# ---- design 1 ----
### Layout detail, design 1

Window x 2 to 52, y 57 to 107 um. Cells in grey, sequential cells in the stronger grey; small squares are vias.
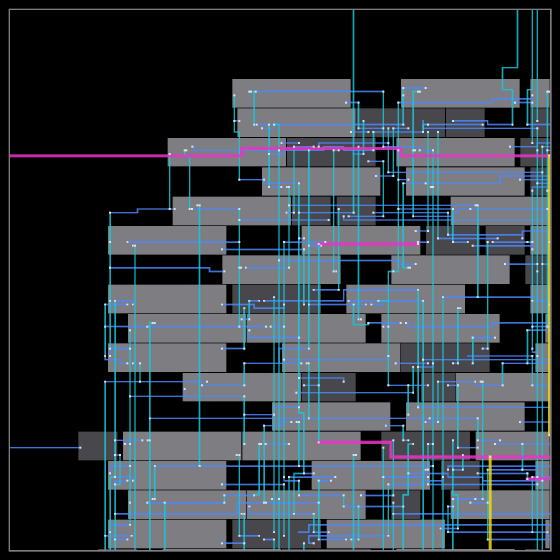

File: src/rtl/kbd_disp_fifo.sv
// Scan-code display buffer: queues PS/2 scan codes in a circular FIFO and shows
// each one on disp_code for DISP_TIME cycles, in arrival order.
module kbd_disp_fifo #(
  parameter int unsigned          DATA_W    = 8,
  parameter int unsigned          DEPTH     = 8,
  parameter int unsigned          DISP_TIME = 25000000,
  parameter bit                   HOLD_LAST = 1'b0,
  parameter logic [DATA_W-1:0]    BLANK     = '0
) (
  input  logic                       clk,
  input  logic                       rst_n,
  input  logic [DATA_W-1:0]          scode,
  input  logic                       scode_en,
  input  logic                       flush,
  input  logic                       ovf_clr,
  output logic [DATA_W-1:0]          disp_code,
  output logic                       disp_valid,
  output logic                       disp_new,
  output logic [$clog2(DEPTH):0]     level,
  output logic                       overflow
);

  localparam int unsigned PtrW = $clog2(DEPTH);
  localparam int unsigned LvlW = PtrW + 1;
  localparam int unsigned TmrW = $clog2(DISP_TIME);

  localparam logic [TmrW-1:0] TmrLast = TmrW'(DISP_TIME - 1);
  localparam logic [LvlW-1:0] LvlFull = LvlW'(DEPTH);

  typedef enum logic {StIdle, StShow} state_e;

  logic [DATA_W-1:0] mem_q [DEPTH];

  logic [PtrW-1:0]   wr_ptr_q, wr_ptr_d;
  logic [PtrW-1:0]   rd_ptr_q, rd_ptr_d;
  logic [LvlW-1:0]   level_q, level_d;
  logic [TmrW-1:0]   timer_q, timer_d;
  state_e            state_q, state_d;
  logic [DATA_W-1:0] disp_code_q, disp_code_d;
  logic              disp_valid_q, disp_valid_d;
  logic              disp_new_q, disp_new_d;
  logic              overflow_q, overflow_d;

  logic timer_done, full, pop, push, drop, mem_we;

  // Handshake decode: a pop frees a slot, so a write into a full FIFO may proceed.
  always_comb begin
    timer_done = (timer_q == TmrLast);
    full       = (level_q == LvlFull);
    // An empty FIFO never pops, even if a write lands this cycle (no bypass).
    pop        = (level_q != '0) && ((state_q == StIdle) || timer_done);
    push       = scode_en && (!full || pop);
    drop       = scode_en && full && !pop;
    mem_we     = push && !flush;
  end

  // Next-state for pointers, occupancy, display FSM and overflow flag.
  always_comb begin
    wr_ptr_d     = wr_ptr_q;
    rd_ptr_d     = rd_ptr_q;
    level_d      = level_q;
    timer_d      = timer_q;
    state_d      = state_q;
    disp_code_d  = disp_code_q;
    disp_valid_d = disp_valid_q;
    disp_new_d   = 1'b0;
    overflow_d   = overflow_q;

    if (flush) begin
      wr_ptr_d     = '0;
      rd_ptr_d     = '0;
      level_d      = '0;
      timer_d      = '0;
      state_d      = StIdle;
      disp_code_d  = BLANK;
      disp_valid_d = 1'b0;
    end else begin
      if (push) wr_ptr_d = wr_ptr_q + PtrW'(1);
      if (pop)  rd_ptr_d = rd_ptr_q + PtrW'(1);

      unique case ({push, pop})
        2'b10:   level_d = level_q + LvlW'(1);
        2'b01:   level_d = level_q - LvlW'(1);
        default: level_d = level_q;
      endcase

      if (pop) begin
        disp_code_d  = mem_q[rd_ptr_q];
        disp_valid_d = 1'b1;
        disp_new_d   = 1'b1;
        timer_d      = '0;
        state_d      = StShow;
      end else if (state_q == StShow) begin
        if (timer_done) begin
          disp_valid_d = 1'b0;
          timer_d      = '0;
          state_d      = StIdle;
          if (!HOLD_LAST) disp_code_d = BLANK;
        end else begin
          timer_d = timer_q + TmrW'(1);
        end
      end

      // A drop coinciding with a clear must leave the flag set.
      if (drop)         overflow_d = 1'b1;
      else if (ovf_clr) overflow_d = 1'b0;
    end
  end

  // Storage array; contents are don't-care until written, so no reset.
  always_ff @(posedge clk) begin
    if (mem_we) mem_q[wr_ptr_q] <= scode;
  end

  // State registers with asynchronous active-low reset.
  always_ff @(posedge clk or negedge rst_n) begin
    if (!rst_n) begin
      wr_ptr_q     <= '0;
      rd_ptr_q     <= '0;
      level_q      <= '0;
      timer_q      <= '0;
      state_q      <= StIdle;
      disp_code_q  <= BLANK;
      disp_valid_q <= 1'b0;
      disp_new_q   <= 1'b0;
      overflow_q   <= 1'b0;
    end else begin
      wr_ptr_q     <= wr_ptr_d;
      rd_ptr_q     <= rd_ptr_d;
      level_q      <= level_d;
      timer_q      <= timer_d;
      state_q      <= state_d;
      disp_code_q  <= disp_code_d;
      disp_valid_q <= disp_valid_d;
      disp_new_q   <= disp_new_d;
      overflow_q   <= overflow_d;
    end
  end

  assign disp_code  = disp_code_q;
  assign disp_valid = disp_valid_q;
  assign disp_new   = disp_new_q;
  assign level      = level_q;
  assign overflow   = overflow_q;

endmodule

File: config.mk
export PLATFORM = sky130hd
export DESIGN_NAME = kbd_disp_fifo
export DESIGN_NICKNAME = d
export VERILOG_FILES = /design/src/rtl/kbd_disp_fifo.sv
export SDC_FILE = /design/constraint.sdc
export NUM_CORES = 1
export LEC_CHECK = 0
export CORE_MARGIN = 8
export CORE_UTILIZATION = 55
export DETAILED_ROUTE_END_ITERATION = 10
export GPL_ROUTABILITY_DRIVEN = 0
export GPL_TIMING_DRIVEN = 0
export HOLD_SLACK_MARGIN = 0.03
export PLACE_DENSITY = 0.71
export RECOVER_POWER = 50
export SLEW_MARGIN = 0
export SYNTH_ARGS = -nofsm -noshare
export SYNTH_HDL_FRONTEND = slang
export SYNTH_SLANG_ARGS = --single-unit
File: constraint.sdc
create_clock -name clk -period 4.08 [get_ports clk]
set_clock_uncertainty 0.2 [all_clocks]
set_input_delay 0.816 -clock clk [delete_from_list [all_inputs] [get_ports clk]]
set_output_delay 0.816 -clock clk [all_outputs]
set_load 0.02 [all_outputs]
# ---- design 2 ----
File: src/rtl/vga_scan_output.sv
// VGA raster counters plus DAC/sync output stage. Sync and blanking ride a
// PIPE_LAT-deep delay line so they line up with colour returning from the drawers.
module vga_scan_output #(
    parameter int H_ACTIVE = 640,
    parameter int H_FP     = 16,
    parameter int H_SYNC   = 96,
    parameter int H_BP     = 48,
    parameter int V_ACTIVE = 480,
    parameter int V_FP     = 10,
    parameter int V_SYNC   = 2,
    parameter int V_BP     = 33,
    parameter int PIPE_LAT = 1
) (
    input  logic        clk,
    input  logic        resetN,
    input  logic [3:0]  Red_level,
    input  logic [3:0]  Green_level,
    input  logic [3:0]  Blue_level,
    output logic [10:0] pixelX,
    output logic [10:0] pixelY,
    output logic        pixel_valid,
    output logic        start_of_frame,
    output logic [3:0]  VGA_R,
    output logic [3:0]  VGA_G,
    output logic [3:0]  VGA_B,
    output logic        VGA_HS,
    output logic        VGA_VS
);

    localparam int H_TOTAL  = H_ACTIVE + H_FP + H_SYNC + H_BP;
    localparam int V_TOTAL  = V_ACTIVE + V_FP + V_SYNC + V_BP;
    localparam int HS_START = H_ACTIVE + H_FP;
    localparam int HS_END   = H_ACTIVE + H_FP + H_SYNC;
    localparam int VS_START = V_ACTIVE + V_FP;
    localparam int VS_END   = V_ACTIVE + V_FP + V_SYNC;

    typedef struct packed {
        logic act;
        logic hs_n;
        logic vs_n;
    } ctl_t;

    localparam ctl_t CTL_IDLE = '{act: 1'b0, hs_n: 1'b1, vs_n: 1'b1};

    logic [10:0] hcnt, vcnt;
    logic        h_last, v_last;
    ctl_t        ctl_now, ctl_dly;

    assign h_last = (hcnt == 11'(H_TOTAL - 1));
    assign v_last = (vcnt == 11'(V_TOTAL - 1));

    // start_of_frame is registered off the wrap condition, so it is high
    // exactly while the counters sit at (0,0) after a full frame.
    always_ff @(posedge clk or negedge resetN) begin
        if (!resetN) begin
            hcnt           <= '0;
            vcnt           <= '0;
            start_of_frame <= 1'b0;
        end else begin
            start_of_frame <= h_last && v_last;
            if (h_last) begin
                hcnt <= '0;
                vcnt <= v_last ? 11'd0 : vcnt + 11'd1;
            end else begin
                hcnt <= hcnt + 11'd1;
            end
        end
    end

    assign pixelX      = hcnt;
    assign pixelY      = vcnt;
    assign pixel_valid = (hcnt < 11'(H_ACTIVE)) && (vcnt < 11'(V_ACTIVE));

    always_comb begin
        ctl_now      = CTL_IDLE;
        ctl_now.act  = pixel_valid;
        ctl_now.hs_n = !((hcnt >= 11'(HS_START)) && (hcnt < 11'(HS_END)));
        ctl_now.vs_n = !((vcnt >= 11'(VS_START)) && (vcnt < 11'(VS_END)));
    end

    generate
        if (PIPE_LAT == 0) begin : g_nopipe
            assign ctl_dly = ctl_now;
        end else begin : g_pipe
            ctl_t [PIPE_LAT-1:0] ctl_pipe;

            always_ff @(posedge clk or negedge resetN) begin
                if (!resetN) begin
                    for (int i = 0; i < PIPE_LAT; i++) ctl_pipe[i] <= CTL_IDLE;
                end else begin
                    ctl_pipe[0] <= ctl_now;
                    for (int i = 1; i < PIPE_LAT; i++) ctl_pipe[i] <= ctl_pipe[i-1];
                end
            end

            assign ctl_dly = ctl_pipe[PIPE_LAT-1];
        end
    endgenerate

    // Colour is gated by the delayed blanking so nothing leaks onto the DAC
    // outside the visible window, whatever the drawers return.
    always_ff @(posedge clk or negedge resetN) begin
        if (!resetN) begin
            VGA_R  <= 4'h0;
            VGA_G  <= 4'h0;
            VGA_B  <= 4'h0;
            VGA_HS <= 1'b1;
            VGA_VS <= 1'b1;
        end else begin
            VGA_R  <= ctl_dly.act ? Red_level   : 4'h0;
            VGA_G  <= ctl_dly.act ? Green_level : 4'h0;
            VGA_B  <= ctl_dly.act ? Blue_level  : 4'h0;
            VGA_HS <= ctl_dly.hs_n;
            VGA_VS <= ctl_dly.vs_n;
        end
    end

endmodule

File: config.mk
export PLATFORM = sky130hd
export DESIGN_NAME = vga_scan_output
export DESIGN_NICKNAME = d
export VERILOG_FILES = /design/src/rtl/vga_scan_output.sv
export SDC_FILE = /design/constraint.sdc
export NUM_CORES = 1
export LEC_CHECK = 0
export ABC_AREA = 1
export CORE_MARGIN = 2
export CORE_UTILIZATION = 50
export DETAILED_ROUTE_END_ITERATION = 7
export PLACE_DENSITY_LB_ADDON = 0.3
export SLEW_MARGIN = 20
export SYNTH_ARGS = -nofsm -noshare
export SYNTH_HDL_FRONTEND = slang
export SYNTH_SLANG_ARGS = --single-unit
export TNS_END_PERCENT = 20
File: constraint.sdc
create_clock -name clk -period 2.3 [get_ports clk]
set_input_delay 0.46 -clock clk [delete_from_list [all_inputs] [get_ports clk]]
set_output_delay 0.46 -clock clk [all_outputs]
set_load 0.02 [all_outputs]
# ---- design 3 ----
$ cat src/rtl/register_bank_pkg.sv
// -----------------------------------------------------------------------------
// register_bank_pkg
// Shared definitions for the register bank arbiter slice.
//   DEF_DATA_WIDTH / DEF_ADDR_WIDTH : default bank geometry (8 x 8-bit registers)
//   arb_state_t                     : arbiter sequencer state encoding
//   op_t                            : requester operation encoding
// -----------------------------------------------------------------------------
package register_bank_pkg;

  localparam int DEF_DATA_WIDTH = 8;
  localparam int DEF_ADDR_WIDTH = 3;

  typedef enum logic [1:0] {
    IDLE    = 2'd0,
    ISSUE   = 2'd1,
    CAPTURE = 2'd2,
    RESP    = 2'd3
  } arb_state_t;

  typedef enum logic {
    OP_READ  = 1'b0,
    OP_WRITE = 1'b1
  } op_t;

endpackage

$ cat src/rtl/rr_priority_picker.sv
// -----------------------------------------------------------------------------
// rr_priority_picker
// Combinational round-robin pick: the winner is the first set request bit
// found scanning upward from (last_winner + 1) mod NUM_REQ, wrapping around.
// Ports:
//   req         in  NUM_REQ  request vector
//   last_winner in  IDX_W    index granted most recently
//   winner_oh   out NUM_REQ  one-hot winner (all zero when no request)
//   winner_idx  out IDX_W    binary winner index (0 when no request)
//   any_req     out 1        at least one request bit set
// -----------------------------------------------------------------------------
module rr_priority_picker #(
  parameter int NUM_REQ = 3,
  parameter int IDX_W   = $clog2(NUM_REQ)
) (
  input  logic [NUM_REQ-1:0] req,
  input  logic [IDX_W-1:0]   last_winner,
  output logic [NUM_REQ-1:0] winner_oh,
  output logic [IDX_W-1:0]   winner_idx,
  output logic               any_req
);

  logic             found;
  logic [IDX_W-1:0] cand;

  always_comb begin
    winner_oh  = '0;
    winner_idx = '0;
    found      = 1'b0;
    cand       = '0;
    // i runs 1..NUM_REQ so the last winner itself is considered last.
    for (int i = 1; i <= NUM_REQ; i++) begin
      cand = IDX_W'((32'(last_winner) + 32'(i)) % 32'(NUM_REQ));
      if (!found && req[cand]) begin
        found             = 1'b1;
        winner_oh[cand]   = 1'b1;
        winner_idx        = cand;
      end
    end
  end

  assign any_req = |req;

endmodule

$ cat src/rtl/register_bank_arbiter.sv
// -----------------------------------------------------------------------------
// register_bank_arbiter
// Shares one register bank between NUM_REQ requesters. One transaction is in
// flight at a time: IDLE picks a winner round-robin and latches its request,
// ISSUE drives the bank write port (Rx) or bus-read port (Ry), CAPTURE
// registers the bus read data, RESP pulses the winner's completion.
//
// Handshake: a requester raises in_req[i] with op/addr/data and holds all of
// them stable until it sees out_gnt[i] (a one-cycle pulse); it drops in_req[i]
// in that grant cycle for a single transaction. A request still high when the
// arbiter returns to IDLE is a new request. out_rsp_valid[i] pulses once per
// completed transaction; out_rsp_data is meaningful during that pulse for reads.
//
// Ports:
//   clk, rst            clock, synchronous active-high reset
//   in_req/_write/_addr/_data   per-requester request (packed, requester i at
//                       [i*W +: W])
//   out_gnt             one-hot grant pulse
//   out_rsp_valid       one-hot completion pulse
//   out_rsp_data        captured read data (holds between reads)
//   out_rb_*            bank control: write_en, read_en, rx/ry selectors, data
//   in_rb_bus_data      bank bus read data
//   dbg_state           current sequencer state (arb_state_t encoding)
// All outputs are decoded from registered state only.
// -----------------------------------------------------------------------------
module register_bank_arbiter
  import register_bank_pkg::*;
#(
  parameter int NUM_REQ    = 3,
  parameter int DATA_WIDTH = DEF_DATA_WIDTH,
  parameter int ADDR_WIDTH = DEF_ADDR_WIDTH
) (
  input  logic                           clk,
  input  logic                           rst,
  input  logic [NUM_REQ-1:0]             in_req,
  input  logic [NUM_REQ-1:0]             in_req_write,
  input  logic [NUM_REQ*ADDR_WIDTH-1:0]  in_req_addr,
  input  logic [NUM_REQ*DATA_WIDTH-1:0]  in_req_data,
  output logic [NUM_REQ-1:0]             out_gnt,
  output logic [NUM_REQ-1:0]             out_rsp_valid,
  output logic [DATA_WIDTH-1:0]          out_rsp_data,
  output logic                           out_rb_write_en,
  output logic                           out_rb_read_en,
  output logic [ADDR_WIDTH-1:0]          out_rb_rx_selector,
  output logic [ADDR_WIDTH-1:0]          out_rb_ry_selector,
  output logic [DATA_WIDTH-1:0]          out_rb_data,
  input  logic [DATA_WIDTH-1:0]          in_rb_bus_data,
  output logic [1:0]                     dbg_state
);

  localparam int IDX_W = (NUM_REQ > 1) ? $clog2(NUM_REQ) : 1;

  arb_state_t             state_q, state_d;
  logic [IDX_W-1:0]       last_winner_q;
  logic [NUM_REQ-1:0]     winner_oh_q;
  op_t                    op_q;
  logic [ADDR_WIDTH-1:0]  addr_q;
  logic [DATA_WIDTH-1:0]  data_q;
  logic [DATA_WIDTH-1:0]  rsp_data_q;

  logic [NUM_REQ-1:0]     pick_oh;
  logic [IDX_W-1:0]       pick_idx;
  logic                   any_req;

  rr_priority_picker #(
    .NUM_REQ (NUM_REQ),
    .IDX_W   (IDX_W)
  ) u_picker (
    .req         (in_req),
    .last_winner (last_winner_q),
    .winner_oh   (pick_oh),
    .winner_idx  (pick_idx),
    .any_req     (any_req)
  );

  // Next-state logic.
  always_comb begin
    state_d = state_q;
    case (state_q)
      IDLE:    if (any_req) state_d = ISSUE;
      ISSUE:   state_d = (op_q == OP_WRITE) ? RESP : CAPTURE;
      CAPTURE: state_d = RESP;
      RESP:    state_d = IDLE;
      default: state_d = IDLE;
    endcase
  end

  // State and datapath registers. Reset points last_winner at the top index
  // so the scan starts at requester 0.
  always_ff @(posedge clk) begin
    if (rst) begin
      state_q       <= IDLE;
      last_winner_q <= IDX_W'(NUM_REQ - 1);
      winner_oh_q   <= '0;
      op_q          <= OP_READ;
      addr_q        <= '0;
      data_q        <= '0;
      rsp_data_q    <= '0;
    end else begin
      state_q <= state_d;
      if (state_q == IDLE && any_req) begin
        last_winner_q <= pick_idx;
        winner_oh_q   <= pick_oh;
        op_q          <= op_t'(in_req_write[pick_idx]);
        addr_q        <= in_req_addr[pick_idx*ADDR_WIDTH +: ADDR_WIDTH];
        data_q        <= in_req_data[pick_idx*DATA_WIDTH +: DATA_WIDTH];
      end
      if (state_q == CAPTURE) begin
        rsp_data_q <= in_rb_bus_data;
      end
    end
  end

  // Output decode from registered state; everything idles at zero.
  always_comb begin
    out_gnt            = '0;
    out_rsp_valid      = '0;
    out_rb_write_en    = 1'b0;
    out_rb_read_en     = 1'b0;
    out_rb_rx_selector = '0;
    out_rb_ry_selector = '0;
    out_rb_data        = '0;
    case (state_q)
      ISSUE: begin
        out_gnt = winner_oh_q;
        if (op_q == OP_WRITE) begin
          out_rb_write_en    = 1'b1;
          out_rb_rx_selector = addr_q;
          out_rb_data        = data_q;
        end else begin
          out_rb_read_en     = 1'b1;
          out_rb_ry_selector = addr_q;
        end
      end
      CAPTURE: begin
        out_rb_read_en     = 1'b1;
        out_rb_ry_selector = addr_q;
      end
      RESP: begin
        out_rsp_valid = winner_oh_q;
      end
      default: ;
    endcase
  end

  assign out_rsp_data = rsp_data_q;
  assign dbg_state    = state_q;

endmodule

$ cat config.mk
export PLATFORM = sky130hd
export DESIGN_NAME = register_bank_arbiter
export DESIGN_NICKNAME = d
export VERILOG_FILES = /design/src/rtl/register_bank_pkg.sv /design/src/rtl/rr_priority_picker.sv /design/src/rtl/register_bank_arbiter.sv
export SDC_FILE = /design/constraint.sdc
export NUM_CORES = 1
export LEC_CHECK = 0
export CAP_MARGIN = 10
export CORE_ASPECT_RATIO = 1.75
export CORE_UTILIZATION = 41
export DETAILED_ROUTE_END_ITERATION = 10
export GPL_TIMING_DRIVEN = 0
export PLACE_DENSITY = 0.76
export SYNTH_ARGS = -nofsm -noshare
export SYNTH_HDL_FRONTEND = slang
export SYNTH_HIERARCHICAL = 1
export SYNTH_SLANG_ARGS = --single-unit
$ cat constraint.sdc
create_clock -name clk -period 3.1 [get_ports clk]
set_clock_uncertainty 0.1 [all_clocks]
set_input_delay 0.62 -clock clk [delete_from_list [all_inputs] [get_ports clk]]
set_output_delay 0.62 -clock clk [all_outputs]
set_load 0.02 [all_outputs]
# ---- design 4 ----
<file path="config.mk">
export PLATFORM = sky130hd
export DESIGN_NAME = regfile_2r1w
export DESIGN_NICKNAME = d
export VERILOG_FILES = /design/src/rtl/regfile_2r1w.sv
export SDC_FILE = /design/constraint.sdc
export NUM_CORES = 1
export LEC_CHECK = 0
export ABC_CLOCK_PERIOD_IN_PS = 4800
export CORE_ASPECT_RATIO = 0.6
export CORE_MARGIN = 2
export CORE_UTILIZATION = 40
export DETAILED_ROUTE_END_ITERATION = 10
export SLEW_MARGIN = 20
export SYNTH_ARGS = -nofsm -noshare
export SYNTH_HDL_FRONTEND = slang
export SYNTH_SLANG_ARGS = --single-unit
</file>
<file path="constraint.sdc">
create_clock -name clock -period 4.8 [get_ports clock]
set_clock_uncertainty 0.15 [all_clocks]
set_input_delay 0.72 -clock clock [delete_from_list [all_inputs] [get_ports clock]]
set_output_delay 0.72 -clock clock [all_outputs]
set_load 0.1 [all_outputs]
</file>
<file path="src/rtl/regfile_2r1w.sv">
// Parametrised 2-read/1-write register file with registered read ports,
// optional write-to-read bypass and a sequenced clear-all engine.
module regfile_2r1w #(
    parameter int DATA_W = 8,
    parameter int ADDR_W = 4,
    parameter int DEPTH  = 16,
    parameter int BYPASS = 1
) (
    input  logic              clock,
    input  logic              reset,
    input  logic              wr_en,
    input  logic [ADDR_W-1:0] wr_addr,
    input  logic [DATA_W-1:0] wr_data,
    output logic              wr_ack,
    input  logic [ADDR_W-1:0] rd_a_addr,
    output logic [DATA_W-1:0] rd_a_data,
    input  logic [ADDR_W-1:0] rd_b_addr,
    output logic [DATA_W-1:0] rd_b_data,
    input  logic              clear_req,
    output logic              busy
);

    localparam logic [0:0] S_IDLE  = 1'b0;
    localparam logic [0:0] S_CLEAR = 1'b1;

    localparam logic [ADDR_W:0]   DEPTH_L = (ADDR_W + 1)'(DEPTH);
    localparam logic [ADDR_W-1:0] LAST    = ADDR_W'(DEPTH - 1);

    logic [DATA_W-1:0] mem [DEPTH];
    logic [0:0]        state;
    logic [ADDR_W-1:0] ptr;
    logic              wr_commit;
    logic [DATA_W-1:0] a_next;
    logic [DATA_W-1:0] b_next;

    // Read data as it will appear after this edge: includes the same-edge
    // write (bypass) and the same-edge sweep of entry[ptr].
    function automatic logic [DATA_W-1:0] read_port(input logic [ADDR_W-1:0] addr);
        logic [DATA_W-1:0] val;
        val = '0;
        if ({1'b0, addr} < DEPTH_L) begin
            if (BYPASS != 0 && wr_commit && addr == wr_addr)
                val = wr_data;
            else if (BYPASS != 0 && state == S_CLEAR && addr == ptr)
                val = '0;
            else
                val = mem[addr];
        end
        return val;
    endfunction

    always_comb begin
        wr_commit = wr_en && (state == S_IDLE) && ({1'b0, wr_addr} < DEPTH_L);
        a_next    = read_port(rd_a_addr);
        b_next    = read_port(rd_b_addr);
    end

    assign busy = (state == S_CLEAR);

    always_ff @(posedge clock or posedge reset) begin
        if (reset) begin
            state     <= S_IDLE;
            ptr       <= '0;
            wr_ack    <= 1'b0;
            rd_a_data <= '0;
            rd_b_data <= '0;
            for (int unsigned i = 0; i < DEPTH; i++) mem[i] <= '0;
        end else begin
            wr_ack    <= wr_commit;
            rd_a_data <= a_next;
            rd_b_data <= b_next;
            if (wr_commit) mem[wr_addr] <= wr_data;
            case (state)
                S_IDLE: begin
                    if (clear_req) begin
                        state <= S_CLEAR;
                        ptr   <= '0;
                    end
                end
                default: begin
                    mem[ptr] <= '0;
                    if (ptr == LAST) begin
                        state <= S_IDLE;
                        ptr   <= '0;
                    end else begin
                        ptr <= ptr + 1'b1;
                    end
                end
            endcase
        end
    end

endmodule

</file>

==> layout pictures side by side <==
Supply network.
Pins as bars on the die edge.
Plate I
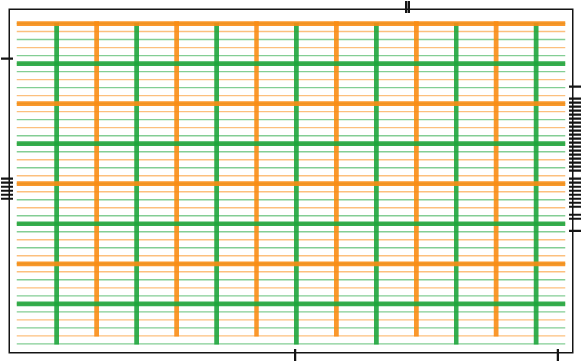
Plate II
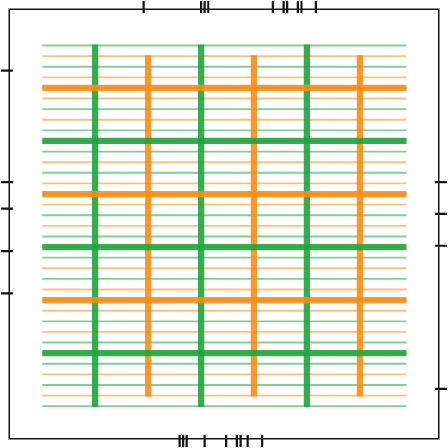
Plate III
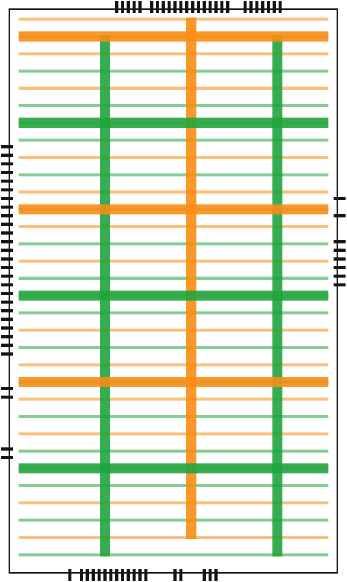
Plate IV
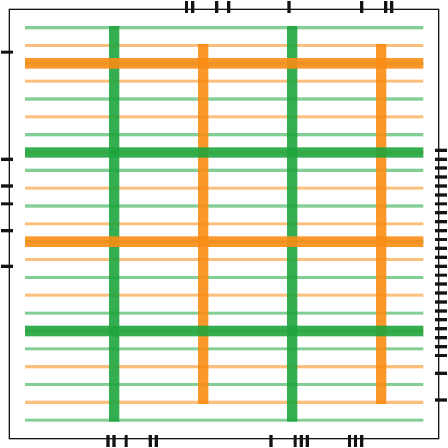
| from | picture |
|---|---|
| design 2 | Plate IV |
| design 1 | Plate II |
| design 4 | Plate I |
| design 3 | Plate III |

Key to Plate IV:
legend:
  green:
    net: VSS
  orange:
    net: VDD
met1 rails: 23
rows: 22
signal pins: 52

### Selected gate families, design 1

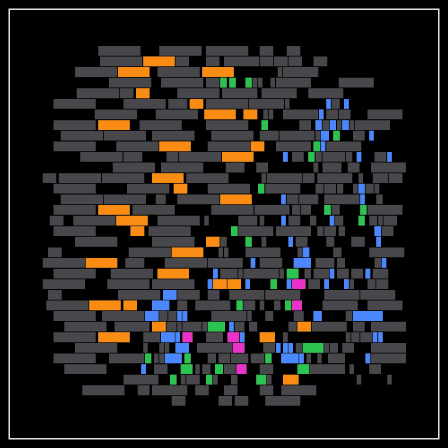
legend:
  magenta:
    family: AND-OR and OR-AND gates
    cells: 6
    where: south
  blue:
    family: NOR gates
    cells: 54
  green:
    family: inverting AOI/OAI gates
    cells: 28
  orange:
    family: multiplexers
    cells: 30

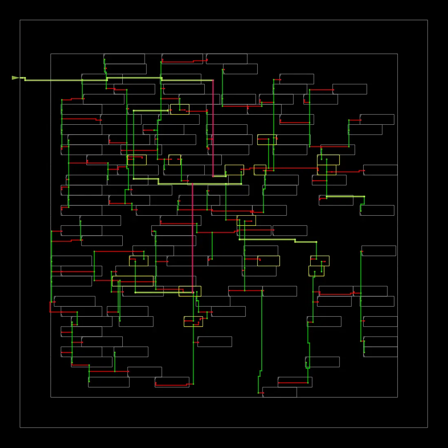
*The clock network, design 1*
clock-net power: 0.715 mW
registers: 111
clock buffer count from CTS: 9
clk sink count: 111

## Picture notes: 'Layout detail' of design 1
legend:
  yellow:
    layer: met4
  blue:
    layer: met1
  magenta:
    layer: met3
  cyan:
    layer: met2
netlist names of flops here include: mem_q (34)
most frequent: edfxtp_1 (34), mux4_2 (6), dlygate4sd3_1 (5)
sequential cells in the window: 34
cells with their middle in the window: 52

==> Changelog: implementation, design 1 <==
## Implementation

- Pre-CTS setup slack: 0.234 ns
- Hold Path Class: reg -> reg
- P_comb: 0.777 mW
- H-Tree Depth: 3
- Mapped Area: 4830 um2
- Setup WS post-layout: 0.739 ns
- Ys flops: 111
- Top-area cell share: 0.398
- Cell count listed in synth_stat.txt: 349
- Largest net degree at the start of global routing: 28
- Final Power: 2.83 mW
- Status: finished with violations
- Crit Path Class: reg -> reg
- Final core occ: 0.639
- R2R setup slack: 0.74 ns
- Aoi share: 0.0461
- Cells after Synth: 349
- Most common reg cell: edfxtp_1
- Design area: 5520 um2
- Met2 usage: 0.296
- Fraction of layout cells with a size suffix above 1: 0.154
- Max cap viols: 1
- CP bufs+invs: 2
- Worst Tran Pin Value: 1.49 ns
- Root buf cell: clkbuf_8
- Startpoint of the worst hold path: disp_code[5]
- Antenna cells: 0
- Flop pwr share: 0.474
- Core area: 8640 um2
- Family with the most delay on the worst path: simple AND/OR/NAND/NOR gates
- Placement Cell Area: 5290 um2
- Reg2reg end: mem_q[4][3]
- Multiplexer share: 0.104
- Post-Syn Nets: 367
- Drt first pass iters: 4
- Internal: 1.93 mW
- DR vias: 2,830
- Violated checks: max-capacitance violations
- Met2 wire len: 5000 um
[design 1: cell type report]
| type | count | area, um2 | area share |
|---|---|---|---|
| Clock inverter | 7 | 108 | 0.0195 |
| Multi-Input combinational cell | 213 | 1660 | 0.302 |
| Tap cell | 108 | 135 | 0.0245 |
| Clock buffer | 9 | 124 | 0.0225 |
| Inverter | 11 | 41.3 | 0.00749 |
| Timing Repair Buffer | 30 | 283 | 0.0513 |
| Sequential cell | 111 | 3100 | 0.562 |
| Buffer | 14 | 62.6 | 0.0113 |
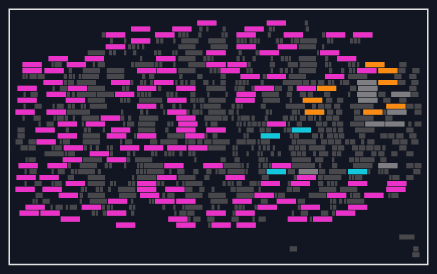
*Sequential cells grouped by signal name, design 4*
Other sequential cells in the stronger grey, the rest of the logic in the fainter grey.
legend:
  cyan:
    name_in_the_netlist: ptr
    placed_flops: 4
  magenta:
    name_in_the_netlist: mem
    placed_flops: 128
    where: all over the die
  orange:
    name_in_the_netlist: rd_b_data
    placed_flops: 8
not coloured: 10

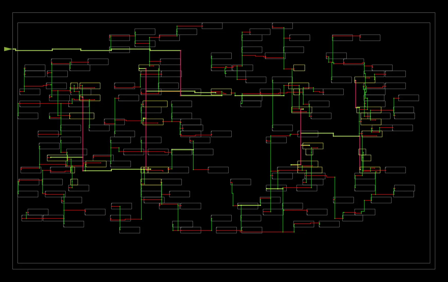
*The clock network, design 4*
clock buffer count from CTS: 17
clock buffers: 19
clock-net power: 1.48 mW
clk sink count: 150
registers: 150

==> Changelog: implementation, design 4 <==
## Implementation

- Status: finished clean
- CTS max path bufs: 2
- Tap Cells: 273
- Cells after Synth: 776
- Avg Inst Size Synth: 10.8 um2
- CP startpoint: busy
- And+or+nand+nor area frac: 0.156
- Family with the most delay on the worst path: buffers and inverters
- Pre-CTS setup slack: 1.46 ns
- Final core occ: 0.472
- DR vias: 6,671
- Hold Buf Count CTS: 0
- Reg2reg start: busy
- Gr usage total: 0.263
- Drt first pass iters: 5
- Met3 wire length: 3900 um
- CP bufs+invs: 1
- Psw: 1.52 mW
- Setup TNS: 0 ns
- Init Core Util: 0.414
- # rows: 40
- DR DRC count: 0
design 4: synth_stat cells (4+ instances only):
cell type  count  area (um2)
dfrtp_1      150        3750
nand2_1      109         409
nand3_1       77         385
a21oi_1       73         365
nor2_1        72         270
mux4_2        64        1440
mux2i_1       56         561
a22oi_1       32         240
clkbuf_1      31         116
a22o_1        16         140
buf_2         14        70.1
buf_4         10        75.1
xor2_1         9        78.8
nor2b_1        8        50.1
xnor2_1        8        70.1
buf_1          7        26.3
nor3_1         6        30.0
ha_1           4        50.1
inv_1          4        15.0
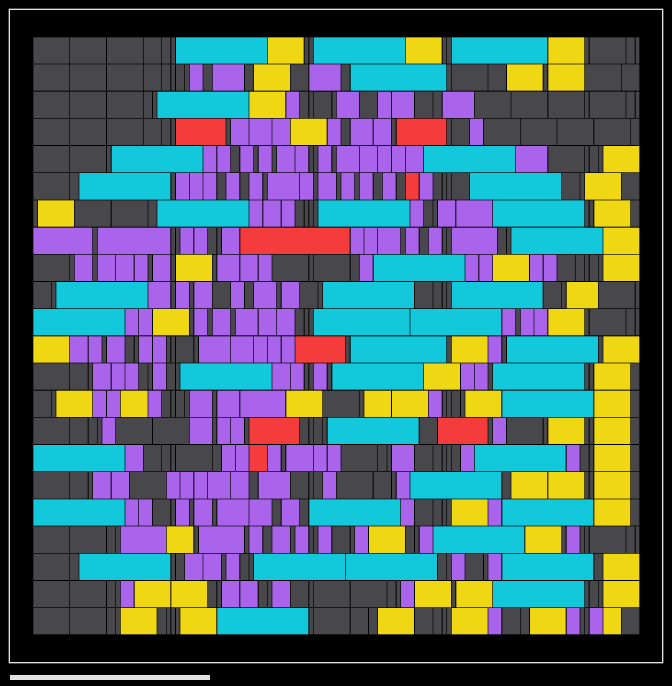
*Placement by cell class, design 2*
Scale bar: 20 um. Fill, decap, tap and diode cells in grey.
legend:
  yellow:
    class: other buffers and delay cells
    cells: 54
    share_of_their_area: 21%
  purple:
    class: all other logic
    cells: 169
    share_of_their_area: 34%
  cyan:
    class: flip-flops
    cells: 40
    share_of_their_area: 41%
  red:
    class: clock drivers and dummy loads
    cells: 8
    share_of_their_area: 4.3%
core area: 3630 um2
Seq area share: 0.397
# rows: 22
design area: 2540 um2
final core occ: 0.698

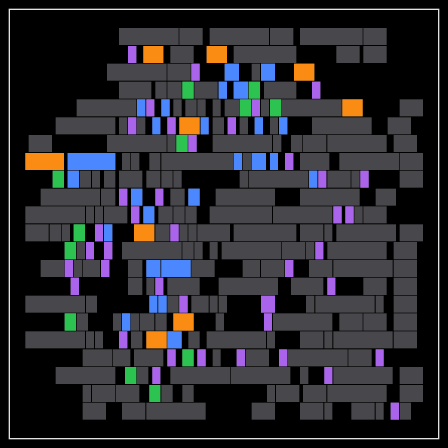
*Selected gate families, design 2*
legend:
  green:
    family: inverting AOI/OAI gates
    cells: 12
  orange:
    family: XOR/XNOR gates
    cells: 9
  purple:
    family: inverters
    cells: 40
  blue:
    family: NOR gates
    cells: 26

==> Changelog: implementation, design 2 <==
## Implementation

- Status: finished clean
- Routed Wire Length: 3940 um
- DR vias: 1,553
- DP HPWL: 2970 um
- Area Overhead vs Synth: 35.2%
- Die area: 4260 um2
- Largest net degree at the start of global routing: 19
- DR WL/cell: 12.3 um
- Warnings from Yosys: 0
- CP cell instances: nand2_1, nor2_1, nor3_1, dlygate4sd2_1
- CP startpoint: pixelY[5]
- Global route total overflow: 0
- Aoi share: 0.0320
- Metal-1 WL: 1800 um
- Hold Buf Count CTS: 0
- CP bufs+invs: 1
- Cell count listed in synth_stat.txt: 213
- Multiplexer share: 0
- Tmin final: 2.06 ns
- Most frequent logic cells in the routed design: 49 x clkdlybuf4s50_1, 47 x nand2_1, 39 x inv_1
- Cells after Synth: 213
- Init Core Util: 0.516
- And+or+nand+nor area frac: 0.266
- Maximum clock rate: 0.485 GHz
- PwrDens: 535 nW/um2
- Post-Syn Nets: 230
[design 2: layer usage]
metal,up-vias,global-route usage
met3,5,0.0685
met5,-,0
met1,715,0.279
met4,0,0.0625
li1,776,-
met2,57,0.320
[design 2: through the flow]
stage | total power, mW | worst slack [ns] | cells | util
4_1_cts | 1.37 | 0.224 | 319 | 0.698
3_3_place_gp | 0.811 | 0.267 | 311 | 0.669
2_1_floorplan | 0.752 | 0.582 | 213 | -
5_1_grt | 1.41 | 0.0859 | 319 | 0.698
3_5_place_dp | 0.813 | 0.250 | 311 | 0.669
6_report | 1.36 | 0.240 | 319 | 0.698
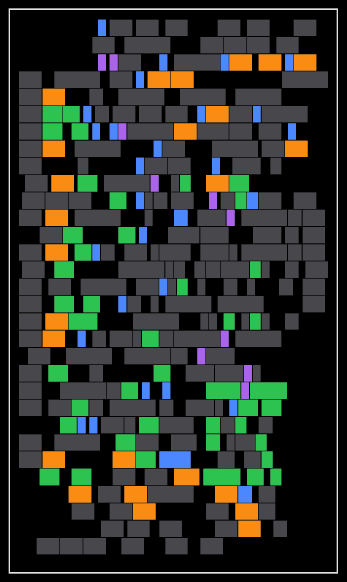
*Selected gate families, design 3*
legend:
  green:
    family: inverting AOI/OAI gates
    cells: 43
  orange:
    family: multiplexers
    cells: 25
    where: all over the die
  purple:
    family: inverters
    cells: 10
  blue:
    family: NOR gates
    cells: 29

==> Changelog: implementation, design 3 <==
## Implementation

- Status: finished clean
- Psw: 0.946 mW
- Max VDD drop: 0.482 mV
- # port buffers: 79
- Slowest stage cell, crit path: clkdlybuf4s50_1
- Adder-cell area share of the yosys netlist: 0.0714
- Clock transition at path regs: 0.09 ns
- Flop pwr share: 0.254
- Comb gate area: 1080 um2
- Log Warnings: 34
- Final Power: 2.24 mW
- Hold Path Cell Cnt: 2
- Gr usage total: 0.198
- Worst Setup Start Kind: flip-flop
- Worst Tran Pin Value: 0.481 ns
- # rows: 31
- Biggest area cells: dfxtp_1 31%, mux2i_1 14%, ha_1 7.1%, a2bb2oi_1 6.0%, nor2_1 5.4%
- Area Overhead vs Synth: 51.2%
- XOR Share, Synth: 0
- I/O Pins: 81
- Final period util: 0.931
- Cell count along the critical path: 6
- DR vias: 1,707
- Crit Path Class: reg -> out
- Cells after Synth: 199
design 3: synth_stat cells (2+ instances only):
master and count:
o21ai_0 3, nor2_1 25, and3_1 11, mux2i_1 24, o22ai_1 2, buf_2 5
clkbuf_1 4, nand3b_1 3, a21oi_1 6, dfxtp_1 27, ha_1 10, and2_1 8
nand2_1 13, a211oi_1 11, a221oi_1 2, nand2b_1 3, inv_1 10, a2bb2oi_1 12
design 3: what timing repair did:
item | CTS | global route
gates resized | 0 | 1
hold buffers | 0 | 0
endpoints found under the hold margin | 0 | 0
setup endpoints to repair | 0 | 4

# ---- design 5 ----
==> config.mk <==
export PLATFORM = sky130hd
export DESIGN_NAME = forwarding_scoreboard
export DESIGN_NICKNAME = d
export VERILOG_FILES = /design/src/rtl/forwarding_scoreboard.sv
export SDC_FILE = /design/constraint.sdc
export NUM_CORES = 1
export LEC_CHECK = 0
export CAP_MARGIN = 0
export CORE_AREA = 2 2 205 207
export CTS_BUF_LIST = sky130_fd_sc_hd__clkbuf_8
export CTS_CLUSTER_DIAMETER = 150
export DETAILED_ROUTE_END_ITERATION = 6
export DIE_AREA = 0 0 207 209
export PLACE_DENSITY = 0.68
export SYNTH_ARGS = -nofsm -noshare
export SYNTH_HDL_FRONTEND = slang
export SYNTH_SLANG_ARGS = --single-unit
==> constraint.sdc <==
create_clock -name clk -period 7.55 [get_ports clk]
set_input_delay 1.51 -clock clk [delete_from_list [all_inputs] [get_ports clk]]
set_output_delay 1.51 -clock clk [all_outputs]
set_load 0.05 [all_outputs]
==> src/rtl/forwarding_scoreboard.sv <==
// Register pending-bit scoreboard with operand bypass for multi-port reads.
// Long-latency issues mark a destination pending; completions or bypasses release the operand.
module forwarding_scoreboard #(
  parameter int unsigned DATA_W  = 32,
  parameter int unsigned ADDR_W  = 5,
  parameter int unsigned NUM_FWD = 4,
  parameter int unsigned NUM_RD  = 4,
  parameter int unsigned NUM_ISS = 2,
  parameter int unsigned NUM_CMP = 2
) (
  input  logic                        clk,
  input  logic                        rst,
  input  logic                        flush,
  input  logic [NUM_ISS-1:0]          iss_en,
  input  logic [NUM_ISS*ADDR_W-1:0]   iss_addr,
  input  logic [NUM_CMP-1:0]          cmp_en,
  input  logic [NUM_CMP*ADDR_W-1:0]   cmp_addr,
  input  logic [NUM_CMP*DATA_W-1:0]   cmp_data,
  input  logic [NUM_FWD-1:0]          fwd_en,
  input  logic [NUM_FWD*ADDR_W-1:0]   fwd_addr,
  input  logic [NUM_FWD*DATA_W-1:0]   fwd_data,
  input  logic [NUM_RD-1:0]           rd_req,
  input  logic [NUM_RD*ADDR_W-1:0]    rd_addr,
  input  logic [NUM_RD*DATA_W-1:0]    rd_rf_data,
  output logic [NUM_RD*DATA_W-1:0]    rd_data,
  output logic [NUM_RD-1:0]           rd_ready,
  output logic                        stall,
  output logic [ADDR_W:0]             pending_cnt
);

  localparam int unsigned DEPTH = 1 << ADDR_W;

  logic [DEPTH-1:0] pending;
  logic [DEPTH-1:0] pending_nxt;
  logic [DEPTH-1:0] iss_mask;
  logic [DEPTH-1:0] cmp_mask;
  logic [ADDR_W:0]  cnt_nxt;

  always_comb begin
    iss_mask = '0;
    cmp_mask = '0;
    for (int unsigned i = 0; i < NUM_ISS; i++)
      if (iss_en[i]) iss_mask[iss_addr[i*ADDR_W +: ADDR_W]] = 1'b1;
    for (int unsigned j = 0; j < NUM_CMP; j++)
      if (cmp_en[j]) cmp_mask[cmp_addr[j*ADDR_W +: ADDR_W]] = 1'b1;
    // Issue is applied after the completion clear so it wins on a collision.
    pending_nxt    = (pending & ~cmp_mask) | iss_mask;
    pending_nxt[0] = 1'b0;
    cnt_nxt = '0;
    for (int unsigned r = 0; r < DEPTH; r++)
      cnt_nxt = cnt_nxt + {{ADDR_W{1'b0}}, pending_nxt[r]};
  end

  always_ff @(posedge clk) begin
    if (!rst) begin
      pending     <= '0;
      pending_cnt <= '0;
    end else if (flush) begin
      pending     <= '0;
      pending_cnt <= '0;
    end else begin
      pending     <= pending_nxt;
      pending_cnt <= cnt_nxt;
    end
  end

  always_comb begin : read_mux
    logic [ADDR_W-1:0] a;
    logic [DATA_W-1:0] sel;
    logic              hit;
    a        = '0;
    sel      = '0;
    hit      = 1'b0;
    rd_data  = '0;
    rd_ready = '1;
    stall    = 1'b0;
    for (int unsigned p = 0; p < NUM_RD; p++) begin
      a   = rd_addr[p*ADDR_W +: ADDR_W];
      sel = rd_rf_data[p*DATA_W +: DATA_W];
      hit = 1'b0;
      // Scan high-to-low so the lowest-index match is written last; bypass overrides completion.
      for (int unsigned j = NUM_CMP; j > 0; j--)
        if (cmp_en[j-1] && (cmp_addr[(j-1)*ADDR_W +: ADDR_W] == a)) begin
          sel = cmp_data[(j-1)*DATA_W +: DATA_W];
          hit = 1'b1;
        end
      for (int unsigned i = NUM_FWD; i > 0; i--)
        if (fwd_en[i-1] && (fwd_addr[(i-1)*ADDR_W +: ADDR_W] == a)) begin
          sel = fwd_data[(i-1)*DATA_W +: DATA_W];
          hit = 1'b1;
        end
      if (a == '0) sel = '0;
      rd_data[p*DATA_W +: DATA_W] = sel;
      rd_ready[p] = ~pending[a] | hit;
      stall       = stall | (rd_req[p] & ~rd_ready[p]);
    end
  end

endmodule

# ---- design 6 ----
**src/rtl/ppu_pkg.sv**
```systemverilog
// ppu_pkg: shared definitions for the layer-engine / pixel-mixer slice.
// Holds the line geometry, engine read latency, layer codes written into
// the scanline buffer, the sprite priority encoding, the engine pixel
// struct layouts and two small pixel helpers.
package ppu_pkg;

  // Line geometry and engine read latency.
  localparam int PPU_LINE_W   = 320;
  localparam int PPU_ADDR_W   = 9;
  localparam int PPU_READ_LAT = 2;

  // Layer code carried in the top two bits of every line-buffer word.
  typedef enum logic [1:0] {
    LYR_BACKDROP = 2'b00,
    LYR_BGR      = 2'b01,
    LYR_FGR      = 2'b10,
    LYR_SPR      = 2'b11
  } layer_e;

  // Sprite priority relative to the two tile layers.
  typedef enum logic [1:0] {
    SPR_PRIO_BELOW_BGR = 2'b00,
    SPR_PRIO_MID       = 2'b01,
    SPR_PRIO_TOP       = 2'b10,
    SPR_PRIO_TOP_ALT   = 2'b11
  } spr_prio_e;

  // Tile engine pixel: 16 palettes of 16 colors.
  typedef struct packed {
    logic [3:0] pal;
    logic [3:0] color;
  } tile_px_t;

  // Sprite engine pixel: 32 palettes of 16 colors.
  typedef struct packed {
    logic [4:0] pal;
    logic [3:0] color;
  } spr_px_t;

  // One scanline-buffer entry.
  typedef struct packed {
    layer_e     layer;
    logic [8:0] idx;
  } lbuf_word_t;

  // Color 0 is transparent in every palette; a disabled layer never shows.
  function automatic logic px_opaque(input logic en, input logic [3:0] color);
    return en && (color != 4'd0);
  endfunction

  // Tile palette references are zero-extended into the 9-bit index space.
  function automatic logic [8:0] tile_idx(input tile_px_t px);
    return {1'b0, px};
  endfunction

endpackage

```
**src/rtl/pmxr_priority_resolve.sv**
```systemverilog
// pmxr_priority_resolve: combinational per-pixel layer resolve.
// Picks the visible layer among background, foreground and sprite using
// transparency (color 0 or layer disabled) and the sprite priority, and
// forms the {layer, idx} word stored in the scanline buffer.
// Ports:
//   bgr_en_i, fgr_en_i, spr_en_i  layer enables
//   bgr_px_i, fgr_px_i            tile pixels {pal[3:0], color[3:0]}
//   spr_px_i                      sprite pixel {pal[4:0], color[3:0]}
//   spr_prio_i                    sprite priority code
//   mix_o                         resolved {layer[1:0], idx[8:0]}
module pmxr_priority_resolve
  import ppu_pkg::*;
(
  input  logic        bgr_en_i,
  input  logic        fgr_en_i,
  input  logic        spr_en_i,
  input  logic [7:0]  bgr_px_i,
  input  logic [7:0]  fgr_px_i,
  input  logic [8:0]  spr_px_i,
  input  logic [1:0]  spr_prio_i,
  output logic [10:0] mix_o
);

  tile_px_t   bgr_s;
  tile_px_t   fgr_s;
  spr_px_t    spr_s;
  spr_prio_e  prio_s;
  logic       bgr_op_s;
  logic       fgr_op_s;
  logic       spr_op_s;
  logic       spr_top_s;
  logic       spr_mid_s;
  logic       spr_low_s;
  lbuf_word_t mix_s;

  assign bgr_s  = tile_px_t'(bgr_px_i);
  assign fgr_s  = tile_px_t'(fgr_px_i);
  assign spr_s  = spr_px_t'(spr_px_i);
  assign prio_s = spr_prio_e'(spr_prio_i);

  assign bgr_op_s = px_opaque(bgr_en_i, bgr_s.color);
  assign fgr_op_s = px_opaque(fgr_en_i, fgr_s.color);
  assign spr_op_s = px_opaque(spr_en_i, spr_s.color);

  // Split an opaque sprite into the three priority slots it can occupy.
  always_comb begin
    spr_top_s = 1'b0;
    spr_mid_s = 1'b0;
    spr_low_s = 1'b0;
    case (prio_s)
      SPR_PRIO_TOP, SPR_PRIO_TOP_ALT: spr_top_s = spr_op_s;
      SPR_PRIO_MID:                   spr_mid_s = spr_op_s;
      SPR_PRIO_BELOW_BGR:             spr_low_s = spr_op_s;
      default:                        spr_low_s = 1'b0;
    endcase
  end

  // Highest visible layer wins; nothing opaque leaves the backdrop.
  always_comb begin
    mix_s = '{layer: LYR_BACKDROP, idx: 9'd0};
    if (spr_top_s) begin
      mix_s = '{layer: LYR_SPR, idx: spr_s};
    end else if (fgr_op_s) begin
      mix_s = '{layer: LYR_FGR, idx: tile_idx(fgr_s)};
    end else if (spr_mid_s) begin
      mix_s = '{layer: LYR_SPR, idx: spr_s};
    end else if (bgr_op_s) begin
      mix_s = '{layer: LYR_BGR, idx: tile_idx(bgr_s)};
    end else if (spr_low_s) begin
      mix_s = '{layer: LYR_SPR, idx: spr_s};
    end else begin
      mix_s = '{layer: LYR_BACKDROP, idx: 9'd0};
    end
  end

  assign mix_o = mix_s;

endmodule

```
**src/rtl/pixel_mixer.sv**
```systemverilog
// pixel_mixer: consumer end of the layer-engine pixel read interface.
// After prep it waits until every enabled engine reports its row ready,
// sweeps the shared pixel address 0..LINE_W-1 one per cycle, tracks each
// address through a READ_LAT-deep valid/address pipe so it lines up with
// the engine data, resolves the visible layer and writes one palette
// reference per pixel into the scanline buffer. done holds until the next
// prep; a prep in any active state abandons the current row.
// Ports:
//   clk, rst                     clock, async active-high reset
//   prep                         row start / restart pulse
//   bgr_en, fgr_en, spr_en       layer enables
//   bgr_done, fgr_done, spr_done engine row-ready flags
//   pmxr_pixel_addr              registered pixel address to the engines
//   bgr/fgr/spr_pixel_data       engine pixel data, READ_LAT after address
//   spr_pixel_prio               sprite priority for the current pixel
//   lbuf_wren/wraddr/wrdata      scanline buffer write port
//   done                         row complete
module pixel_mixer
  import ppu_pkg::*;
#(
  parameter int LINE_W   = PPU_LINE_W,
  parameter int ADDR_W   = PPU_ADDR_W,
  parameter int READ_LAT = PPU_READ_LAT
) (
  input  logic              clk,
  input  logic              rst,
  input  logic              prep,
  input  logic              bgr_en,
  input  logic              fgr_en,
  input  logic              spr_en,
  input  logic              bgr_done,
  input  logic              fgr_done,
  input  logic              spr_done,
  output logic [ADDR_W-1:0] pmxr_pixel_addr,
  input  logic [7:0]        bgr_pixel_data,
  input  logic [7:0]        fgr_pixel_data,
  input  logic [8:0]        spr_pixel_data,
  input  logic [1:0]        spr_pixel_prio,
  output logic              lbuf_wren,
  output logic [ADDR_W-1:0] lbuf_wraddr,
  output logic [10:0]       lbuf_wrdata,
  output logic              done
);

  localparam logic [2:0] S_IDLE  = 3'd0;
  localparam logic [2:0] S_WAIT  = 3'd1;
  localparam logic [2:0] S_RUN   = 3'd2;
  localparam logic [2:0] S_DRAIN = 3'd3;
  localparam logic [2:0] S_DONE  = 3'd4;

  localparam logic [ADDR_W-1:0] ADDR_LAST = ADDR_W'(LINE_W - 1);
  localparam logic [ADDR_W-1:0] ADDR_ONE  = ADDR_W'(1);

  logic [2:0]        state_q;
  logic [2:0]        state_d;
  logic [ADDR_W-1:0] addr_q;
  logic [ADDR_W-1:0] addr_d;
  logic              pipe_vld_q  [READ_LAT];
  logic [ADDR_W-1:0] pipe_addr_q [READ_LAT];
  logic              wren_q;
  logic              wren_d;
  logic [ADDR_W-1:0] wraddr_q;
  logic [ADDR_W-1:0] wraddr_d;
  logic [10:0]       wrdata_q;
  logic [10:0]       wrdata_d;
  logic              done_q;
  logic              done_d;
  logic              layers_ready_s;
  logic              issue_s;
  logic              flush_s;
  logic              last_wr_s;
  logic [10:0]       mix_s;

  // A disabled layer never holds up the sweep.
  assign layers_ready_s = (bgr_done | ~bgr_en) & (fgr_done | ~fgr_en) & (spr_done | ~spr_en);

  // The address on the bus is a real request only while sweeping.
  assign issue_s = (state_q == S_RUN);

  // The pipe tail carrying the final address is the row's last write.
  assign last_wr_s = pipe_vld_q[READ_LAT-1] && (pipe_addr_q[READ_LAT-1] == ADDR_LAST);

  pmxr_priority_resolve u_resolve (
    .bgr_en_i   (bgr_en),
    .fgr_en_i   (fgr_en),
    .spr_en_i   (spr_en),
    .bgr_px_i   (bgr_pixel_data),
    .fgr_px_i   (fgr_pixel_data),
    .spr_px_i   (spr_pixel_data),
    .spr_prio_i (spr_pixel_prio),
    .mix_o      (mix_s)
  );

  // Row sequencer and address sweep; prep overrides every state.
  always_comb begin
    state_d = state_q;
    addr_d  = addr_q;
    flush_s = 1'b0;
    if (prep) begin
      state_d = S_WAIT;
      addr_d  = '0;
      flush_s = 1'b1;
    end else begin
      case (state_q)
        S_IDLE: state_d = S_IDLE;
        S_WAIT: begin
          if (layers_ready_s) begin
            state_d = S_RUN;
          end else begin
            state_d = S_WAIT;
          end
        end
        S_RUN: begin
          // Address parks on the last pixel rather than wrapping.
          if (addr_q == ADDR_LAST) begin
            state_d = S_DRAIN;
          end else begin
            addr_d = addr_q + ADDR_ONE;
          end
        end
        S_DRAIN: begin
          if (last_wr_s) begin
            state_d = S_DONE;
          end else begin
            state_d = S_DRAIN;
          end
        end
        S_DONE:  state_d = S_DONE;
        default: begin
          state_d = S_IDLE;
          addr_d  = '0;
        end
      endcase
    end
  end

  // Write-port next state; the prep edge suppresses any in-flight write.
  always_comb begin
    wren_d   = pipe_vld_q[READ_LAT-1] & ~prep;
    wraddr_d = wraddr_q;
    wrdata_d = wrdata_q;
    if (wren_d) begin
      wraddr_d = pipe_addr_q[READ_LAT-1];
      wrdata_d = mix_s;
    end else begin
      wraddr_d = wraddr_q;
      wrdata_d = wrdata_q;
    end
    done_d = (state_q == S_DONE) & ~prep;
  end

  // Sequencer state and pixel address registers.
  always_ff @(posedge clk or posedge rst) begin
    if (rst) begin
      state_q <= S_IDLE;
      addr_q  <= '0;
    end else begin
      state_q <= state_d;
      addr_q  <= addr_d;
    end
  end

  // Valid/address delay line matching the engine read latency.
  always_ff @(posedge clk or posedge rst) begin
    if (rst) begin
      for (int i = 0; i < READ_LAT; i++) begin
        pipe_vld_q[i]  <= 1'b0;
        pipe_addr_q[i] <= '0;
      end
    end else if (flush_s) begin
      for (int i = 0; i < READ_LAT; i++) begin
        pipe_vld_q[i] <= 1'b0;
      end
    end else begin
      pipe_vld_q[0]  <= issue_s;
      pipe_addr_q[0] <= addr_q;
      for (int i = 1; i < READ_LAT; i++) begin
        pipe_vld_q[i]  <= pipe_vld_q[i-1];
        pipe_addr_q[i] <= pipe_addr_q[i-1];
      end
    end
  end

  // Registered line-buffer write port and done flag.
  always_ff @(posedge clk or posedge rst) begin
    if (rst) begin
      wren_q   <= 1'b0;
      wraddr_q <= '0;
      wrdata_q <= 11'd0;
      done_q   <= 1'b0;
    end else begin
      wren_q   <= wren_d;
      wraddr_q <= wraddr_d;
      wrdata_q <= wrdata_d;
      done_q   <= done_d;
    end
  end

  assign pmxr_pixel_addr = addr_q;
  assign lbuf_wren       = wren_q;
  assign lbuf_wraddr     = wraddr_q;
  assign lbuf_wrdata     = wrdata_q;
  assign done            = done_q;

endmodule
```
**config.mk**
```make
export PLATFORM = sky130hd
export DESIGN_NAME = pixel_mixer
export DESIGN_NICKNAME = d
export VERILOG_FILES = /design/src/rtl/ppu_pkg.sv /design/src/rtl/pmxr_priority_resolve.sv /design/src/rtl/pixel_mixer.sv
export SDC_FILE = /design/constraint.sdc
export NUM_CORES = 1
export LEC_CHECK = 0
export ABC_AREA = 1
export CELL_PAD_IN_SITES_DETAIL_PLACEMENT = 1
export CELL_PAD_IN_SITES_GLOBAL_PLACEMENT = 2
export CORE_AREA = 2 2 108 100
export CTS_CLUSTER_SIZE = 28
export DETAILED_ROUTE_END_ITERATION = 10
export DIE_AREA = 0 0 110 102
export PLACE_DENSITY_LB_ADDON = 0.1
export SLEW_MARGIN = 15
export SYNTH_ARGS = -nofsm -noshare
export SYNTH_HDL_FRONTEND = slang
export SYNTH_HIERARCHICAL = 1
export SYNTH_SLANG_ARGS = --single-unit
export TNS_END_PERCENT = 10
```
**constraint.sdc**
```tcl
create_clock -name clk -period 1.8 [get_ports clk]
set_input_delay 0.18 -clock clk [delete_from_list [all_inputs] [get_ports clk]]
set_output_delay 0.18 -clock clk [all_outputs]
set_load 0.02 [all_outputs]
```
# ---- design 7 ----
### config.mk
export PLATFORM = sky130hd
export DESIGN_NAME = filter_tune_ctrl
export DESIGN_NICKNAME = d
export VERILOG_FILES = /design/src/rtl/filter_ctrl_pkg.sv /design/src/rtl/filter_tune_slew.sv /design/src/rtl/filter_tune_ctrl.sv
export SDC_FILE = /design/constraint.sdc
export NUM_CORES = 1
export LEC_CHECK = 0
export ABC_AREA = 1
export CORE_ASPECT_RATIO = 1.5
export CORE_MARGIN = 1
export CORE_UTILIZATION = 52
export DETAILED_ROUTE_END_ITERATION = 7
export GPL_TIMING_DRIVEN = 0
export PLACE_DENSITY = 0.84
export SLEW_MARGIN = 40
export SYNTH_ARGS = -nofsm -noshare
export SYNTH_HDL_FRONTEND = slang
export SYNTH_SLANG_ARGS = --single-unit
### constraint.sdc
create_clock -name clk -period 5.55 [get_ports clk]
set_clock_uncertainty 0.05 [all_clocks]
set_input_delay 0.555 -clock clk [delete_from_list [all_inputs] [get_ports clk]]
set_output_delay 0.555 -clock clk [all_outputs]
set_load 0.01 [all_outputs]
### src/rtl/filter_ctrl_pkg.sv
// Shared definitions for the filter sequencers.
// Contents:
//   tune_state_t : tuning controller states (IDLE, ARMED, DONE)
//   LFSR_TAPS    : Galois LFSR feedback taps (x^32 + x^22 + x^2 + x + 1),
//                  used by the optional idle dither
package filter_ctrl_pkg;

  typedef enum logic [1:0] {
    IDLE  = 2'd0,
    ARMED = 2'd1,
    DONE  = 2'd2
  } tune_state_t;

  localparam logic [31:0] LFSR_TAPS = 32'h8020_0003;

endpackage

### src/rtl/filter_tune_slew.sv
// Combinational slew calculator: moves cur toward target by at most step.
// Ports:
//   cur       in  current tuning word
//   target    in  destination tuning word
//   step      in  maximum change per commit; 0 jumps straight to target
//   next      out value to commit on the next trigger
//   at_target out next equals target
// The move is clamped to the remaining distance, so it never overshoots
// and never wraps.
module filter_tune_slew #(
  parameter int TUNE_WIDTH = 32
) (
  input  logic [TUNE_WIDTH-1:0] cur,
  input  logic [TUNE_WIDTH-1:0] target,
  input  logic [TUNE_WIDTH-1:0] step,
  output logic [TUNE_WIDTH-1:0] next,
  output logic                  at_target
);

  logic [TUNE_WIDTH-1:0] dist_s;
  logic                  jump_s;

  // Clamped step toward target in either direction.
  always_comb begin
    dist_s = {TUNE_WIDTH{1'b0}};
    next   = cur;
    if (target > cur) begin
      dist_s = target - cur;
    end else begin
      dist_s = cur - target;
    end
    jump_s = (step == {TUNE_WIDTH{1'b0}}) || (step >= dist_s);
    if (jump_s) begin
      next = target;
    end else if (target > cur) begin
      next = cur + step;
    end else begin
      next = cur - step;
    end
    at_target = (next == target);
  end

endmodule

### src/rtl/filter_tune_ctrl.sv
// Tuning-word sequencer for the variable digital filter's DDS.
// Accepts a target over valid/ready, then slews the live tuning word toward
// it, committing only on S&H trigger pulses so the phase accumulator never
// sees a mid-period retune. A watchdog forces the final value if triggers
// stall.
// Ports:
//   clk, RST    clock; asynchronous active-high reset
//   tgt_word    requested target word      tgt_step  max change per commit
//   tgt_valid   request valid              tgt_ready request accepted when high
//   sah_trig    one-cycle trigger pulse    abort     cancel ramp (ARMED only)
//   tuning_word live word to DDS           busy      ramp in progress
//   done        one-cycle target-reached   wdog_err  sticky forced-commit flag
// Optional build macro FILTER_TUNE_CTRL_DITHER_EN: LSB dither of the word
// from an LFSR on every trigger while IDLE.
module filter_tune_ctrl
  import filter_ctrl_pkg::*;
#(
  parameter int                    TUNE_WIDTH  = 32,
  parameter logic [TUNE_WIDTH-1:0] RESET_WORD  = '0,
  parameter int                    WDOG_CYCLES = 65536,
  parameter int                    WDOG_WIDTH  = $clog2(WDOG_CYCLES + 1)
) (
  input  logic                  clk,
  input  logic                  RST,
  input  logic [TUNE_WIDTH-1:0] tgt_word,
  input  logic [TUNE_WIDTH-1:0] tgt_step,
  input  logic                  tgt_valid,
  output logic                  tgt_ready,
  input  logic                  sah_trig,
  input  logic                  abort,
  output logic [TUNE_WIDTH-1:0] tuning_word,
  output logic                  busy,
  output logic                  done,
  output logic                  wdog_err
);

  localparam logic [WDOG_WIDTH-1:0] WDOG_LAST = WDOG_WIDTH'(WDOG_CYCLES - 1);

  tune_state_t           state_r, state_nxt_s;
  logic [TUNE_WIDTH-1:0] word_r, word_nxt_s;
  logic [TUNE_WIDTH-1:0] tgt_r, step_r;
  logic [WDOG_WIDTH-1:0] wdog_cnt_r, wdog_cnt_nxt_s;
  logic                  wdog_err_r, wdog_err_nxt_s;
  logic                  accept_s;
  logic                  ready_r, busy_r, done_r;
  logic [TUNE_WIDTH-1:0] slew_next_s;
  logic                  slew_at_tgt_s;

  filter_tune_slew #(.TUNE_WIDTH(TUNE_WIDTH)) u_slew (
    .cur       (word_r),
    .target    (tgt_r),
    .step      (step_r),
    .next      (slew_next_s),
    .at_target (slew_at_tgt_s)
  );

`ifdef FILTER_TUNE_CTRL_DITHER_EN
  logic [TUNE_WIDTH-1:0] lfsr_r;
  // Undithered LSB, restored when a new target is accepted.
  logic                  base_lsb_r;

  // Free-running LFSR, advanced once per trigger.
  always_ff @(posedge clk or posedge RST) begin
    if (RST) begin
      lfsr_r <= TUNE_WIDTH'(1);
    end else if (sah_trig) begin
      lfsr_r <= lfsr_r[0] ? ((lfsr_r >> 1) ^ TUNE_WIDTH'(LFSR_TAPS)) : (lfsr_r >> 1);
    end else begin
      lfsr_r <= lfsr_r;
    end
  end

  // Track the true LSB whenever the word is not being dithered.
  always_ff @(posedge clk or posedge RST) begin
    if (RST) begin
      base_lsb_r <= RESET_WORD[0];
    end else if (state_r != IDLE) begin
      base_lsb_r <= word_nxt_s[0];
    end else begin
      base_lsb_r <= base_lsb_r;
    end
  end
`endif

  // Next-state, commit and watchdog decisions.
  always_comb begin
    state_nxt_s    = state_r;
    word_nxt_s     = word_r;
    wdog_cnt_nxt_s = wdog_cnt_r;
    wdog_err_nxt_s = wdog_err_r;
    accept_s       = 1'b0;
    case (state_r)
      IDLE: begin
        if (tgt_valid) begin
          accept_s       = 1'b1;
          wdog_cnt_nxt_s = {WDOG_WIDTH{1'b0}};
          wdog_err_nxt_s = 1'b0;
          state_nxt_s    = ARMED;
`ifdef FILTER_TUNE_CTRL_DITHER_EN
          word_nxt_s     = {word_r[TUNE_WIDTH-1:1], base_lsb_r};
`endif
        end else begin
`ifdef FILTER_TUNE_CTRL_DITHER_EN
          if (sah_trig) begin
            word_nxt_s = {word_r[TUNE_WIDTH-1:1], tgt_r[0] ^ lfsr_r[0]};
          end else begin
            word_nxt_s = word_r;
          end
`else
          word_nxt_s = word_r;
`endif
        end
      end
      ARMED: begin
        // Priority: abort, then trigger, then watchdog expiry.
        if (abort) begin
          state_nxt_s = IDLE;
        end else if (sah_trig) begin
          word_nxt_s     = slew_next_s;
          wdog_cnt_nxt_s = {WDOG_WIDTH{1'b0}};
          state_nxt_s    = slew_at_tgt_s ? DONE : ARMED;
        end else if (wdog_cnt_r == WDOG_LAST) begin
          word_nxt_s     = tgt_r;
          wdog_err_nxt_s = 1'b1;
          state_nxt_s    = DONE;
        end else begin
          wdog_cnt_nxt_s = wdog_cnt_r + WDOG_WIDTH'(1);
        end
      end
      DONE: begin
        state_nxt_s = IDLE;
      end
      default: begin
        state_nxt_s = IDLE;
      end
    endcase
  end

  // State, datapath and registered status outputs.
  always_ff @(posedge clk or posedge RST) begin
    if (RST) begin
      state_r    <= IDLE;
      word_r     <= RESET_WORD;
      tgt_r      <= {TUNE_WIDTH{1'b0}};
      step_r     <= {TUNE_WIDTH{1'b0}};
      wdog_cnt_r <= {WDOG_WIDTH{1'b0}};
      wdog_err_r <= 1'b0;
      ready_r    <= 1'b1;
      busy_r     <= 1'b0;
      done_r     <= 1'b0;
    end else begin
      state_r    <= state_nxt_s;
      word_r     <= word_nxt_s;
      wdog_cnt_r <= wdog_cnt_nxt_s;
      wdog_err_r <= wdog_err_nxt_s;
      ready_r    <= (state_nxt_s == IDLE);
      busy_r     <= (state_nxt_s == ARMED);
      done_r     <= (state_nxt_s == DONE);
      if (accept_s) begin
        tgt_r  <= tgt_word;
        step_r <= tgt_step;
      end else begin
        tgt_r  <= tgt_r;
        step_r <= step_r;
      end
    end
  end

  assign tuning_word = word_r;
  assign tgt_ready   = ready_r;
  assign busy        = busy_r;
  assign done        = done_r;
  assign wdog_err    = wdog_err_r;

endmodule

### Supply network, design 5

Pins as bars on the die edge.
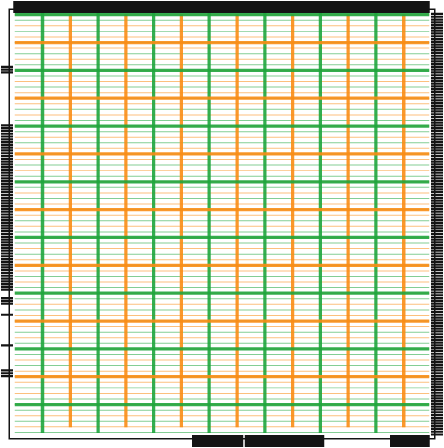
legend:
  orange:
    net: VDD
  green:
    net: VSS
met5 straps: 15
met1 rails: 76
Die H: 209 um
Die X: 207 um
core area: 41,300 um2

==> Changelog: implementation, design 5 <==
## Implementation

- Most frequent logic cells in the routed design: 402 x clkdlybuf4s50_1, 263 x nor2_1, 146 x mux2i_1
- Logic share of the area: 0.573
- Max stage delay on crit path: 0.58 ns
- NonClk Buf Share: 0.347
- Log Warnings: 26
- CP bufs+invs: 3
- Biggest regs: pending: 31 flops, pending_cnt: 6 flops
- DR DRC count: 11
- Fraction of layout cells with a size suffix above 1: 0.157
- Post-Syn Nets: 2,481
- Max transition margin: 0.329
- Final Setup Violations: 0
- Top reg by flops: pending
- 1st-iter DRT viols: 3,243
- Non-CTS buffers: 661
- Slowest stage cell, crit path: fa_1
- Setup WS post-layout: 0.243 ns
- Post_cts resized: 0
- Grt peak-use layer: met2
- Fin Hold WS: 0.694 ns
- Reg2reg start: pending[6]
- CP cell instances: clkdlybuf4s50_1, buf_4, and3b_1, a22oi_1, a21oi_2, fa_1, fa_1, fa_1, fa_1, fa_1, fa_1, inv_1, fa_1, fa_1, a21o_1, a21oi_1, xor2_1, nor2_1
- Top-area cell share: 0.101
- R2R cell count: 18
- Register Area: 741 um2
- Cells after Synth: 2,056
- Final GP Congestion: 1.02
- # rows: 75
- Hold Buf Count CTS: 0
- #MultiIn Comb: 1,741
- CP Data Required Time: 7.71 ns
- Status: finished with violations
- Post-Place Cells: 3,014
- R2R setup slack: 2.04 ns
- Violated checks: design-rule violations
- Cell count along the critical path: 18
- Root buf cell: clkbuf_8
- Clock buffers: 5
- I/O Pins: 534
- Max cap viols: 0
- Hold EP: pending[19]
- Chip Area, Yosys: 14,500 um2
design 5: cells by family (layout without fill, tap and decap cells):
logic type	after synthesis	count (layout)	share of synthesized area
flops	37	37	0.0512
simple gates	760	760	0.267
fa+ha+maj	30	30	0.0379
buf+inv	278	705	0.0953
xor+xnor	123	123	0.0751
mux	174	174	0.139
other cells	0	36	0
compound gates	654	654	0.335
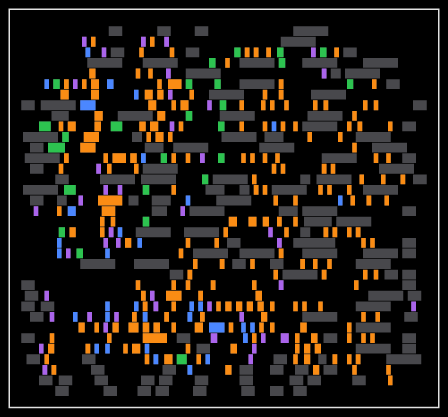
*Selected gate families, design 6*
legend:
  green:
    family: inverting AOI/OAI gates
    cells: 25
  blue:
    family: NOR gates
    cells: 33
  orange:
    family: NAND gates
    cells: 204
    where: all over the die
  purple:
    family: inverters
    cells: 42
logic share of the area: 0.326
most numerous logic cell after layout: nand2_1

==> Changelog: implementation, design 6 <==
## Implementation

- Status: finished clean
- Max cap viols: 0
- Family with the most delay on the worst path: buffers and inverters
- Met3 wire length: 264 um
- DR WL/cell: 13.4 um
- Most common reg cell: dfrtp_1
- Most frequent logic cells in the routed design: 152 x nand2_1, 66 x clkdlybuf4s50_1, 54 x dfrtp_1
- Placement Cell Area: 3620 um2
- Largest logic family: simple AND/OR/NAND/NOR gates
- CTS max path bufs: 2
- # rows: 35
- And+or+nand+nor area frac: 0.383
- Synth Seq Share: 0.488
- Routed Wire Length: 7630 um
- Worst Tran Pin Value: 0.441 ns
- CP startpoint: pmxr_pixel_addr[2]
- Comb gate area: 1220 um2
design 6: Yosys cell counts, drive strengths merged (2+ instances only):
cell type	n	area [um2]
nand2	162	648
nand3	32	200
o21ai	17	92.6
inv	40	153
nor2	32	138
dfrtp	54	1350
a21oi	6	33.8
nand4	9	56.3
clkinv	2	8.75
buf	6	32.5
design 6: cell type report:
cell class | instances | share of cell area
Clock buffer | 5 | 0.0184
Timing Repair Buffer | 73 | 0.194
Inverter | 42 | 0.0432
Multi-Input combinational cell | 264 | 0.326
Tap cell | 129 | 0.0432
Sequential cell | 54 | 0.362
Clock inverter | 3 | 0.0131
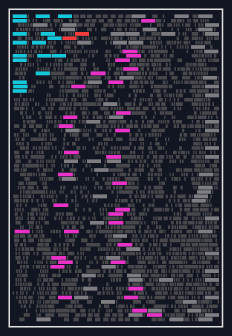
*Sequential cells grouped by signal name, design 7*
Other sequential cells in the stronger grey, the rest of the logic in the fainter grey.
legend:
  red:
    name_in_the_netlist: state_r
    placed_flops: 2
  magenta:
    name_in_the_netlist: tuning_word
    placed_flops: 32
  cyan:
    name_in_the_netlist: wdog_cnt_r
    placed_flops: 17
    where: north-west

==> Changelog: implementation, design 7 <==
## Implementation

- Final Setup Violations: 0
- Post-CTS Setup Inserts: 3
- Core area: 24,400 um2
- Max transition margin: 0.401
- First-pass GRT wire length: 81,800 um
- Fraction of layout cells with a size suffix above 1: 0.145
- CP endpoint: busy
- Crit Path Max Fanout: 10
- # port buffers: 104
- Reg2reg start: tuning_word[2]
- Inverters: 268
- Most common reg cell: dfrtp_1
- Die area: 25,600 um2
- Post_cts resized: 61
- Clock buffer count from CTS: 17
- Status: finished clean
- Biggest area cells: dfrtp_1 23%, nand2_1 13%, ha_1 12%, o21ai_0 8.4%, a21oi_1 8.2%
- Clk Latency, worst-skew pair: 0.45 ns
- Synth unique cells: 57
- Seq area share: 0.186
- Crit path top cell by count: nand2_1
- Final GP Congestion: 1.05
- Cell count listed in synth_stat.txt: 1,989
- Worst Path Arrival: 5.69 ns
- CTS max path bufs: 2
- Logic share of the area: 0.590
- 1st-iter DRT viols: 1,274
- Chip Area, Yosys: 13,000 um2
- Area Overhead vs Synth: 24.8%
- Largest logic family: simple AND/OR/NAND/NOR gates
- R2R setup slack: 0.11 ns
- Adder-cell area share of the yosys netlist: 0.129
- Init Core Util: 0.532
- Cells after Synth: 1,989
- Fin Hold WS: 0.444 ns
- Max cap viols: 0
- Die H: 196 um
- And+or+nand+nor area frac: 0.275
- DR vias: 14,800
- EDFF count, synth: 0
- Final period util: 0.980
- Global route total overflow: 0
- Slowest stage cell, crit path: xor2_1
design 7: critical path: cells and delay by family, from the launching register on:
family	cells	cell delay (ns)
flops	1	0.45
compound gates	4	0.59
buf+inv	6	0.75
xor+xnor	1	0.48
fa+ha+maj	2	0.79
simple gates	20	2.16
design 7: layer usage:
layer,GRT usage,wire (um),vias up
li1,-,-,6881
met4,0.322,4870,2
met1,0.493,20700,6924
met2,0.734,26200,728
met3,0.0439,3480,250
met5,0,13,-

==> screenshots <==
Layout detail.
panel A
Window x 27 to 77, y 132 to 182 um. Cells in grey, sequential cells in the stronger grey; small squares are vias.
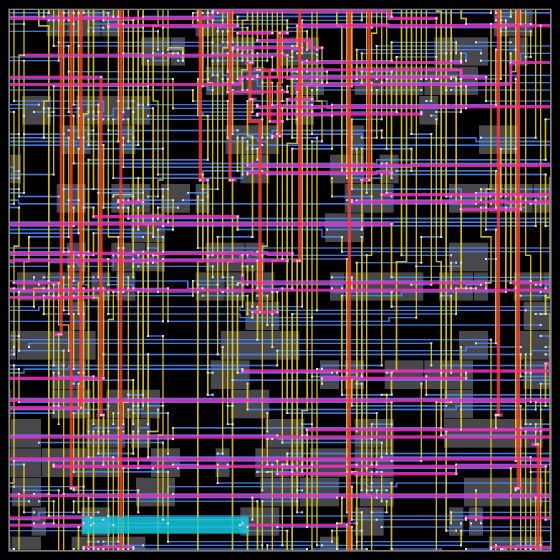
panel B
Window x 2 to 52, y 52 to 102 um. Cells in grey, sequential cells in the stronger grey; small squares are vias.
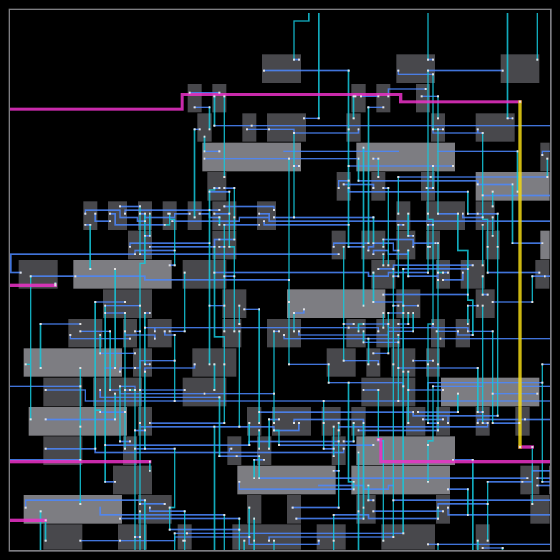
panel C
Window x 8 to 58, y 122 to 172 um. Cells in grey, sequential cells in the stronger grey; small squares are vias.
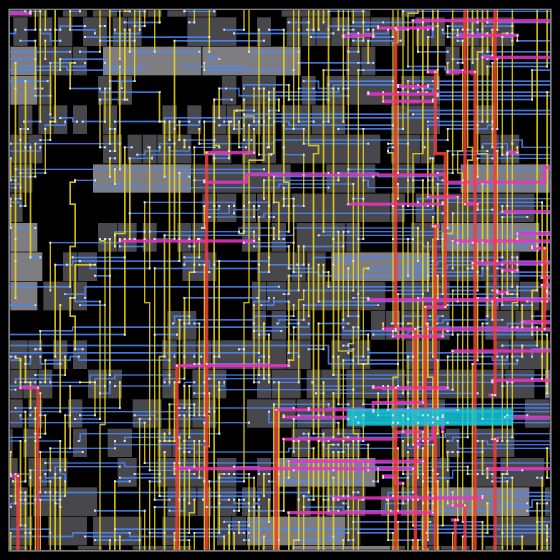
Design 5 is panel A.
Design 6 is panel B.
Design 7 is panel C.

Key to panel C:
legend:
  magenta:
    layer: met3
  blue:
    layer: met1
  cyan:
    layer: met5
  yellow:
    layer: met2
  red:
    layer: met4
sequential cells in the window: 9
netlist names of flops here include: tuning_word (4), wdog_cnt_r (3), tgt_r (2)
most frequent: nand2_1 (49), inv_1 (29), a21oi_1 (21)
cells with their middle in the window: 219


# ---- design 8 ----
### Placement by cell class, design 8

Scale bar: 20 um. Fill, decap, tap and diode cells in grey.
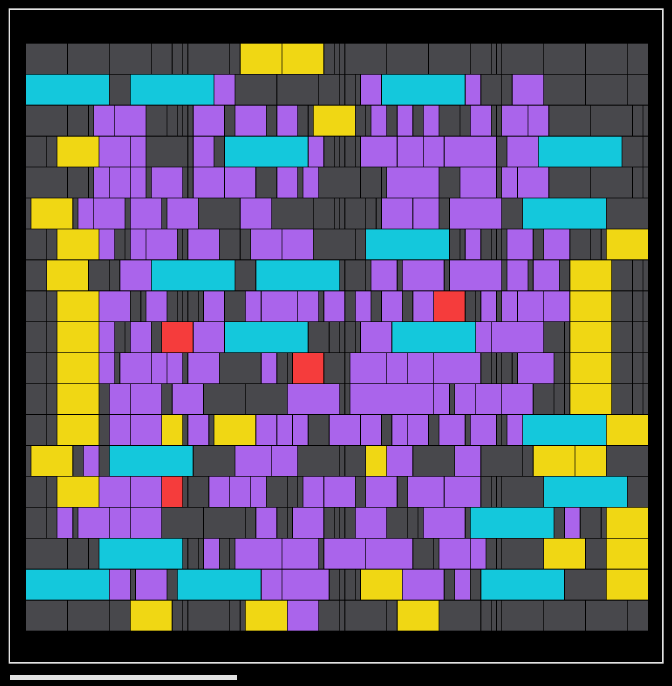

## config.mk

```make
export PLATFORM = sky130hd
export DESIGN_NAME = univ_shift_reg
export DESIGN_NICKNAME = d
export VERILOG_FILES = /design/src/rtl/univ_shift_reg_pkg.sv /design/src/rtl/univ_shift_reg_shift_step.sv /design/src/rtl/univ_shift_reg.sv
export SDC_FILE = /design/constraint.sdc
export NUM_CORES = 1
export LEC_CHECK = 0
export CAP_MARGIN = 30
export CORE_MARGIN = 1
export CORE_UTILIZATION = 45
export CTS_CLUSTER_SIZE = 10
export DETAILED_ROUTE_END_ITERATION = 6
export GPL_ROUTABILITY_DRIVEN = 0
export PLACE_DENSITY = 0.73
export RECOVER_POWER = 25
export SLEW_MARGIN = 5
export SYNTH_ARGS = -nofsm -noshare
export SYNTH_HDL_FRONTEND = slang
export SYNTH_SLANG_ARGS = --single-unit
```

## constraint.sdc

```tcl
create_clock -name clk_i -period 5.7 [get_ports clk_i]
set_input_delay 1.71 -clock clk_i [delete_from_list [all_inputs] [get_ports clk_i]]
set_output_delay 1.71 -clock clk_i [all_outputs]
set_load 0.02 [all_outputs]
```

## src/rtl/univ_shift_reg_pkg.sv

```systemverilog
// univ_shift_reg_pkg
//   Shared types and helpers for the universal shift register.
//   - shift_op_e : 3-bit command opcodes
//   - state_e    : control FSM states (IDLE, SHIFT)
//   - is_legal_op(): opcode legality. Rotates count as legal only when
//     UNIV_SHIFT_REG_ROTATE_EN is defined.
//   - is_shift_op(): opcode moves bits (one step per clock).
//
// Configuration macro: UNIV_SHIFT_REG_ROTATE_EN (enables ROL/ROR).

package univ_shift_reg_pkg;

    typedef enum logic [2:0] {
        OP_NOP  = 3'd0,
        OP_LOAD = 3'd1,
        OP_SHL  = 3'd2,
        OP_SHR  = 3'd3,
        OP_ASR  = 3'd4,
        OP_ROL  = 3'd5,
        OP_ROR  = 3'd6,
        OP_RSV  = 3'd7
    } shift_op_e;

    typedef enum logic [0:0] {
        ST_IDLE  = 1'b0,
        ST_SHIFT = 1'b1
    } state_e;

    // Legal opcodes. Without rotate support, ROL/ROR fall into the
    // illegal group together with the reserved opcode.
    function automatic logic is_legal_op(input logic [2:0] op);
        logic legal;
        case (op)
            OP_NOP, OP_LOAD, OP_SHL, OP_SHR, OP_ASR: legal = 1'b1;
`ifdef UNIV_SHIFT_REG_ROTATE_EN
            OP_ROL, OP_ROR:                          legal = 1'b1;
`endif
            default:                                 legal = 1'b0;
        endcase
        return legal;
    endfunction

    // Opcodes that move bits; legality is checked separately.
    function automatic logic is_shift_op(input logic [2:0] op);
        return (op == OP_SHL) || (op == OP_SHR) || (op == OP_ASR) ||
               (op == OP_ROL) || (op == OP_ROR);
    endfunction

endpackage

```

## src/rtl/univ_shift_reg_shift_step.sv

```systemverilog
// shift_step
//   Purely combinational single-step unit: moves the register by one bit
//   position according to op and reports the bit that leaves.
//   Ports:
//     op      in  3      opcode (shift_op_e encoding)
//     r       in  WIDTH  current register value
//     ser_i   in  1      serial fill bit (SHL/SHR only)
//     r_next  out WIDTH  register value after one step
//     ser_out out 1      bit that leaves the register in this step
//   Non-shift opcodes pass r through unchanged; the caller never commits
//   the result for them.
//
// Configuration macro: UNIV_SHIFT_REG_ROTATE_EN (rotate datapath only
// exists when defined).

module shift_step
    import univ_shift_reg_pkg::*;
#(
    parameter int WIDTH = 8
) (
    input  logic [2:0]       op,
    input  logic [WIDTH-1:0] r,
    input  logic             ser_i,
    output logic [WIDTH-1:0] r_next,
    output logic             ser_out
);

    always_comb begin
        r_next  = r;
        ser_out = 1'b0;
        case (op)
            OP_SHL: begin
                r_next  = {r[WIDTH-2:0], ser_i};
                ser_out = r[WIDTH-1];
            end
            OP_SHR: begin
                r_next  = {ser_i, r[WIDTH-1:1]};
                ser_out = r[0];
            end
            OP_ASR: begin
                // Sign bit is replicated; the fill bit plays no part.
                r_next  = {r[WIDTH-1], r[WIDTH-1:1]};
                ser_out = r[0];
            end
`ifdef UNIV_SHIFT_REG_ROTATE_EN
            OP_ROL: begin
                r_next  = {r[WIDTH-2:0], r[WIDTH-1]};
                ser_out = r[WIDTH-1];
            end
            OP_ROR: begin
                r_next  = {r[0], r[WIDTH-1:1]};
                ser_out = r[0];
            end
`endif
            default: begin
                r_next  = r;
                ser_out = 1'b0;
            end
        endcase
    end

endmodule

```

## src/rtl/univ_shift_reg.sv

```systemverilog
// univ_shift_reg
//   WIDTH-bit universal shift register driven by a valid/ready command
//   interface. Supports parallel load, logical/arithmetic shifts and
//   (optionally) rotates by a programmable amount, one bit per clock.
//   Ports:
//     clk_i        in  1      clock, rising edge
//     rst_i        in  1      synchronous active-high reset
//     cmd_valid_i  in  1      command present
//     cmd_ready_o  out 1      idle; command accepted on valid & ready
//     cmd_op_i     in  3      opcode (shift_op_e)
//     cmd_amt_i    in  AW     shift amount, clamped to WIDTH
//     cmd_data_i   in  WIDTH  parallel load data
//     ser_i        in  1      serial fill bit, sampled live every step
//     par_o        out WIDTH  register contents
//     ser_o        out 1      bit that left in the most recent step
//     busy_o       out 1      ~cmd_ready_o
//     done_o       out 1      one-cycle completion pulse
//     err_o        out 1      one-cycle illegal-opcode pulse (with done_o)
//
// Configuration macro: UNIV_SHIFT_REG_ROTATE_EN (ROL/ROR legal when set,
// otherwise they complete as illegal opcodes).

module univ_shift_reg
    import univ_shift_reg_pkg::*;
#(
    parameter int WIDTH = 8,
    parameter int AW    = $clog2(WIDTH) + 1
) (
    input  logic             clk_i,
    input  logic             rst_i,
    input  logic             cmd_valid_i,
    output logic             cmd_ready_o,
    input  logic [2:0]       cmd_op_i,
    input  logic [AW-1:0]    cmd_amt_i,
    input  logic [WIDTH-1:0] cmd_data_i,
    input  logic             ser_i,
    output logic [WIDTH-1:0] par_o,
    output logic             ser_o,
    output logic             busy_o,
    output logic             done_o,
    output logic             err_o
);

    state_e           state_reg, state_next;
    logic [2:0]       op_reg, op_next;
    logic [AW-1:0]    remaining_reg, remaining_next;
    logic [WIDTH-1:0] par_reg, par_next;
    logic             ser_reg, ser_next;
    logic             done_reg, done_next;
    logic             err_reg, err_next;

    logic             accept;
    logic [AW-1:0]    amt_clamped;
    logic [2:0]       step_op;
    logic [WIDTH-1:0] step_r;
    logic             step_bit;

    assign accept = cmd_valid_i && (state_reg == ST_IDLE);

    // Clamp once at accept so the step counter never has to wrap.
    assign amt_clamped = (cmd_amt_i > AW'(WIDTH)) ? AW'(WIDTH) : cmd_amt_i;

    // The first step runs at the accept edge straight from the command
    // inputs; later steps use the latched opcode.
    assign step_op = (state_reg == ST_IDLE) ? cmd_op_i : op_reg;

    shift_step #(
        .WIDTH (WIDTH)
    ) u_step (
        .op      (step_op),
        .r       (par_reg),
        .ser_i   (ser_i),
        .r_next  (step_r),
        .ser_out (step_bit)
    );

    always_comb begin
        state_next     = state_reg;
        op_next        = op_reg;
        remaining_next = remaining_reg;
        par_next       = par_reg;
        ser_next       = ser_reg;
        done_next      = 1'b0;
        err_next       = 1'b0;

        case (state_reg)
            ST_IDLE: begin
                if (accept) begin
                    // Single-cycle completion unless a multi-step shift
                    // is started below.
                    done_next = 1'b1;
                    if (!is_legal_op(cmd_op_i)) begin
                        err_next = 1'b1;
                    end else if (cmd_op_i == OP_LOAD) begin
                        par_next = cmd_data_i;
                    end else if (is_shift_op(cmd_op_i) && (amt_clamped != '0)) begin
                        par_next = step_r;
                        ser_next = step_bit;
                        if (amt_clamped > AW'(1)) begin
                            state_next     = ST_SHIFT;
                            op_next        = cmd_op_i;
                            remaining_next = amt_clamped - AW'(1);
                            done_next      = 1'b0;
                        end
                    end
                end
            end
            ST_SHIFT: begin
                par_next       = step_r;
                ser_next       = step_bit;
                remaining_next = remaining_reg - AW'(1);
                if (remaining_reg == AW'(1)) begin
                    state_next = ST_IDLE;
                    done_next  = 1'b1;
                end
            end
            default: begin
                state_next = ST_IDLE;
            end
        endcase
    end

    always_ff @(posedge clk_i) begin
        if (rst_i) begin
            state_reg     <= ST_IDLE;
            op_reg        <= OP_NOP;
            remaining_reg <= '0;
            par_reg       <= '0;
            ser_reg       <= 1'b0;
            done_reg      <= 1'b0;
            err_reg       <= 1'b0;
        end else begin
            state_reg     <= state_next;
            op_reg        <= op_next;
            remaining_reg <= remaining_next;
            par_reg       <= par_next;
            ser_reg       <= ser_next;
            done_reg      <= done_next;
            err_reg       <= err_next;
        end
    end

    assign cmd_ready_o = (state_reg == ST_IDLE);
    assign busy_o      = ~cmd_ready_o;
    assign par_o       = par_reg;
    assign ser_o       = ser_reg;
    assign done_o      = done_reg;
    assign err_o       = err_reg;

endmodule

```

# ---- design 9 ----
**config.mk**
```make
export PLATFORM = sky130hd
export DESIGN_NAME = keypad_scan
export DESIGN_NICKNAME = d
export VERILOG_FILES = /design/src/rtl/keypad_pkg.sv /design/src/rtl/kp_debounce.sv /design/src/rtl/keypad_scan.sv
export SDC_FILE = /design/constraint.sdc
export NUM_CORES = 1
export LEC_CHECK = 0
export CAP_MARGIN = 0
export CORE_MARGIN = 2
export CORE_UTILIZATION = 66
export CTS_BUF_LIST = sky130_fd_sc_hd__clkbuf_2 sky130_fd_sc_hd__clkbuf_4 sky130_fd_sc_hd__clkbuf_8
export DETAILED_ROUTE_END_ITERATION = 10
export MAX_ROUTING_LAYER = met4
export PLACE_DENSITY = 0.87
export SYNTH_ARGS = -nofsm -noshare
export SYNTH_HDL_FRONTEND = slang
export SYNTH_SLANG_ARGS = --single-unit
export TNS_END_PERCENT = 30
```
**constraint.sdc**
```tcl
create_clock -name clk -period 4.8 [get_ports clk]
set_input_delay 1.44 -clock clk [delete_from_list [all_inputs] [get_ports clk]]
set_output_delay 1.44 -clock clk [all_outputs]
set_load 0.005 [all_outputs]
```
**src/rtl/keypad_pkg.sv**
```systemverilog
// keypad_pkg: shared types and constants for the 4x4 matrix keypad scanner.
//   key_state_t : 5-bit key state (valid flag + hex code)
//   KEY_NONE    : "no key" state (valid=0, code=0)
//   KEY_MAP     : 16-entry hex code map indexed by {row, col}
package keypad_pkg;

    localparam int unsigned ROWS   = 4;
    localparam int unsigned COLS   = 4;
    localparam int unsigned CODE_W = 4;
    localparam int unsigned DB_W   = 4;

    typedef struct packed {
        logic              valid;
        logic [CODE_W-1:0] code;
    } key_state_t;

    localparam key_state_t KEY_NONE = '{valid: 1'b0, code: 4'h0};

    // Nibble {r,c} holds the legend of the key at row r, column c.
    // row0 = 1 2 3 A, row1 = 4 5 6 B, row2 = 7 8 9 C, row3 = 0 F E D
    localparam logic [15:0][CODE_W-1:0] KEY_MAP = 64'hDEF0_C987_B654_A321;

    function automatic logic [CODE_W-1:0] key_lookup(input logic [1:0] r,
                                                     input logic [1:0] c);
        return KEY_MAP[{r, c}];
    endfunction

endpackage

```
**src/rtl/kp_debounce.sv**
```systemverilog
// kp_debounce: accepts a frame result only after DEBOUNCE_SCANS identical frames.
//   clk, rst        : clock, synchronous active-high reset
//   i_frame_res     : key state resolved by the last scan frame
//   i_frame_end     : strobe, i_frame_res is valid this cycle
//   o_key           : last accepted key code
//   o_key_valid     : one-cycle pulse when a new key is accepted
//   o_key_held      : high while the accepted state is a pressed key
module kp_debounce
    import keypad_pkg::*;
#(
    parameter int unsigned DEBOUNCE_SCANS = 4
) (
    input  logic              clk,
    input  logic              rst,
    input  key_state_t        i_frame_res,
    input  logic              i_frame_end,
    output logic [CODE_W-1:0] o_key,
    output logic              o_key_valid,
    output logic              o_key_held
);

    key_state_t        r_cand;
    key_state_t        r_stable;
    logic [DB_W-1:0]   r_cnt_db;

    key_state_t        w_cand_nxt;
    key_state_t        w_stable_nxt;
    logic [DB_W-1:0]   w_cnt_nxt;
    logic [CODE_W-1:0] w_key_nxt;
    logic              w_valid_nxt;

    // Candidate tracking and acceptance, evaluated once per frame
    always_comb begin
        w_cand_nxt   = r_cand;
        w_stable_nxt = r_stable;
        w_cnt_nxt    = r_cnt_db;
        w_key_nxt    = o_key;
        w_valid_nxt  = 1'b0;
        if (i_frame_end) begin
            if (i_frame_res != r_cand) begin
                w_cand_nxt = i_frame_res;
                w_cnt_nxt  = DB_W'(1);
            end else if (r_cnt_db < DB_W'(DEBOUNCE_SCANS)) begin
                w_cnt_nxt = r_cnt_db + DB_W'(1);
            end
            // Acceptance uses the updated count so DEBOUNCE_SCANS=1 accepts at once
            if ((w_cnt_nxt == DB_W'(DEBOUNCE_SCANS)) && (w_cand_nxt != r_stable)) begin
                w_stable_nxt = w_cand_nxt;
                if (w_cand_nxt.valid) begin
                    w_key_nxt   = w_cand_nxt.code;
                    w_valid_nxt = 1'b1;
                end
            end
        end
    end

    // State and registered outputs
    always_ff @(posedge clk) begin
        if (rst) begin
            r_cand      <= KEY_NONE;
            r_stable    <= KEY_NONE;
            r_cnt_db    <= '0;
            o_key       <= '0;
            o_key_valid <= 1'b0;
            o_key_held  <= 1'b0;
        end else begin
            r_cand      <= w_cand_nxt;
            r_stable    <= w_stable_nxt;
            r_cnt_db    <= w_cnt_nxt;
            o_key       <= w_key_nxt;
            o_key_valid <= w_valid_nxt;
            o_key_held  <= w_stable_nxt.valid;
        end
    end

endmodule

```
**src/rtl/keypad_scan.sv**
```systemverilog
// keypad_scan: column-scanning driver and debouncer for a 4x4 active-low keypad.
//   clk, rst   : clock, synchronous active-high reset
//   row        : keypad rows, active-low, asynchronous
//   col        : keypad columns, active-low, one low at a time
//   key        : last accepted key code (hex)
//   key_valid  : one-cycle pulse per accepted key
//   key_held   : high while a key is accepted as pressed
module keypad_scan
    import keypad_pkg::*;
#(
    parameter int unsigned SCAN_TICKS     = 20000,
    parameter int unsigned DEBOUNCE_SCANS = 4
) (
    input  logic              clk,
    input  logic              rst,
    input  logic [ROWS-1:0]   row,
    output logic [COLS-1:0]   col,
    output logic [CODE_W-1:0] key,
    output logic              key_valid,
    output logic              key_held
);

    localparam int unsigned CNT_W = $clog2(SCAN_TICKS + 1);

    logic [ROWS-1:0]  r_row_s1;
    logic [ROWS-1:0]  r_row_s2;
    logic [CNT_W-1:0] r_cnt;
    logic [1:0]       r_sel;
    logic [COLS-1:0]  r_col;
    key_state_t       r_hit;

    logic             w_sample;
    logic             w_frame_end;
    logic             w_any;
    logic [1:0]       w_row_idx;
    key_state_t       w_hit_nxt;

    // Two-flop synchronizer, idle-high
    always_ff @(posedge clk) begin
        if (rst) begin
            r_row_s1 <= '1;
            r_row_s2 <= '1;
        end else begin
            r_row_s1 <= row;
            r_row_s2 <= r_row_s1;
        end
    end

    // Dwell counter and column select; col rotates in step with sel
    always_ff @(posedge clk) begin
        if (rst) begin
            r_cnt <= '0;
            r_sel <= 2'd0;
            r_col <= 4'b1110;
        end else if (w_sample) begin
            r_cnt <= '0;
            r_sel <= r_sel + 2'd1;
            r_col <= {r_col[COLS-2:0], r_col[COLS-1]};
        end else begin
            r_cnt <= r_cnt + CNT_W'(1);
        end
    end

    // Lowest-index active row, and first-hit latch for the frame
    always_comb begin
        w_sample    = (r_cnt == CNT_W'(SCAN_TICKS));
        w_frame_end = w_sample && (r_sel == 2'd3);
        w_any       = 1'b0;
        w_row_idx   = 2'd0;
        for (int unsigned i = 0; i < ROWS; i++) begin
            if (!r_row_s2[i] && !w_any) begin
                w_any     = 1'b1;
                w_row_idx = 2'(i);
            end
        end
        w_hit_nxt = r_hit;
        if (w_sample && !r_hit.valid && w_any) begin
            w_hit_nxt = '{valid: 1'b1, code: key_lookup(w_row_idx, r_sel)};
        end
    end

    // Hit latch clears at frame end; the frame result includes the last column
    always_ff @(posedge clk) begin
        if (rst || w_frame_end) begin
            r_hit <= KEY_NONE;
        end else begin
            r_hit <= w_hit_nxt;
        end
    end

    assign col = r_col;

    kp_debounce #(
        .DEBOUNCE_SCANS(DEBOUNCE_SCANS)
    ) u_debounce (
        .clk         (clk),
        .rst         (rst),
        .i_frame_res (w_hit_nxt),
        .i_frame_end (w_frame_end),
        .o_key       (key),
        .o_key_valid (key_valid),
        .o_key_held  (key_held)
    );

endmodule
```
# ---- design 10 ----
File: config.mk
export PLATFORM = sky130hd
export DESIGN_NAME = seg7_scan_flat
export DESIGN_NICKNAME = d
export VERILOG_FILES = /design/src/rtl/seg7_if.sv /design/src/rtl/seg7_scan.sv /design/src/flat_wrapper.sv
export SDC_FILE = /design/constraint.sdc
export NUM_CORES = 1
export LEC_CHECK = 0
export ABC_AREA = 1
export CAP_MARGIN = 20
export CELL_PAD_IN_SITES_DETAIL_PLACEMENT = 1
export CELL_PAD_IN_SITES_GLOBAL_PLACEMENT = 1
export CORE_UTILIZATION = 46
export CTS_CLUSTER_SIZE = 12
export DETAILED_ROUTE_END_ITERATION = 16
export GPL_ROUTABILITY_DRIVEN = 0
export GPL_TIMING_DRIVEN = 0
export PLACE_DENSITY_LB_ADDON = 0.08
export SLEW_MARGIN = 20
export SYNTH_ARGS = -nofsm -noshare
export SYNTH_HDL_FRONTEND = slang
export SYNTH_SLANG_ARGS = --single-unit
File: constraint.sdc
create_clock -name CLK -period 3.6 [get_ports CLK]
set_input_delay 0.72 -clock CLK [delete_from_list [all_inputs] [get_ports CLK]]
set_output_delay 0.72 -clock CLK [all_outputs]
set_load 0.01 [all_outputs]
File: src/rtl/seg7_if.sv
// seg7_if: write port and display outputs of the 4-digit seven-segment scanner
interface seg7_if;
  logic        WE;
  logic [15:0] WDATA;
  logic [3:0]  DP_IN;
  logic [7:0]  nSEG;
  logic [3:0]  nAN;
  logic        FRAME;
  modport master (output WE, WDATA, DP_IN, input nSEG, nAN, FRAME);
  modport slave  (input WE, WDATA, DP_IN, output nSEG, nAN, FRAME);
endinterface

File: src/rtl/seg7_scan.sv
// seg7_scan: multiplexed 4-digit hex display driver with frame-synchronous double buffer
module seg7_scan #(
  parameter int SCAN_DIV  = 12500,
  parameter int BLANK_CYC = 500,
  parameter bit LZB       = 1'b0
) (
  input logic   CLK,
  input logic   RST,
  seg7_if.slave bus
);
  localparam int CW = $clog2(SCAN_DIV);
  logic [CW-1:0] div_cnt_q, div_cnt_d;
  logic [1:0]    dig_q, dig_d;
  logic [15:0]   shd_dat_q, shd_dat_d, act_dat_q, act_dat_d;
  logic [3:0]    shd_dp_q, shd_dp_d, act_dp_q, act_dp_d;
  logic          pending_q, pending_d;
  logic [7:0]    nseg_q, nseg_d;
  logic [3:0]    nan_q, nan_d;
  logic          frame_q, frame_d;
  logic          wrap, boundary, blank;
  logic [3:0]    hex;
  logic [6:0]    seg;
  always_comb begin
    wrap      = div_cnt_q == CW'(SCAN_DIV - 1);
    boundary  = wrap && dig_q == 2'd3;
    div_cnt_d = wrap ? '0 : div_cnt_q + 1'b1;
    dig_d     = wrap ? dig_q + 2'd1 : dig_q;
    shd_dat_d = bus.WE ? bus.WDATA : shd_dat_q;
    shd_dp_d  = bus.WE ? bus.DP_IN : shd_dp_q;
    // commit uses the pre-write shadow; a write on the boundary stays pending
    act_dat_d = boundary && pending_q ? shd_dat_q : act_dat_q;
    act_dp_d  = boundary && pending_q ? shd_dp_q : act_dp_q;
    pending_d = bus.WE | (pending_q & ~boundary);
    frame_d   = boundary;
  end
  always_comb begin
    hex   = act_dat_q[{dig_q, 2'b00} +: 4];
    blank = LZB && (dig_q == 2'd3 ? act_dat_q[15:12] == 4'h0 :
                    dig_q == 2'd2 ? act_dat_q[15:8] == 8'h00 :
                    dig_q == 2'd1 ? act_dat_q[15:4] == 12'h000 : 1'b0);
    case (hex)
      4'h0: seg = 7'b1000000;
      4'h1: seg = 7'b1111001;
      4'h2: seg = 7'b0100100;
      4'h3: seg = 7'b0110000;
      4'h4: seg = 7'b0011001;
      4'h5: seg = 7'b0010010;
      4'h6: seg = 7'b0000010;
      4'h7: seg = 7'b1111000;
      4'h8: seg = 7'b0000000;
      4'h9: seg = 7'b0010000;
      4'hA: seg = 7'b0001000;
      4'hB: seg = 7'b0000011;
      4'hC: seg = 7'b1000110;
      4'hD: seg = 7'b0100001;
      4'hE: seg = 7'b0000110;
      default: seg = 7'b0001110;
    endcase
    nseg_d = {~act_dp_q[dig_q], blank ? 7'h7F : seg};
    nan_d  = div_cnt_q < CW'(BLANK_CYC) ? 4'hF : ~(4'b0001 << dig_q);
  end
  always_ff @(posedge CLK or posedge RST) begin
    if (RST) begin
      div_cnt_q <= '0;
      dig_q     <= '0;
      shd_dat_q <= '0;
      shd_dp_q  <= '0;
      act_dat_q <= '0;
      act_dp_q  <= '0;
      pending_q <= 1'b0;
      nseg_q    <= 8'hFF;
      nan_q     <= 4'hF;
      frame_q   <= 1'b0;
    end else begin
      div_cnt_q <= div_cnt_d;
      dig_q     <= dig_d;
      shd_dat_q <= shd_dat_d;
      shd_dp_q  <= shd_dp_d;
      act_dat_q <= act_dat_d;
      act_dp_q  <= act_dp_d;
      pending_q <= pending_d;
      nseg_q    <= nseg_d;
      nan_q     <= nan_d;
      frame_q   <= frame_d;
    end
  end
  assign bus.nSEG  = nseg_q;
  assign bus.nAN   = nan_q;
  assign bus.FRAME = frame_q;
endmodule

File: src/flat_wrapper.sv
// flat-port wrapper written by rule: the top's interface ports become plain ports
module seg7_scan_flat 
#(
  parameter int SCAN_DIV  = 12500,
  parameter int BLANK_CYC = 500,
  parameter bit LZB       = 1'b0
)
  (CLK, RST, bus_WE, bus_WDATA, bus_DP_IN, bus_nSEG, bus_nAN, bus_FRAME);
  seg7_if bus_i ();
  input logic CLK;
  input logic RST;
  input wire logic [$bits(bus_i.WE)-1:0] bus_WE;
  input wire logic [$bits(bus_i.WDATA)-1:0] bus_WDATA;
  input wire logic [$bits(bus_i.DP_IN)-1:0] bus_DP_IN;
  output wire logic [$bits(bus_i.nSEG)-1:0] bus_nSEG;
  output wire logic [$bits(bus_i.nAN)-1:0] bus_nAN;
  output wire logic [$bits(bus_i.FRAME)-1:0] bus_FRAME;
  assign bus_i.WE = bus_WE;
  assign bus_i.WDATA = bus_WDATA;
  assign bus_i.DP_IN = bus_DP_IN;
  assign bus_nSEG = bus_i.nSEG;
  assign bus_nAN = bus_i.nAN;
  assign bus_FRAME = bus_i.FRAME;
  seg7_scan #(.SCAN_DIV(SCAN_DIV), .BLANK_CYC(BLANK_CYC), .LZB(LZB)) u_core (.CLK(CLK), .RST(RST), .bus(bus_i));
endmodule
# ---- design 11 ----
File: config.mk
export PLATFORM = sky130hd
export DESIGN_NAME = board_lock_clear
export DESIGN_NICKNAME = d
export VERILOG_FILES = /design/src/rtl/board_lock_clear.sv
export SDC_FILE = /design/constraint.sdc
export NUM_CORES = 1
export LEC_CHECK = 0
export ABC_CLOCK_PERIOD_IN_PS = 3400
export CAP_MARGIN = 20
export CORE_MARGIN = 5
export CORE_UTILIZATION = 50
export CTS_CLUSTER_DIAMETER = 50
export DETAILED_ROUTE_END_ITERATION = 10
export PLACE_DENSITY = 0.77
export SYNTH_ARGS = -nofsm -noshare
export SYNTH_HDL_FRONTEND = slang
export SYNTH_SLANG_ARGS = --single-unit
File: constraint.sdc
create_clock -name clk -period 3.4 [get_ports clk]
set_clock_uncertainty 0.2 [all_clocks]
set_input_delay 0.51 -clock clk [delete_from_list [all_inputs] [get_ports clk]]
set_output_delay 0.51 -clock clk [all_outputs]
set_load 0.05 [all_outputs]
File: src/rtl/board_lock_clear.sv
// Game-board writer: merges a landed 4x4 piece, then deletes full rows one row per cycle.
// Optional line scoring is enabled by defining LINE_SCORE_EN.
module board_lock_clear #(
    parameter int BLOCKS_W = 10,
    parameter int BLOCKS_H = 20
) (
    input  logic                clk,
    input  logic                rst,
    input  logic                lock_req,
    input  logic                clear_board,
    input  logic [15:0]         piece_bool,
    input  logic [3:0]          piece_x,
    input  logic [4:0]          piece_y,
    input  logic [3:0]          piece_w,
    input  logic [3:0]          piece_h,
    output logic                busy,
    output logic                done,
    output logic [2:0]          lines_cleared,
    output logic                topped_out,
    output logic [15:0]         score,
    output logic [BLOCKS_W-1:0] game_board [BLOCKS_H]
);

    localparam int RW = $clog2(BLOCKS_H);

    typedef enum logic [1:0] {
        IDLE  = 2'd0,
        MERGE = 2'd1,
        SCAN  = 2'd2,
        DONE  = 2'd3
    } state_t;

    state_t              state_reg;
    logic [BLOCKS_W-1:0] board_reg [BLOCKS_H];
    logic [BLOCKS_W-1:0] piece_cells [BLOCKS_H];
    logic [BLOCKS_H-1:0] row_full;
    logic [15:0]         mask_reg;
    logic [3:0]          px_reg;
    logic [4:0]          py_reg;
    logic [3:0]          pw_reg;
    logic [3:0]          ph_reg;
    logic [RW-1:0]       row_reg;
    logic [2:0]          count_reg;
    logic                busy_reg;
    logic                done_reg;
    logic [2:0]          lines_reg;
    logic                topped_reg;

    // Cells outside the piece bounding box (or the 4x4 mask) never hit; cells that
    // would land past the board edge simply have no board position to map onto.
    function automatic logic cell_hit(
        input int          row,
        input int          col,
        input logic [15:0] mask,
        input logic [3:0]  px,
        input logic [4:0]  py,
        input logic [3:0]  pw,
        input logic [3:0]  ph
    );
        int         dy;
        int         dx;
        logic [3:0] bit_idx;
        dy      = row - int'(py);
        dx      = col - int'(px);
        bit_idx = 4'(15 - 4 * dy - dx);
        return (dy >= 0) && (dy < 4) && (dy < int'(ph)) &&
               (dx >= 0) && (dx < 4) && (dx < int'(pw)) && mask[bit_idx];
    endfunction

    genvar gi, gj;
    generate
        for (gi = 0; gi < BLOCKS_H; gi++) begin : g_row
            assign row_full[gi]   = &board_reg[gi];
            assign game_board[gi] = board_reg[gi];
            for (gj = 0; gj < BLOCKS_W; gj++) begin : g_col
                assign piece_cells[gi][gj] = cell_hit(gi, gj, mask_reg, px_reg, py_reg,
                                                      pw_reg, ph_reg);
            end
        end
    endgenerate

    always_ff @(posedge clk) begin
        if (rst) begin
            state_reg  <= IDLE;
            for (int k = 0; k < BLOCKS_H; k++) begin
                board_reg[k] <= '0;
            end
            mask_reg   <= '0;
            px_reg     <= '0;
            py_reg     <= '0;
            pw_reg     <= '0;
            ph_reg     <= '0;
            row_reg    <= '0;
            count_reg  <= '0;
            busy_reg   <= 1'b0;
            done_reg   <= 1'b0;
            lines_reg  <= '0;
            topped_reg <= 1'b0;
        end else if (clear_board) begin
            // New game: wipe the board and abandon any lock in flight without a done pulse.
            state_reg <= IDLE;
            for (int k = 0; k < BLOCKS_H; k++) begin
                board_reg[k] <= '0;
            end
            busy_reg  <= 1'b0;
            done_reg  <= 1'b0;
        end else begin
            done_reg <= 1'b0;
            case (state_reg)
                IDLE: begin
                    if (lock_req) begin
                        mask_reg  <= piece_bool;
                        px_reg    <= piece_x;
                        py_reg    <= piece_y;
                        pw_reg    <= piece_w;
                        ph_reg    <= piece_h;
                        busy_reg  <= 1'b1;
                        state_reg <= MERGE;
                    end
                end
                MERGE: begin
                    for (int k = 0; k < BLOCKS_H; k++) begin
                        board_reg[k] <= board_reg[k] | piece_cells[k];
                    end
                    row_reg   <= RW'(BLOCKS_H - 1);
                    count_reg <= '0;
                    state_reg <= SCAN;
                end
                SCAN: begin
                    if (row_full[row_reg]) begin
                        // Drop everything above the full row by one; row_reg stays put so
                        // the row that slid into place gets checked next cycle.
                        for (int k = 1; k < BLOCKS_H; k++) begin
                            if (k <= int'(row_reg)) begin
                                board_reg[k] <= board_reg[k-1];
                            end
                        end
                        board_reg[0] <= '0;
                        if (count_reg != 3'd7) begin
                            count_reg <= count_reg + 3'd1;
                        end
                    end else if (row_reg == '0) begin
                        state_reg <= DONE;
                    end else begin
                        row_reg <= row_reg - RW'(1);
                    end
                end
                DONE: begin
                    done_reg   <= 1'b1;
                    lines_reg  <= count_reg;
                    topped_reg <= |board_reg[0];
                    busy_reg   <= 1'b0;
                    state_reg  <= IDLE;
                end
                default: state_reg <= IDLE;
            endcase
        end
    end

`ifdef LINE_SCORE_EN
    logic [15:0] score_reg;
    logic [10:0] line_points;
    logic [16:0] score_sum;

    always_comb begin
        line_points = 11'd0;
        case (count_reg)
            3'd0:    line_points = 11'd0;
            3'd1:    line_points = 11'd40;
            3'd2:    line_points = 11'd100;
            3'd3:    line_points = 11'd300;
            default: line_points = 11'd1200;
        endcase
    end

    assign score_sum = {1'b0, score_reg} + 17'(line_points);

    // Score survives clear_board so a new game can still show the previous total.
    always_ff @(posedge clk) begin
        if (rst) begin
            score_reg <= '0;
        end else if (!clear_board && state_reg == DONE) begin
            score_reg <= score_sum[16] ? 16'hFFFF : score_sum[15:0];
        end
    end

    assign score = score_reg;
`else
    assign score = 16'd0;
`endif

    assign busy          = busy_reg;
    assign done          = done_reg;
    assign lines_cleared = lines_reg;
    assign topped_out    = topped_reg;

endmodule

### Sequential cells grouped by signal name, design 10

Other sequential cells in the stronger grey, the rest of the logic in the fainter grey.
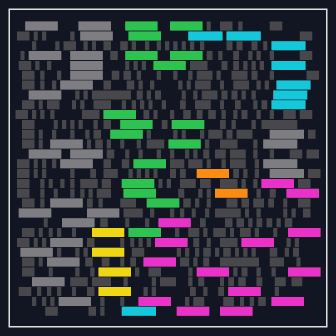
legend:
  cyan:
    name_in_the_netlist: u_core.bus.nSEG
    placed_flops: 8
  orange:
    name_in_the_netlist: u_core.dig_q
    placed_flops: 2
  magenta:
    name_in_the_netlist: u_core.div_cnt_q
    placed_flops: 14
  green:
    name_in_the_netlist: u_core.act_dat_q
    placed_flops: 16
  yellow:
    name_in_the_netlist: u_core.act_dp_q
    placed_flops: 4
Seq area share: 0.434
final core occ: 0.589

==> Changelog: implementation, design 10 <==
## Implementation

- Internal: 1.23 mW
- Tmin final: 2.12 ns
- Global route total overflow: 0
- Antenna cells: 0
- Inverters: 25
- Log Warnings: 34
- Clock network area share: 0.0529
- CP endpoint: bus_nSEG[7]
- DP HPWL: 5410 um
- Setup TNS: 0 ns
- CP bufs+invs: 1
- # rows: 30
- DR WL/cell: 13.8 um
- Status: finished clean
- Avg Inst Size Synth: 8.56 um2
- Max cap viols: 0
- Top-area cell share: 0.433
- Initial antenna violation count: 0
- Post-CTS Setup Inserts: 0
- Setup WS post-layout: 1.48 ns
- Routed Wire Length: 7430 um
- Worst Tran Pin Value: 0.430 ns
- Chip Area, Yosys: 3360 um2
- Max stage delay on crit path: 0.53 ns
- Cell count along the critical path: 1
- Area Overhead vs Synth: 21.3%
- Max-slew violations: 0
- NonClk Buf Share: 0.122
- Clk sink count: 70
- Drt first pass iters: 4
- Registers: 70
- Crit Path Class: reg -> out
- Maximum clock rate: 0.473 GHz
- CTS tree: built
- Most frequent logic cells in the routed design: 169 x nand2_1, 58 x dfrtp_1, 35 x clkdlybuf4s50_1
- Clock buffer count from CTS: 9
## design 10: routing by layer
layer	track usage	part of all wire	up-vias
li1	-	-	1346
met1	0.286	0.46	1280
met2	0.398	0.50	44
met3	0.0351	0.023	12
met4	0.0835	0.015	0
met5	0	0	-
## design 10: power groups by stage
stage / combinational [mW] / clock [mW] / sequential [mW]
floorplan: 0.0341 / 0 / 0.829
global placement: 0.0655 / 0 / 0.832
global route: 0.0824 / 0.736 / 0.821
CTS: 0.0732 / 0.705 / 0.819
finish: 0.0704 / 0.692 / 0.819
detailed placement: 0.0726 / 0 / 0.833
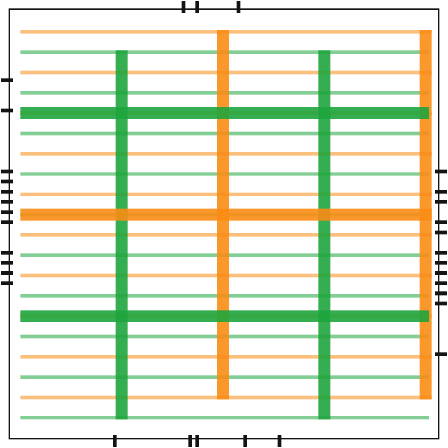
*Supply network, design 8*
Pins as bars on the die edge.
legend:
  green:
    net: VSS
  orange:
    net: VDD
met1 rails: 20
met4 straps: 4
rows: 19
signal pins: 32

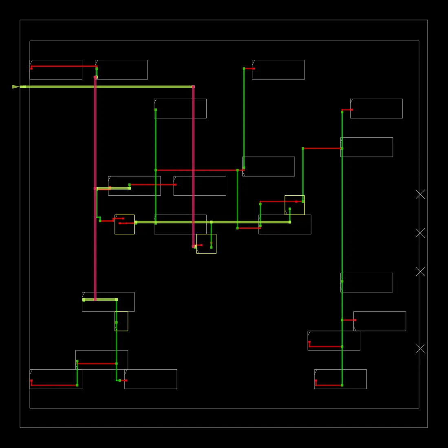
*The clock network, design 8*
Worst Clk Skew: 0.00637 ns
clock buffer count from CTS: 3
clock-net power: 0.0754 mW
Clk Latency, worst-skew pair: 0.31 ns

About 'Placement by cell class' of design 8:
legend:
  yellow:
    class: other buffers and delay cells
    cells: 34
    share_of_their_area: 19%
  purple:
    class: all other logic
    cells: 150
    share_of_their_area: 57%
  red:
    class: clock drivers and dummy loads
    cells: 4
    share_of_their_area: 1.6%
  cyan:
    class: flip-flops
    cells: 19
    share_of_their_area: 22%

==> Changelog: implementation, design 8 <==
## Implementation

- Log Warnings: 29
- Placement Cell Area: 1710 um2
- CTS tree: built
- # port buffers: 31
- Design area: 1740 um2
- P_comb: 0.0977 mW
- Routed Wire Length: 3790 um
- Most frequent logic cells in the routed design: 23 x clkdlybuf4s50_1, 20 x nand2_1, 19 x dfxtp_1
- Status: finished with violations
- Post-CTS Setup Inserts: 0
- DR DRC count: 4
- Max VDD drop: 0.131 mV
- Non-CTS buffers: 34
- Metal-1 WL: 1630 um
- Clock network area share: 0.0158
- Count leader, synth: nand2_1
- Cell count along the critical path: 2
- Final Setup Violations: 0
- Registers: 19
- Violated checks: design-rule violations
- Post-synthesis async set-or-reset flop share: 0
- Synth Seq Share: 0.276
- Antenna cells: 0
- Max transition margin: 0.369
- Ys flops: 19
- And+or+nand+nor area frac: 0.347
- Clock buffers: 3
- Warnings from Yosys: 0
- Final core occ: 0.616
- Comb gate area: 948 um2
- Max cap viols: 0
- Nets: 232
- Top post-synthesis cells by count: 20 x nand2_1, 19 x dfxtp_1, 17 x nand3_1
- Max power group: sequential cells
- Antenna violation net count after detailed routing: 0
- Aoi share: 0.259
- DP HPWL: 2660 um
- I/O Pins: 32
- Crit Path Max Fanout: 27
- Count of final hold-check violations: 0
## design 8: path summary, 6_finish.rpt
| check | to | startpoint | slack [ns] |
|---|---|---|---|
| worst max-delay path | cmd_ready_o | busy_o | 1.58 |
| worst min-delay path | par_o[6] | par_o[6] | 0.55 |
| worst max register to register | done_o | busy_o | 3.41 |
| worst min register to register | par_o[6] | par_o[6] | 0.55 |
## design 8: kinds of logic (layout without fill, tap and decap cells)
group           after synthesis  after routing
buf+inv                      12             43
compound gates               49             49
mux                           5              5
flops                        19             19
fa+ha+maj                     5              5
simple gates                 86             86
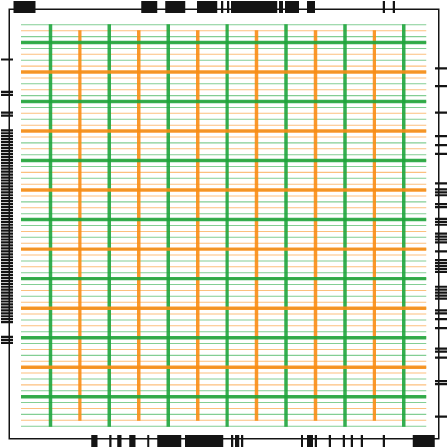
*Supply network, design 11*
Pins as bars on the die edge.
legend:
  green:
    net: VSS
  orange:
    net: VDD
met1 rails: 69
met4 straps: 13
rows: 68

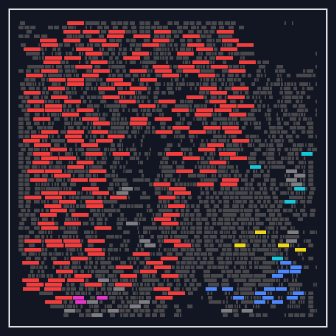
*Sequential cells grouped by signal name, design 11*
Other sequential cells in the stronger grey, the rest of the logic in the fainter grey.
legend:
  blue:
    name_in_the_netlist: mask_reg
    placed_flops: 16
    where: south-east
  cyan:
    name_in_the_netlist: py_reg
    placed_flops: 5
    where: east
  red:
    name_in_the_netlist: board_reg
    placed_flops: 200
  yellow:
    name_in_the_netlist: px_reg
    placed_flops: 4
    where: south-east
  magenta:
    name_in_the_netlist: count_reg
    placed_flops: 3
Seq area share: 0.300
Register Area: 6990 um2
Seq group: 3.63 mW

==> Changelog: implementation, design 11 <==
## Implementation

- Status: finished clean
- Cell count listed in synth_stat.txt: 1,723
- Die H: 197 um
- #MultiIn Comb: 1,349
- Mapped Area: 17,500 um2
- Most numerous logic cell after layout: clkdlybuf4s50_1
- DP HPWL: 51,700 um
- Global route total overflow: 0
- Final Power: 9.85 mW
- Clock transition at path regs: 0.05 ns
- Clock share of power: 0.373
- Avg Inst Size Synth: 10.2 um2
- Leak: 9.06 nW
- Non-CTS buffers: 474
- Synth unique cells: 77
- Internal: 6.52 mW
- RSZ-0062 raised after global routing: true
- Setup TNS: 0 ns
- Sw frac: 0.338
- Cells after Synth: 1,723
- Adder-cell area share of the yosys netlist: 0.0728
- Clock buffer count from CTS: 35
- Routed Wire Length: 71,100 um
- Crit. End Element: flip-flop
- Fill cell count: 2,707
- Die area: 38,900 um2
- Drt first pass iters: 6
[design 11: metal layers]
| layer | up-vias | global-route usage | wire (um) |
|---|---|---|---|
| met2 | 1091 | 0.545 | 32300 |
| met4 | 2 | 0.181 | 4310 |
| met5 | - | 0 | 14 |
| met3 | 227 | 0.0829 | 7970 |
| met1 | 8193 | 0.453 | 26400 |
| li1 | 7292 | - | - |
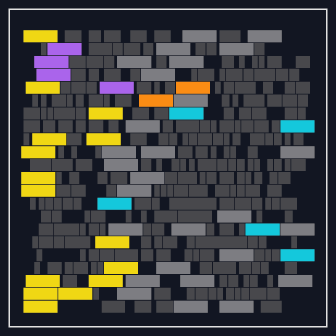
*Sequential cells grouped by signal name, design 9*
Other sequential cells in the stronger grey, the rest of the logic in the fainter grey.
legend:
  orange:
    name_in_the_netlist: r_sel
    placed_flops: 2
  cyan:
    name_in_the_netlist: r_hit
    placed_flops: 5
  purple:
    name_in_the_netlist: col
    placed_flops: 4
    where: north-west
  yellow:
    name_in_the_netlist: r_cnt
    placed_flops: 15
not coloured: 27
Seq group: 0.450 mW
final core occ: 0.776
Seq area share: 0.368

==> Changelog: implementation, design 9 <==
## Implementation

- Status: finished clean
- # rows: 22
- Core area: 3720 um2
- Placement Cell Area: 2760 um2
- CTS max path bufs: 2
- Antenna cells: 0
- Multiplexer share: 0.0274
- Most common reg cell: dfxtp_1
- Logic share of the area: 0.499
- Aoi share: 0.159
- Biggest regs: r_cnt: 15 flops, r_hit: 5 flops, u_debounce.r_cand: 5 flops
- Hold Path Cell Cnt: 1
- Top post-synthesis cells by count: 53 x dfxtp_1, 39 x nor2_1, 17 x a21oi_1
- Reg2reg start: r_cnt[0]
- Inverters: 12
- Fin Hold WS: 0.416 ns
- Hold Path Class: reg -> reg
- Clk sink count: 53
- Final Power: 0.801 mW
- Final GP Congestion: 0.887
- Post_cts resized: 0
- Die area: 4460 um2
- Non-CTS buffers: 16
- Ys flops: 53
- RSZ-0062 raised after global routing: false
- And+or+nand+nor area frac: 0.266
- Post-CTS Setup Inserts: 0
- Vias in the first global route: 2,028
- Maximum clock rate: 0.294 GHz
- Finished Layout Cells: 353
- DR vias: 2,095
- Clock network area share: 0.0416
- Slowest stage cell, crit path: a2111oi_4
- Worst Setup Start Kind: flip-flop
- # port buffers: 15
- Routed Wire Length: 5210 um
==> design 9: report_power, final <==
part           total [mW]  internal (mW)  switching, mW
sequential          0.450          0.445        0.00554
combinational      0.0323         0.0149         0.0175
clock               0.318          0.176          0.143
total               0.801          0.635          0.166
==> design 9: per-layer routing <==
| layer | up-vias | global-route usage | wire length (um) |
|---|---|---|---|
| met5 | - | - | 0 |
| met1 | 954 | 0.327 | 2280 |
| li1 | 1050 | - | - |
| met4 | 0 | 0.153 | 187 |
| met3 | 22 | 0.0659 | 300 |
| met2 | 69 | 0.420 | 2440 |

==> gallery <==
Selected gate families.
image #1
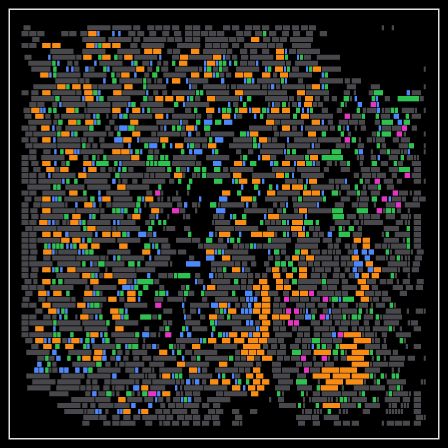
image #2
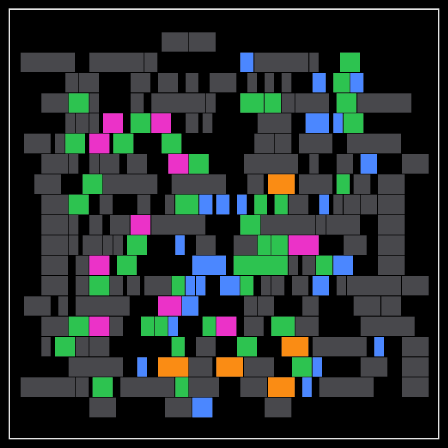
image #3
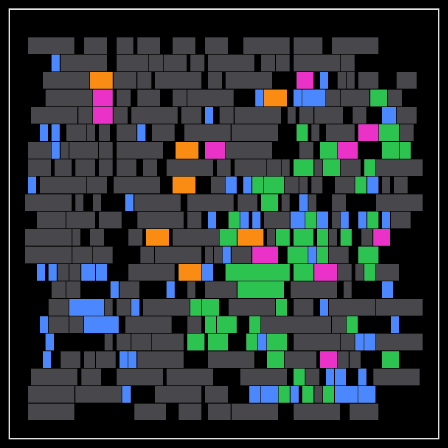
image #4
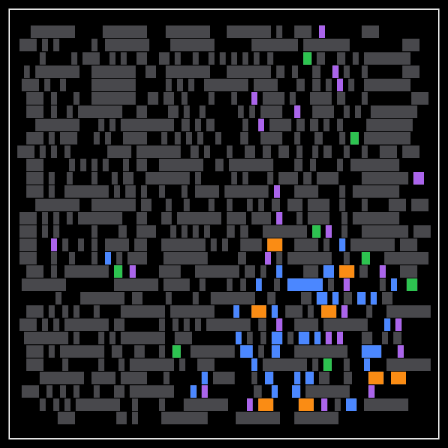
| picture | from |
|---|---|
| image #3 | design 9 |
| image #1 | design 11 |
| image #2 | design 8 |
| image #4 | design 10 |
Of these, most cells: image #1



==> layout pictures side by side <==
Sequential cells grouped by signal name.
shot_01.png
Other sequential cells in the stronger grey, the rest of the logic in the fainter grey.
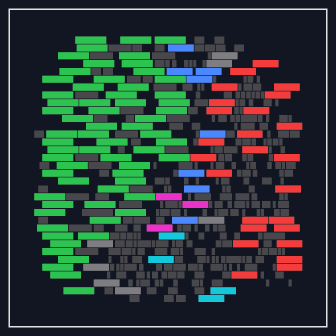
shot_02.png
Other sequential cells in the stronger grey, the rest of the logic in the fainter grey.
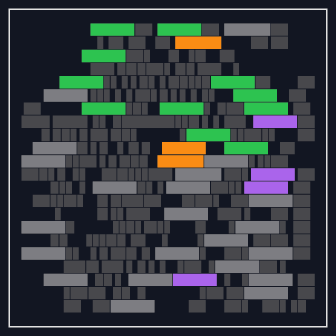
shot_03.png
Other sequential cells in the stronger grey, the rest of the logic in the fainter grey.
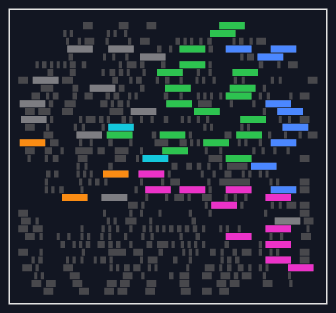
shot_04.png
Other cells in grey.
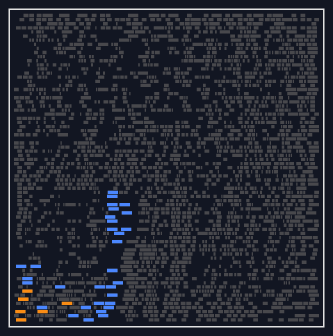
shot_05.png
Other sequential cells in the stronger grey, the rest of the logic in the fainter grey.
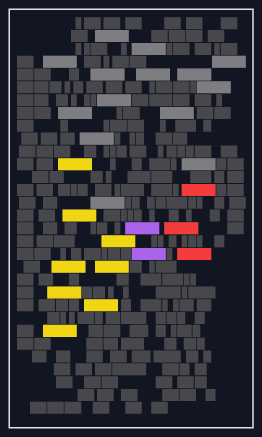
shot_06.png
Other sequential cells in the stronger grey, the rest of the logic in the fainter grey.
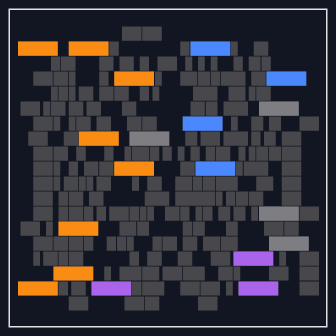
The one with the most cells is shot_04.png.
The one with the most sequential cells is shot_01.png.
shot_06.png -> design 8
shot_01.png -> design 1
shot_03.png -> design 6
shot_02.png -> design 2
shot_05.png -> design 3
shot_04.png -> design 5


==> notes/layouts.md <==
Pictures saved along the way, in no particular order.

Layout detail.
(a)
Window x 24 to 74, y 123 to 173 um. Cells in grey, sequential cells in the stronger grey; small squares are vias.
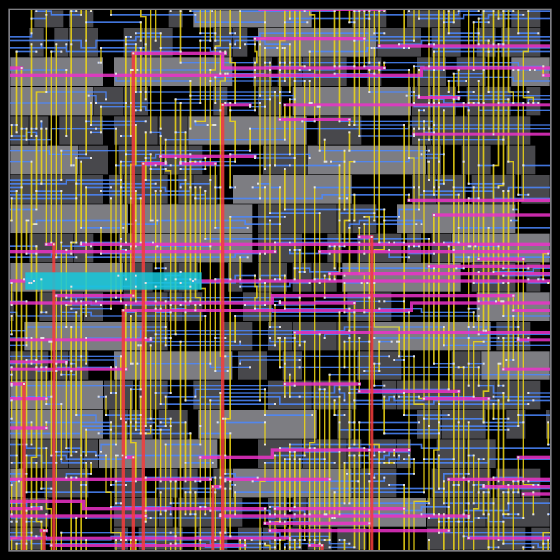
(b)
Window x 23 to 73, y 62 to 112 um. Cells in grey, sequential cells in the stronger grey; small squares are vias.
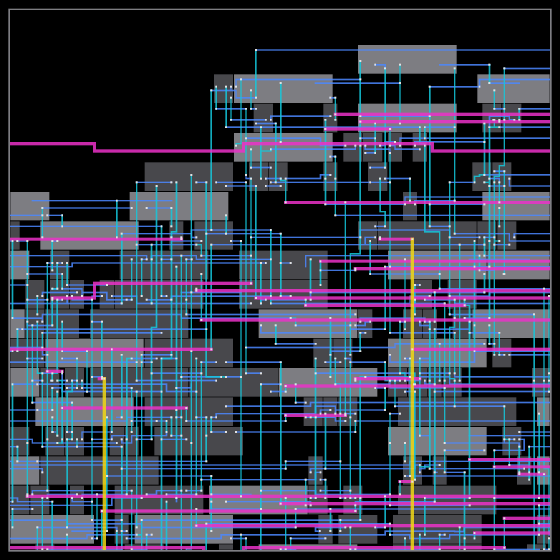
(c)
Window x 0 to 50, y 37 to 87 um. Cells in grey, sequential cells in the stronger grey; small squares are vias.
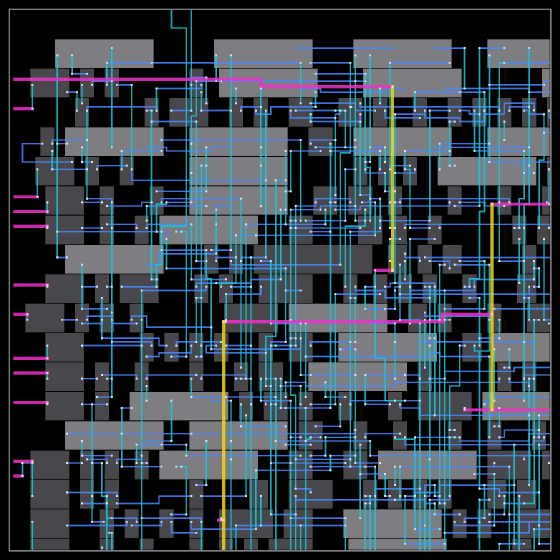
(b) is design 4.
(c) is design 10.
(a) is design 11.

Power figures rest on the tool's default switching activity, not on a simulated workload.
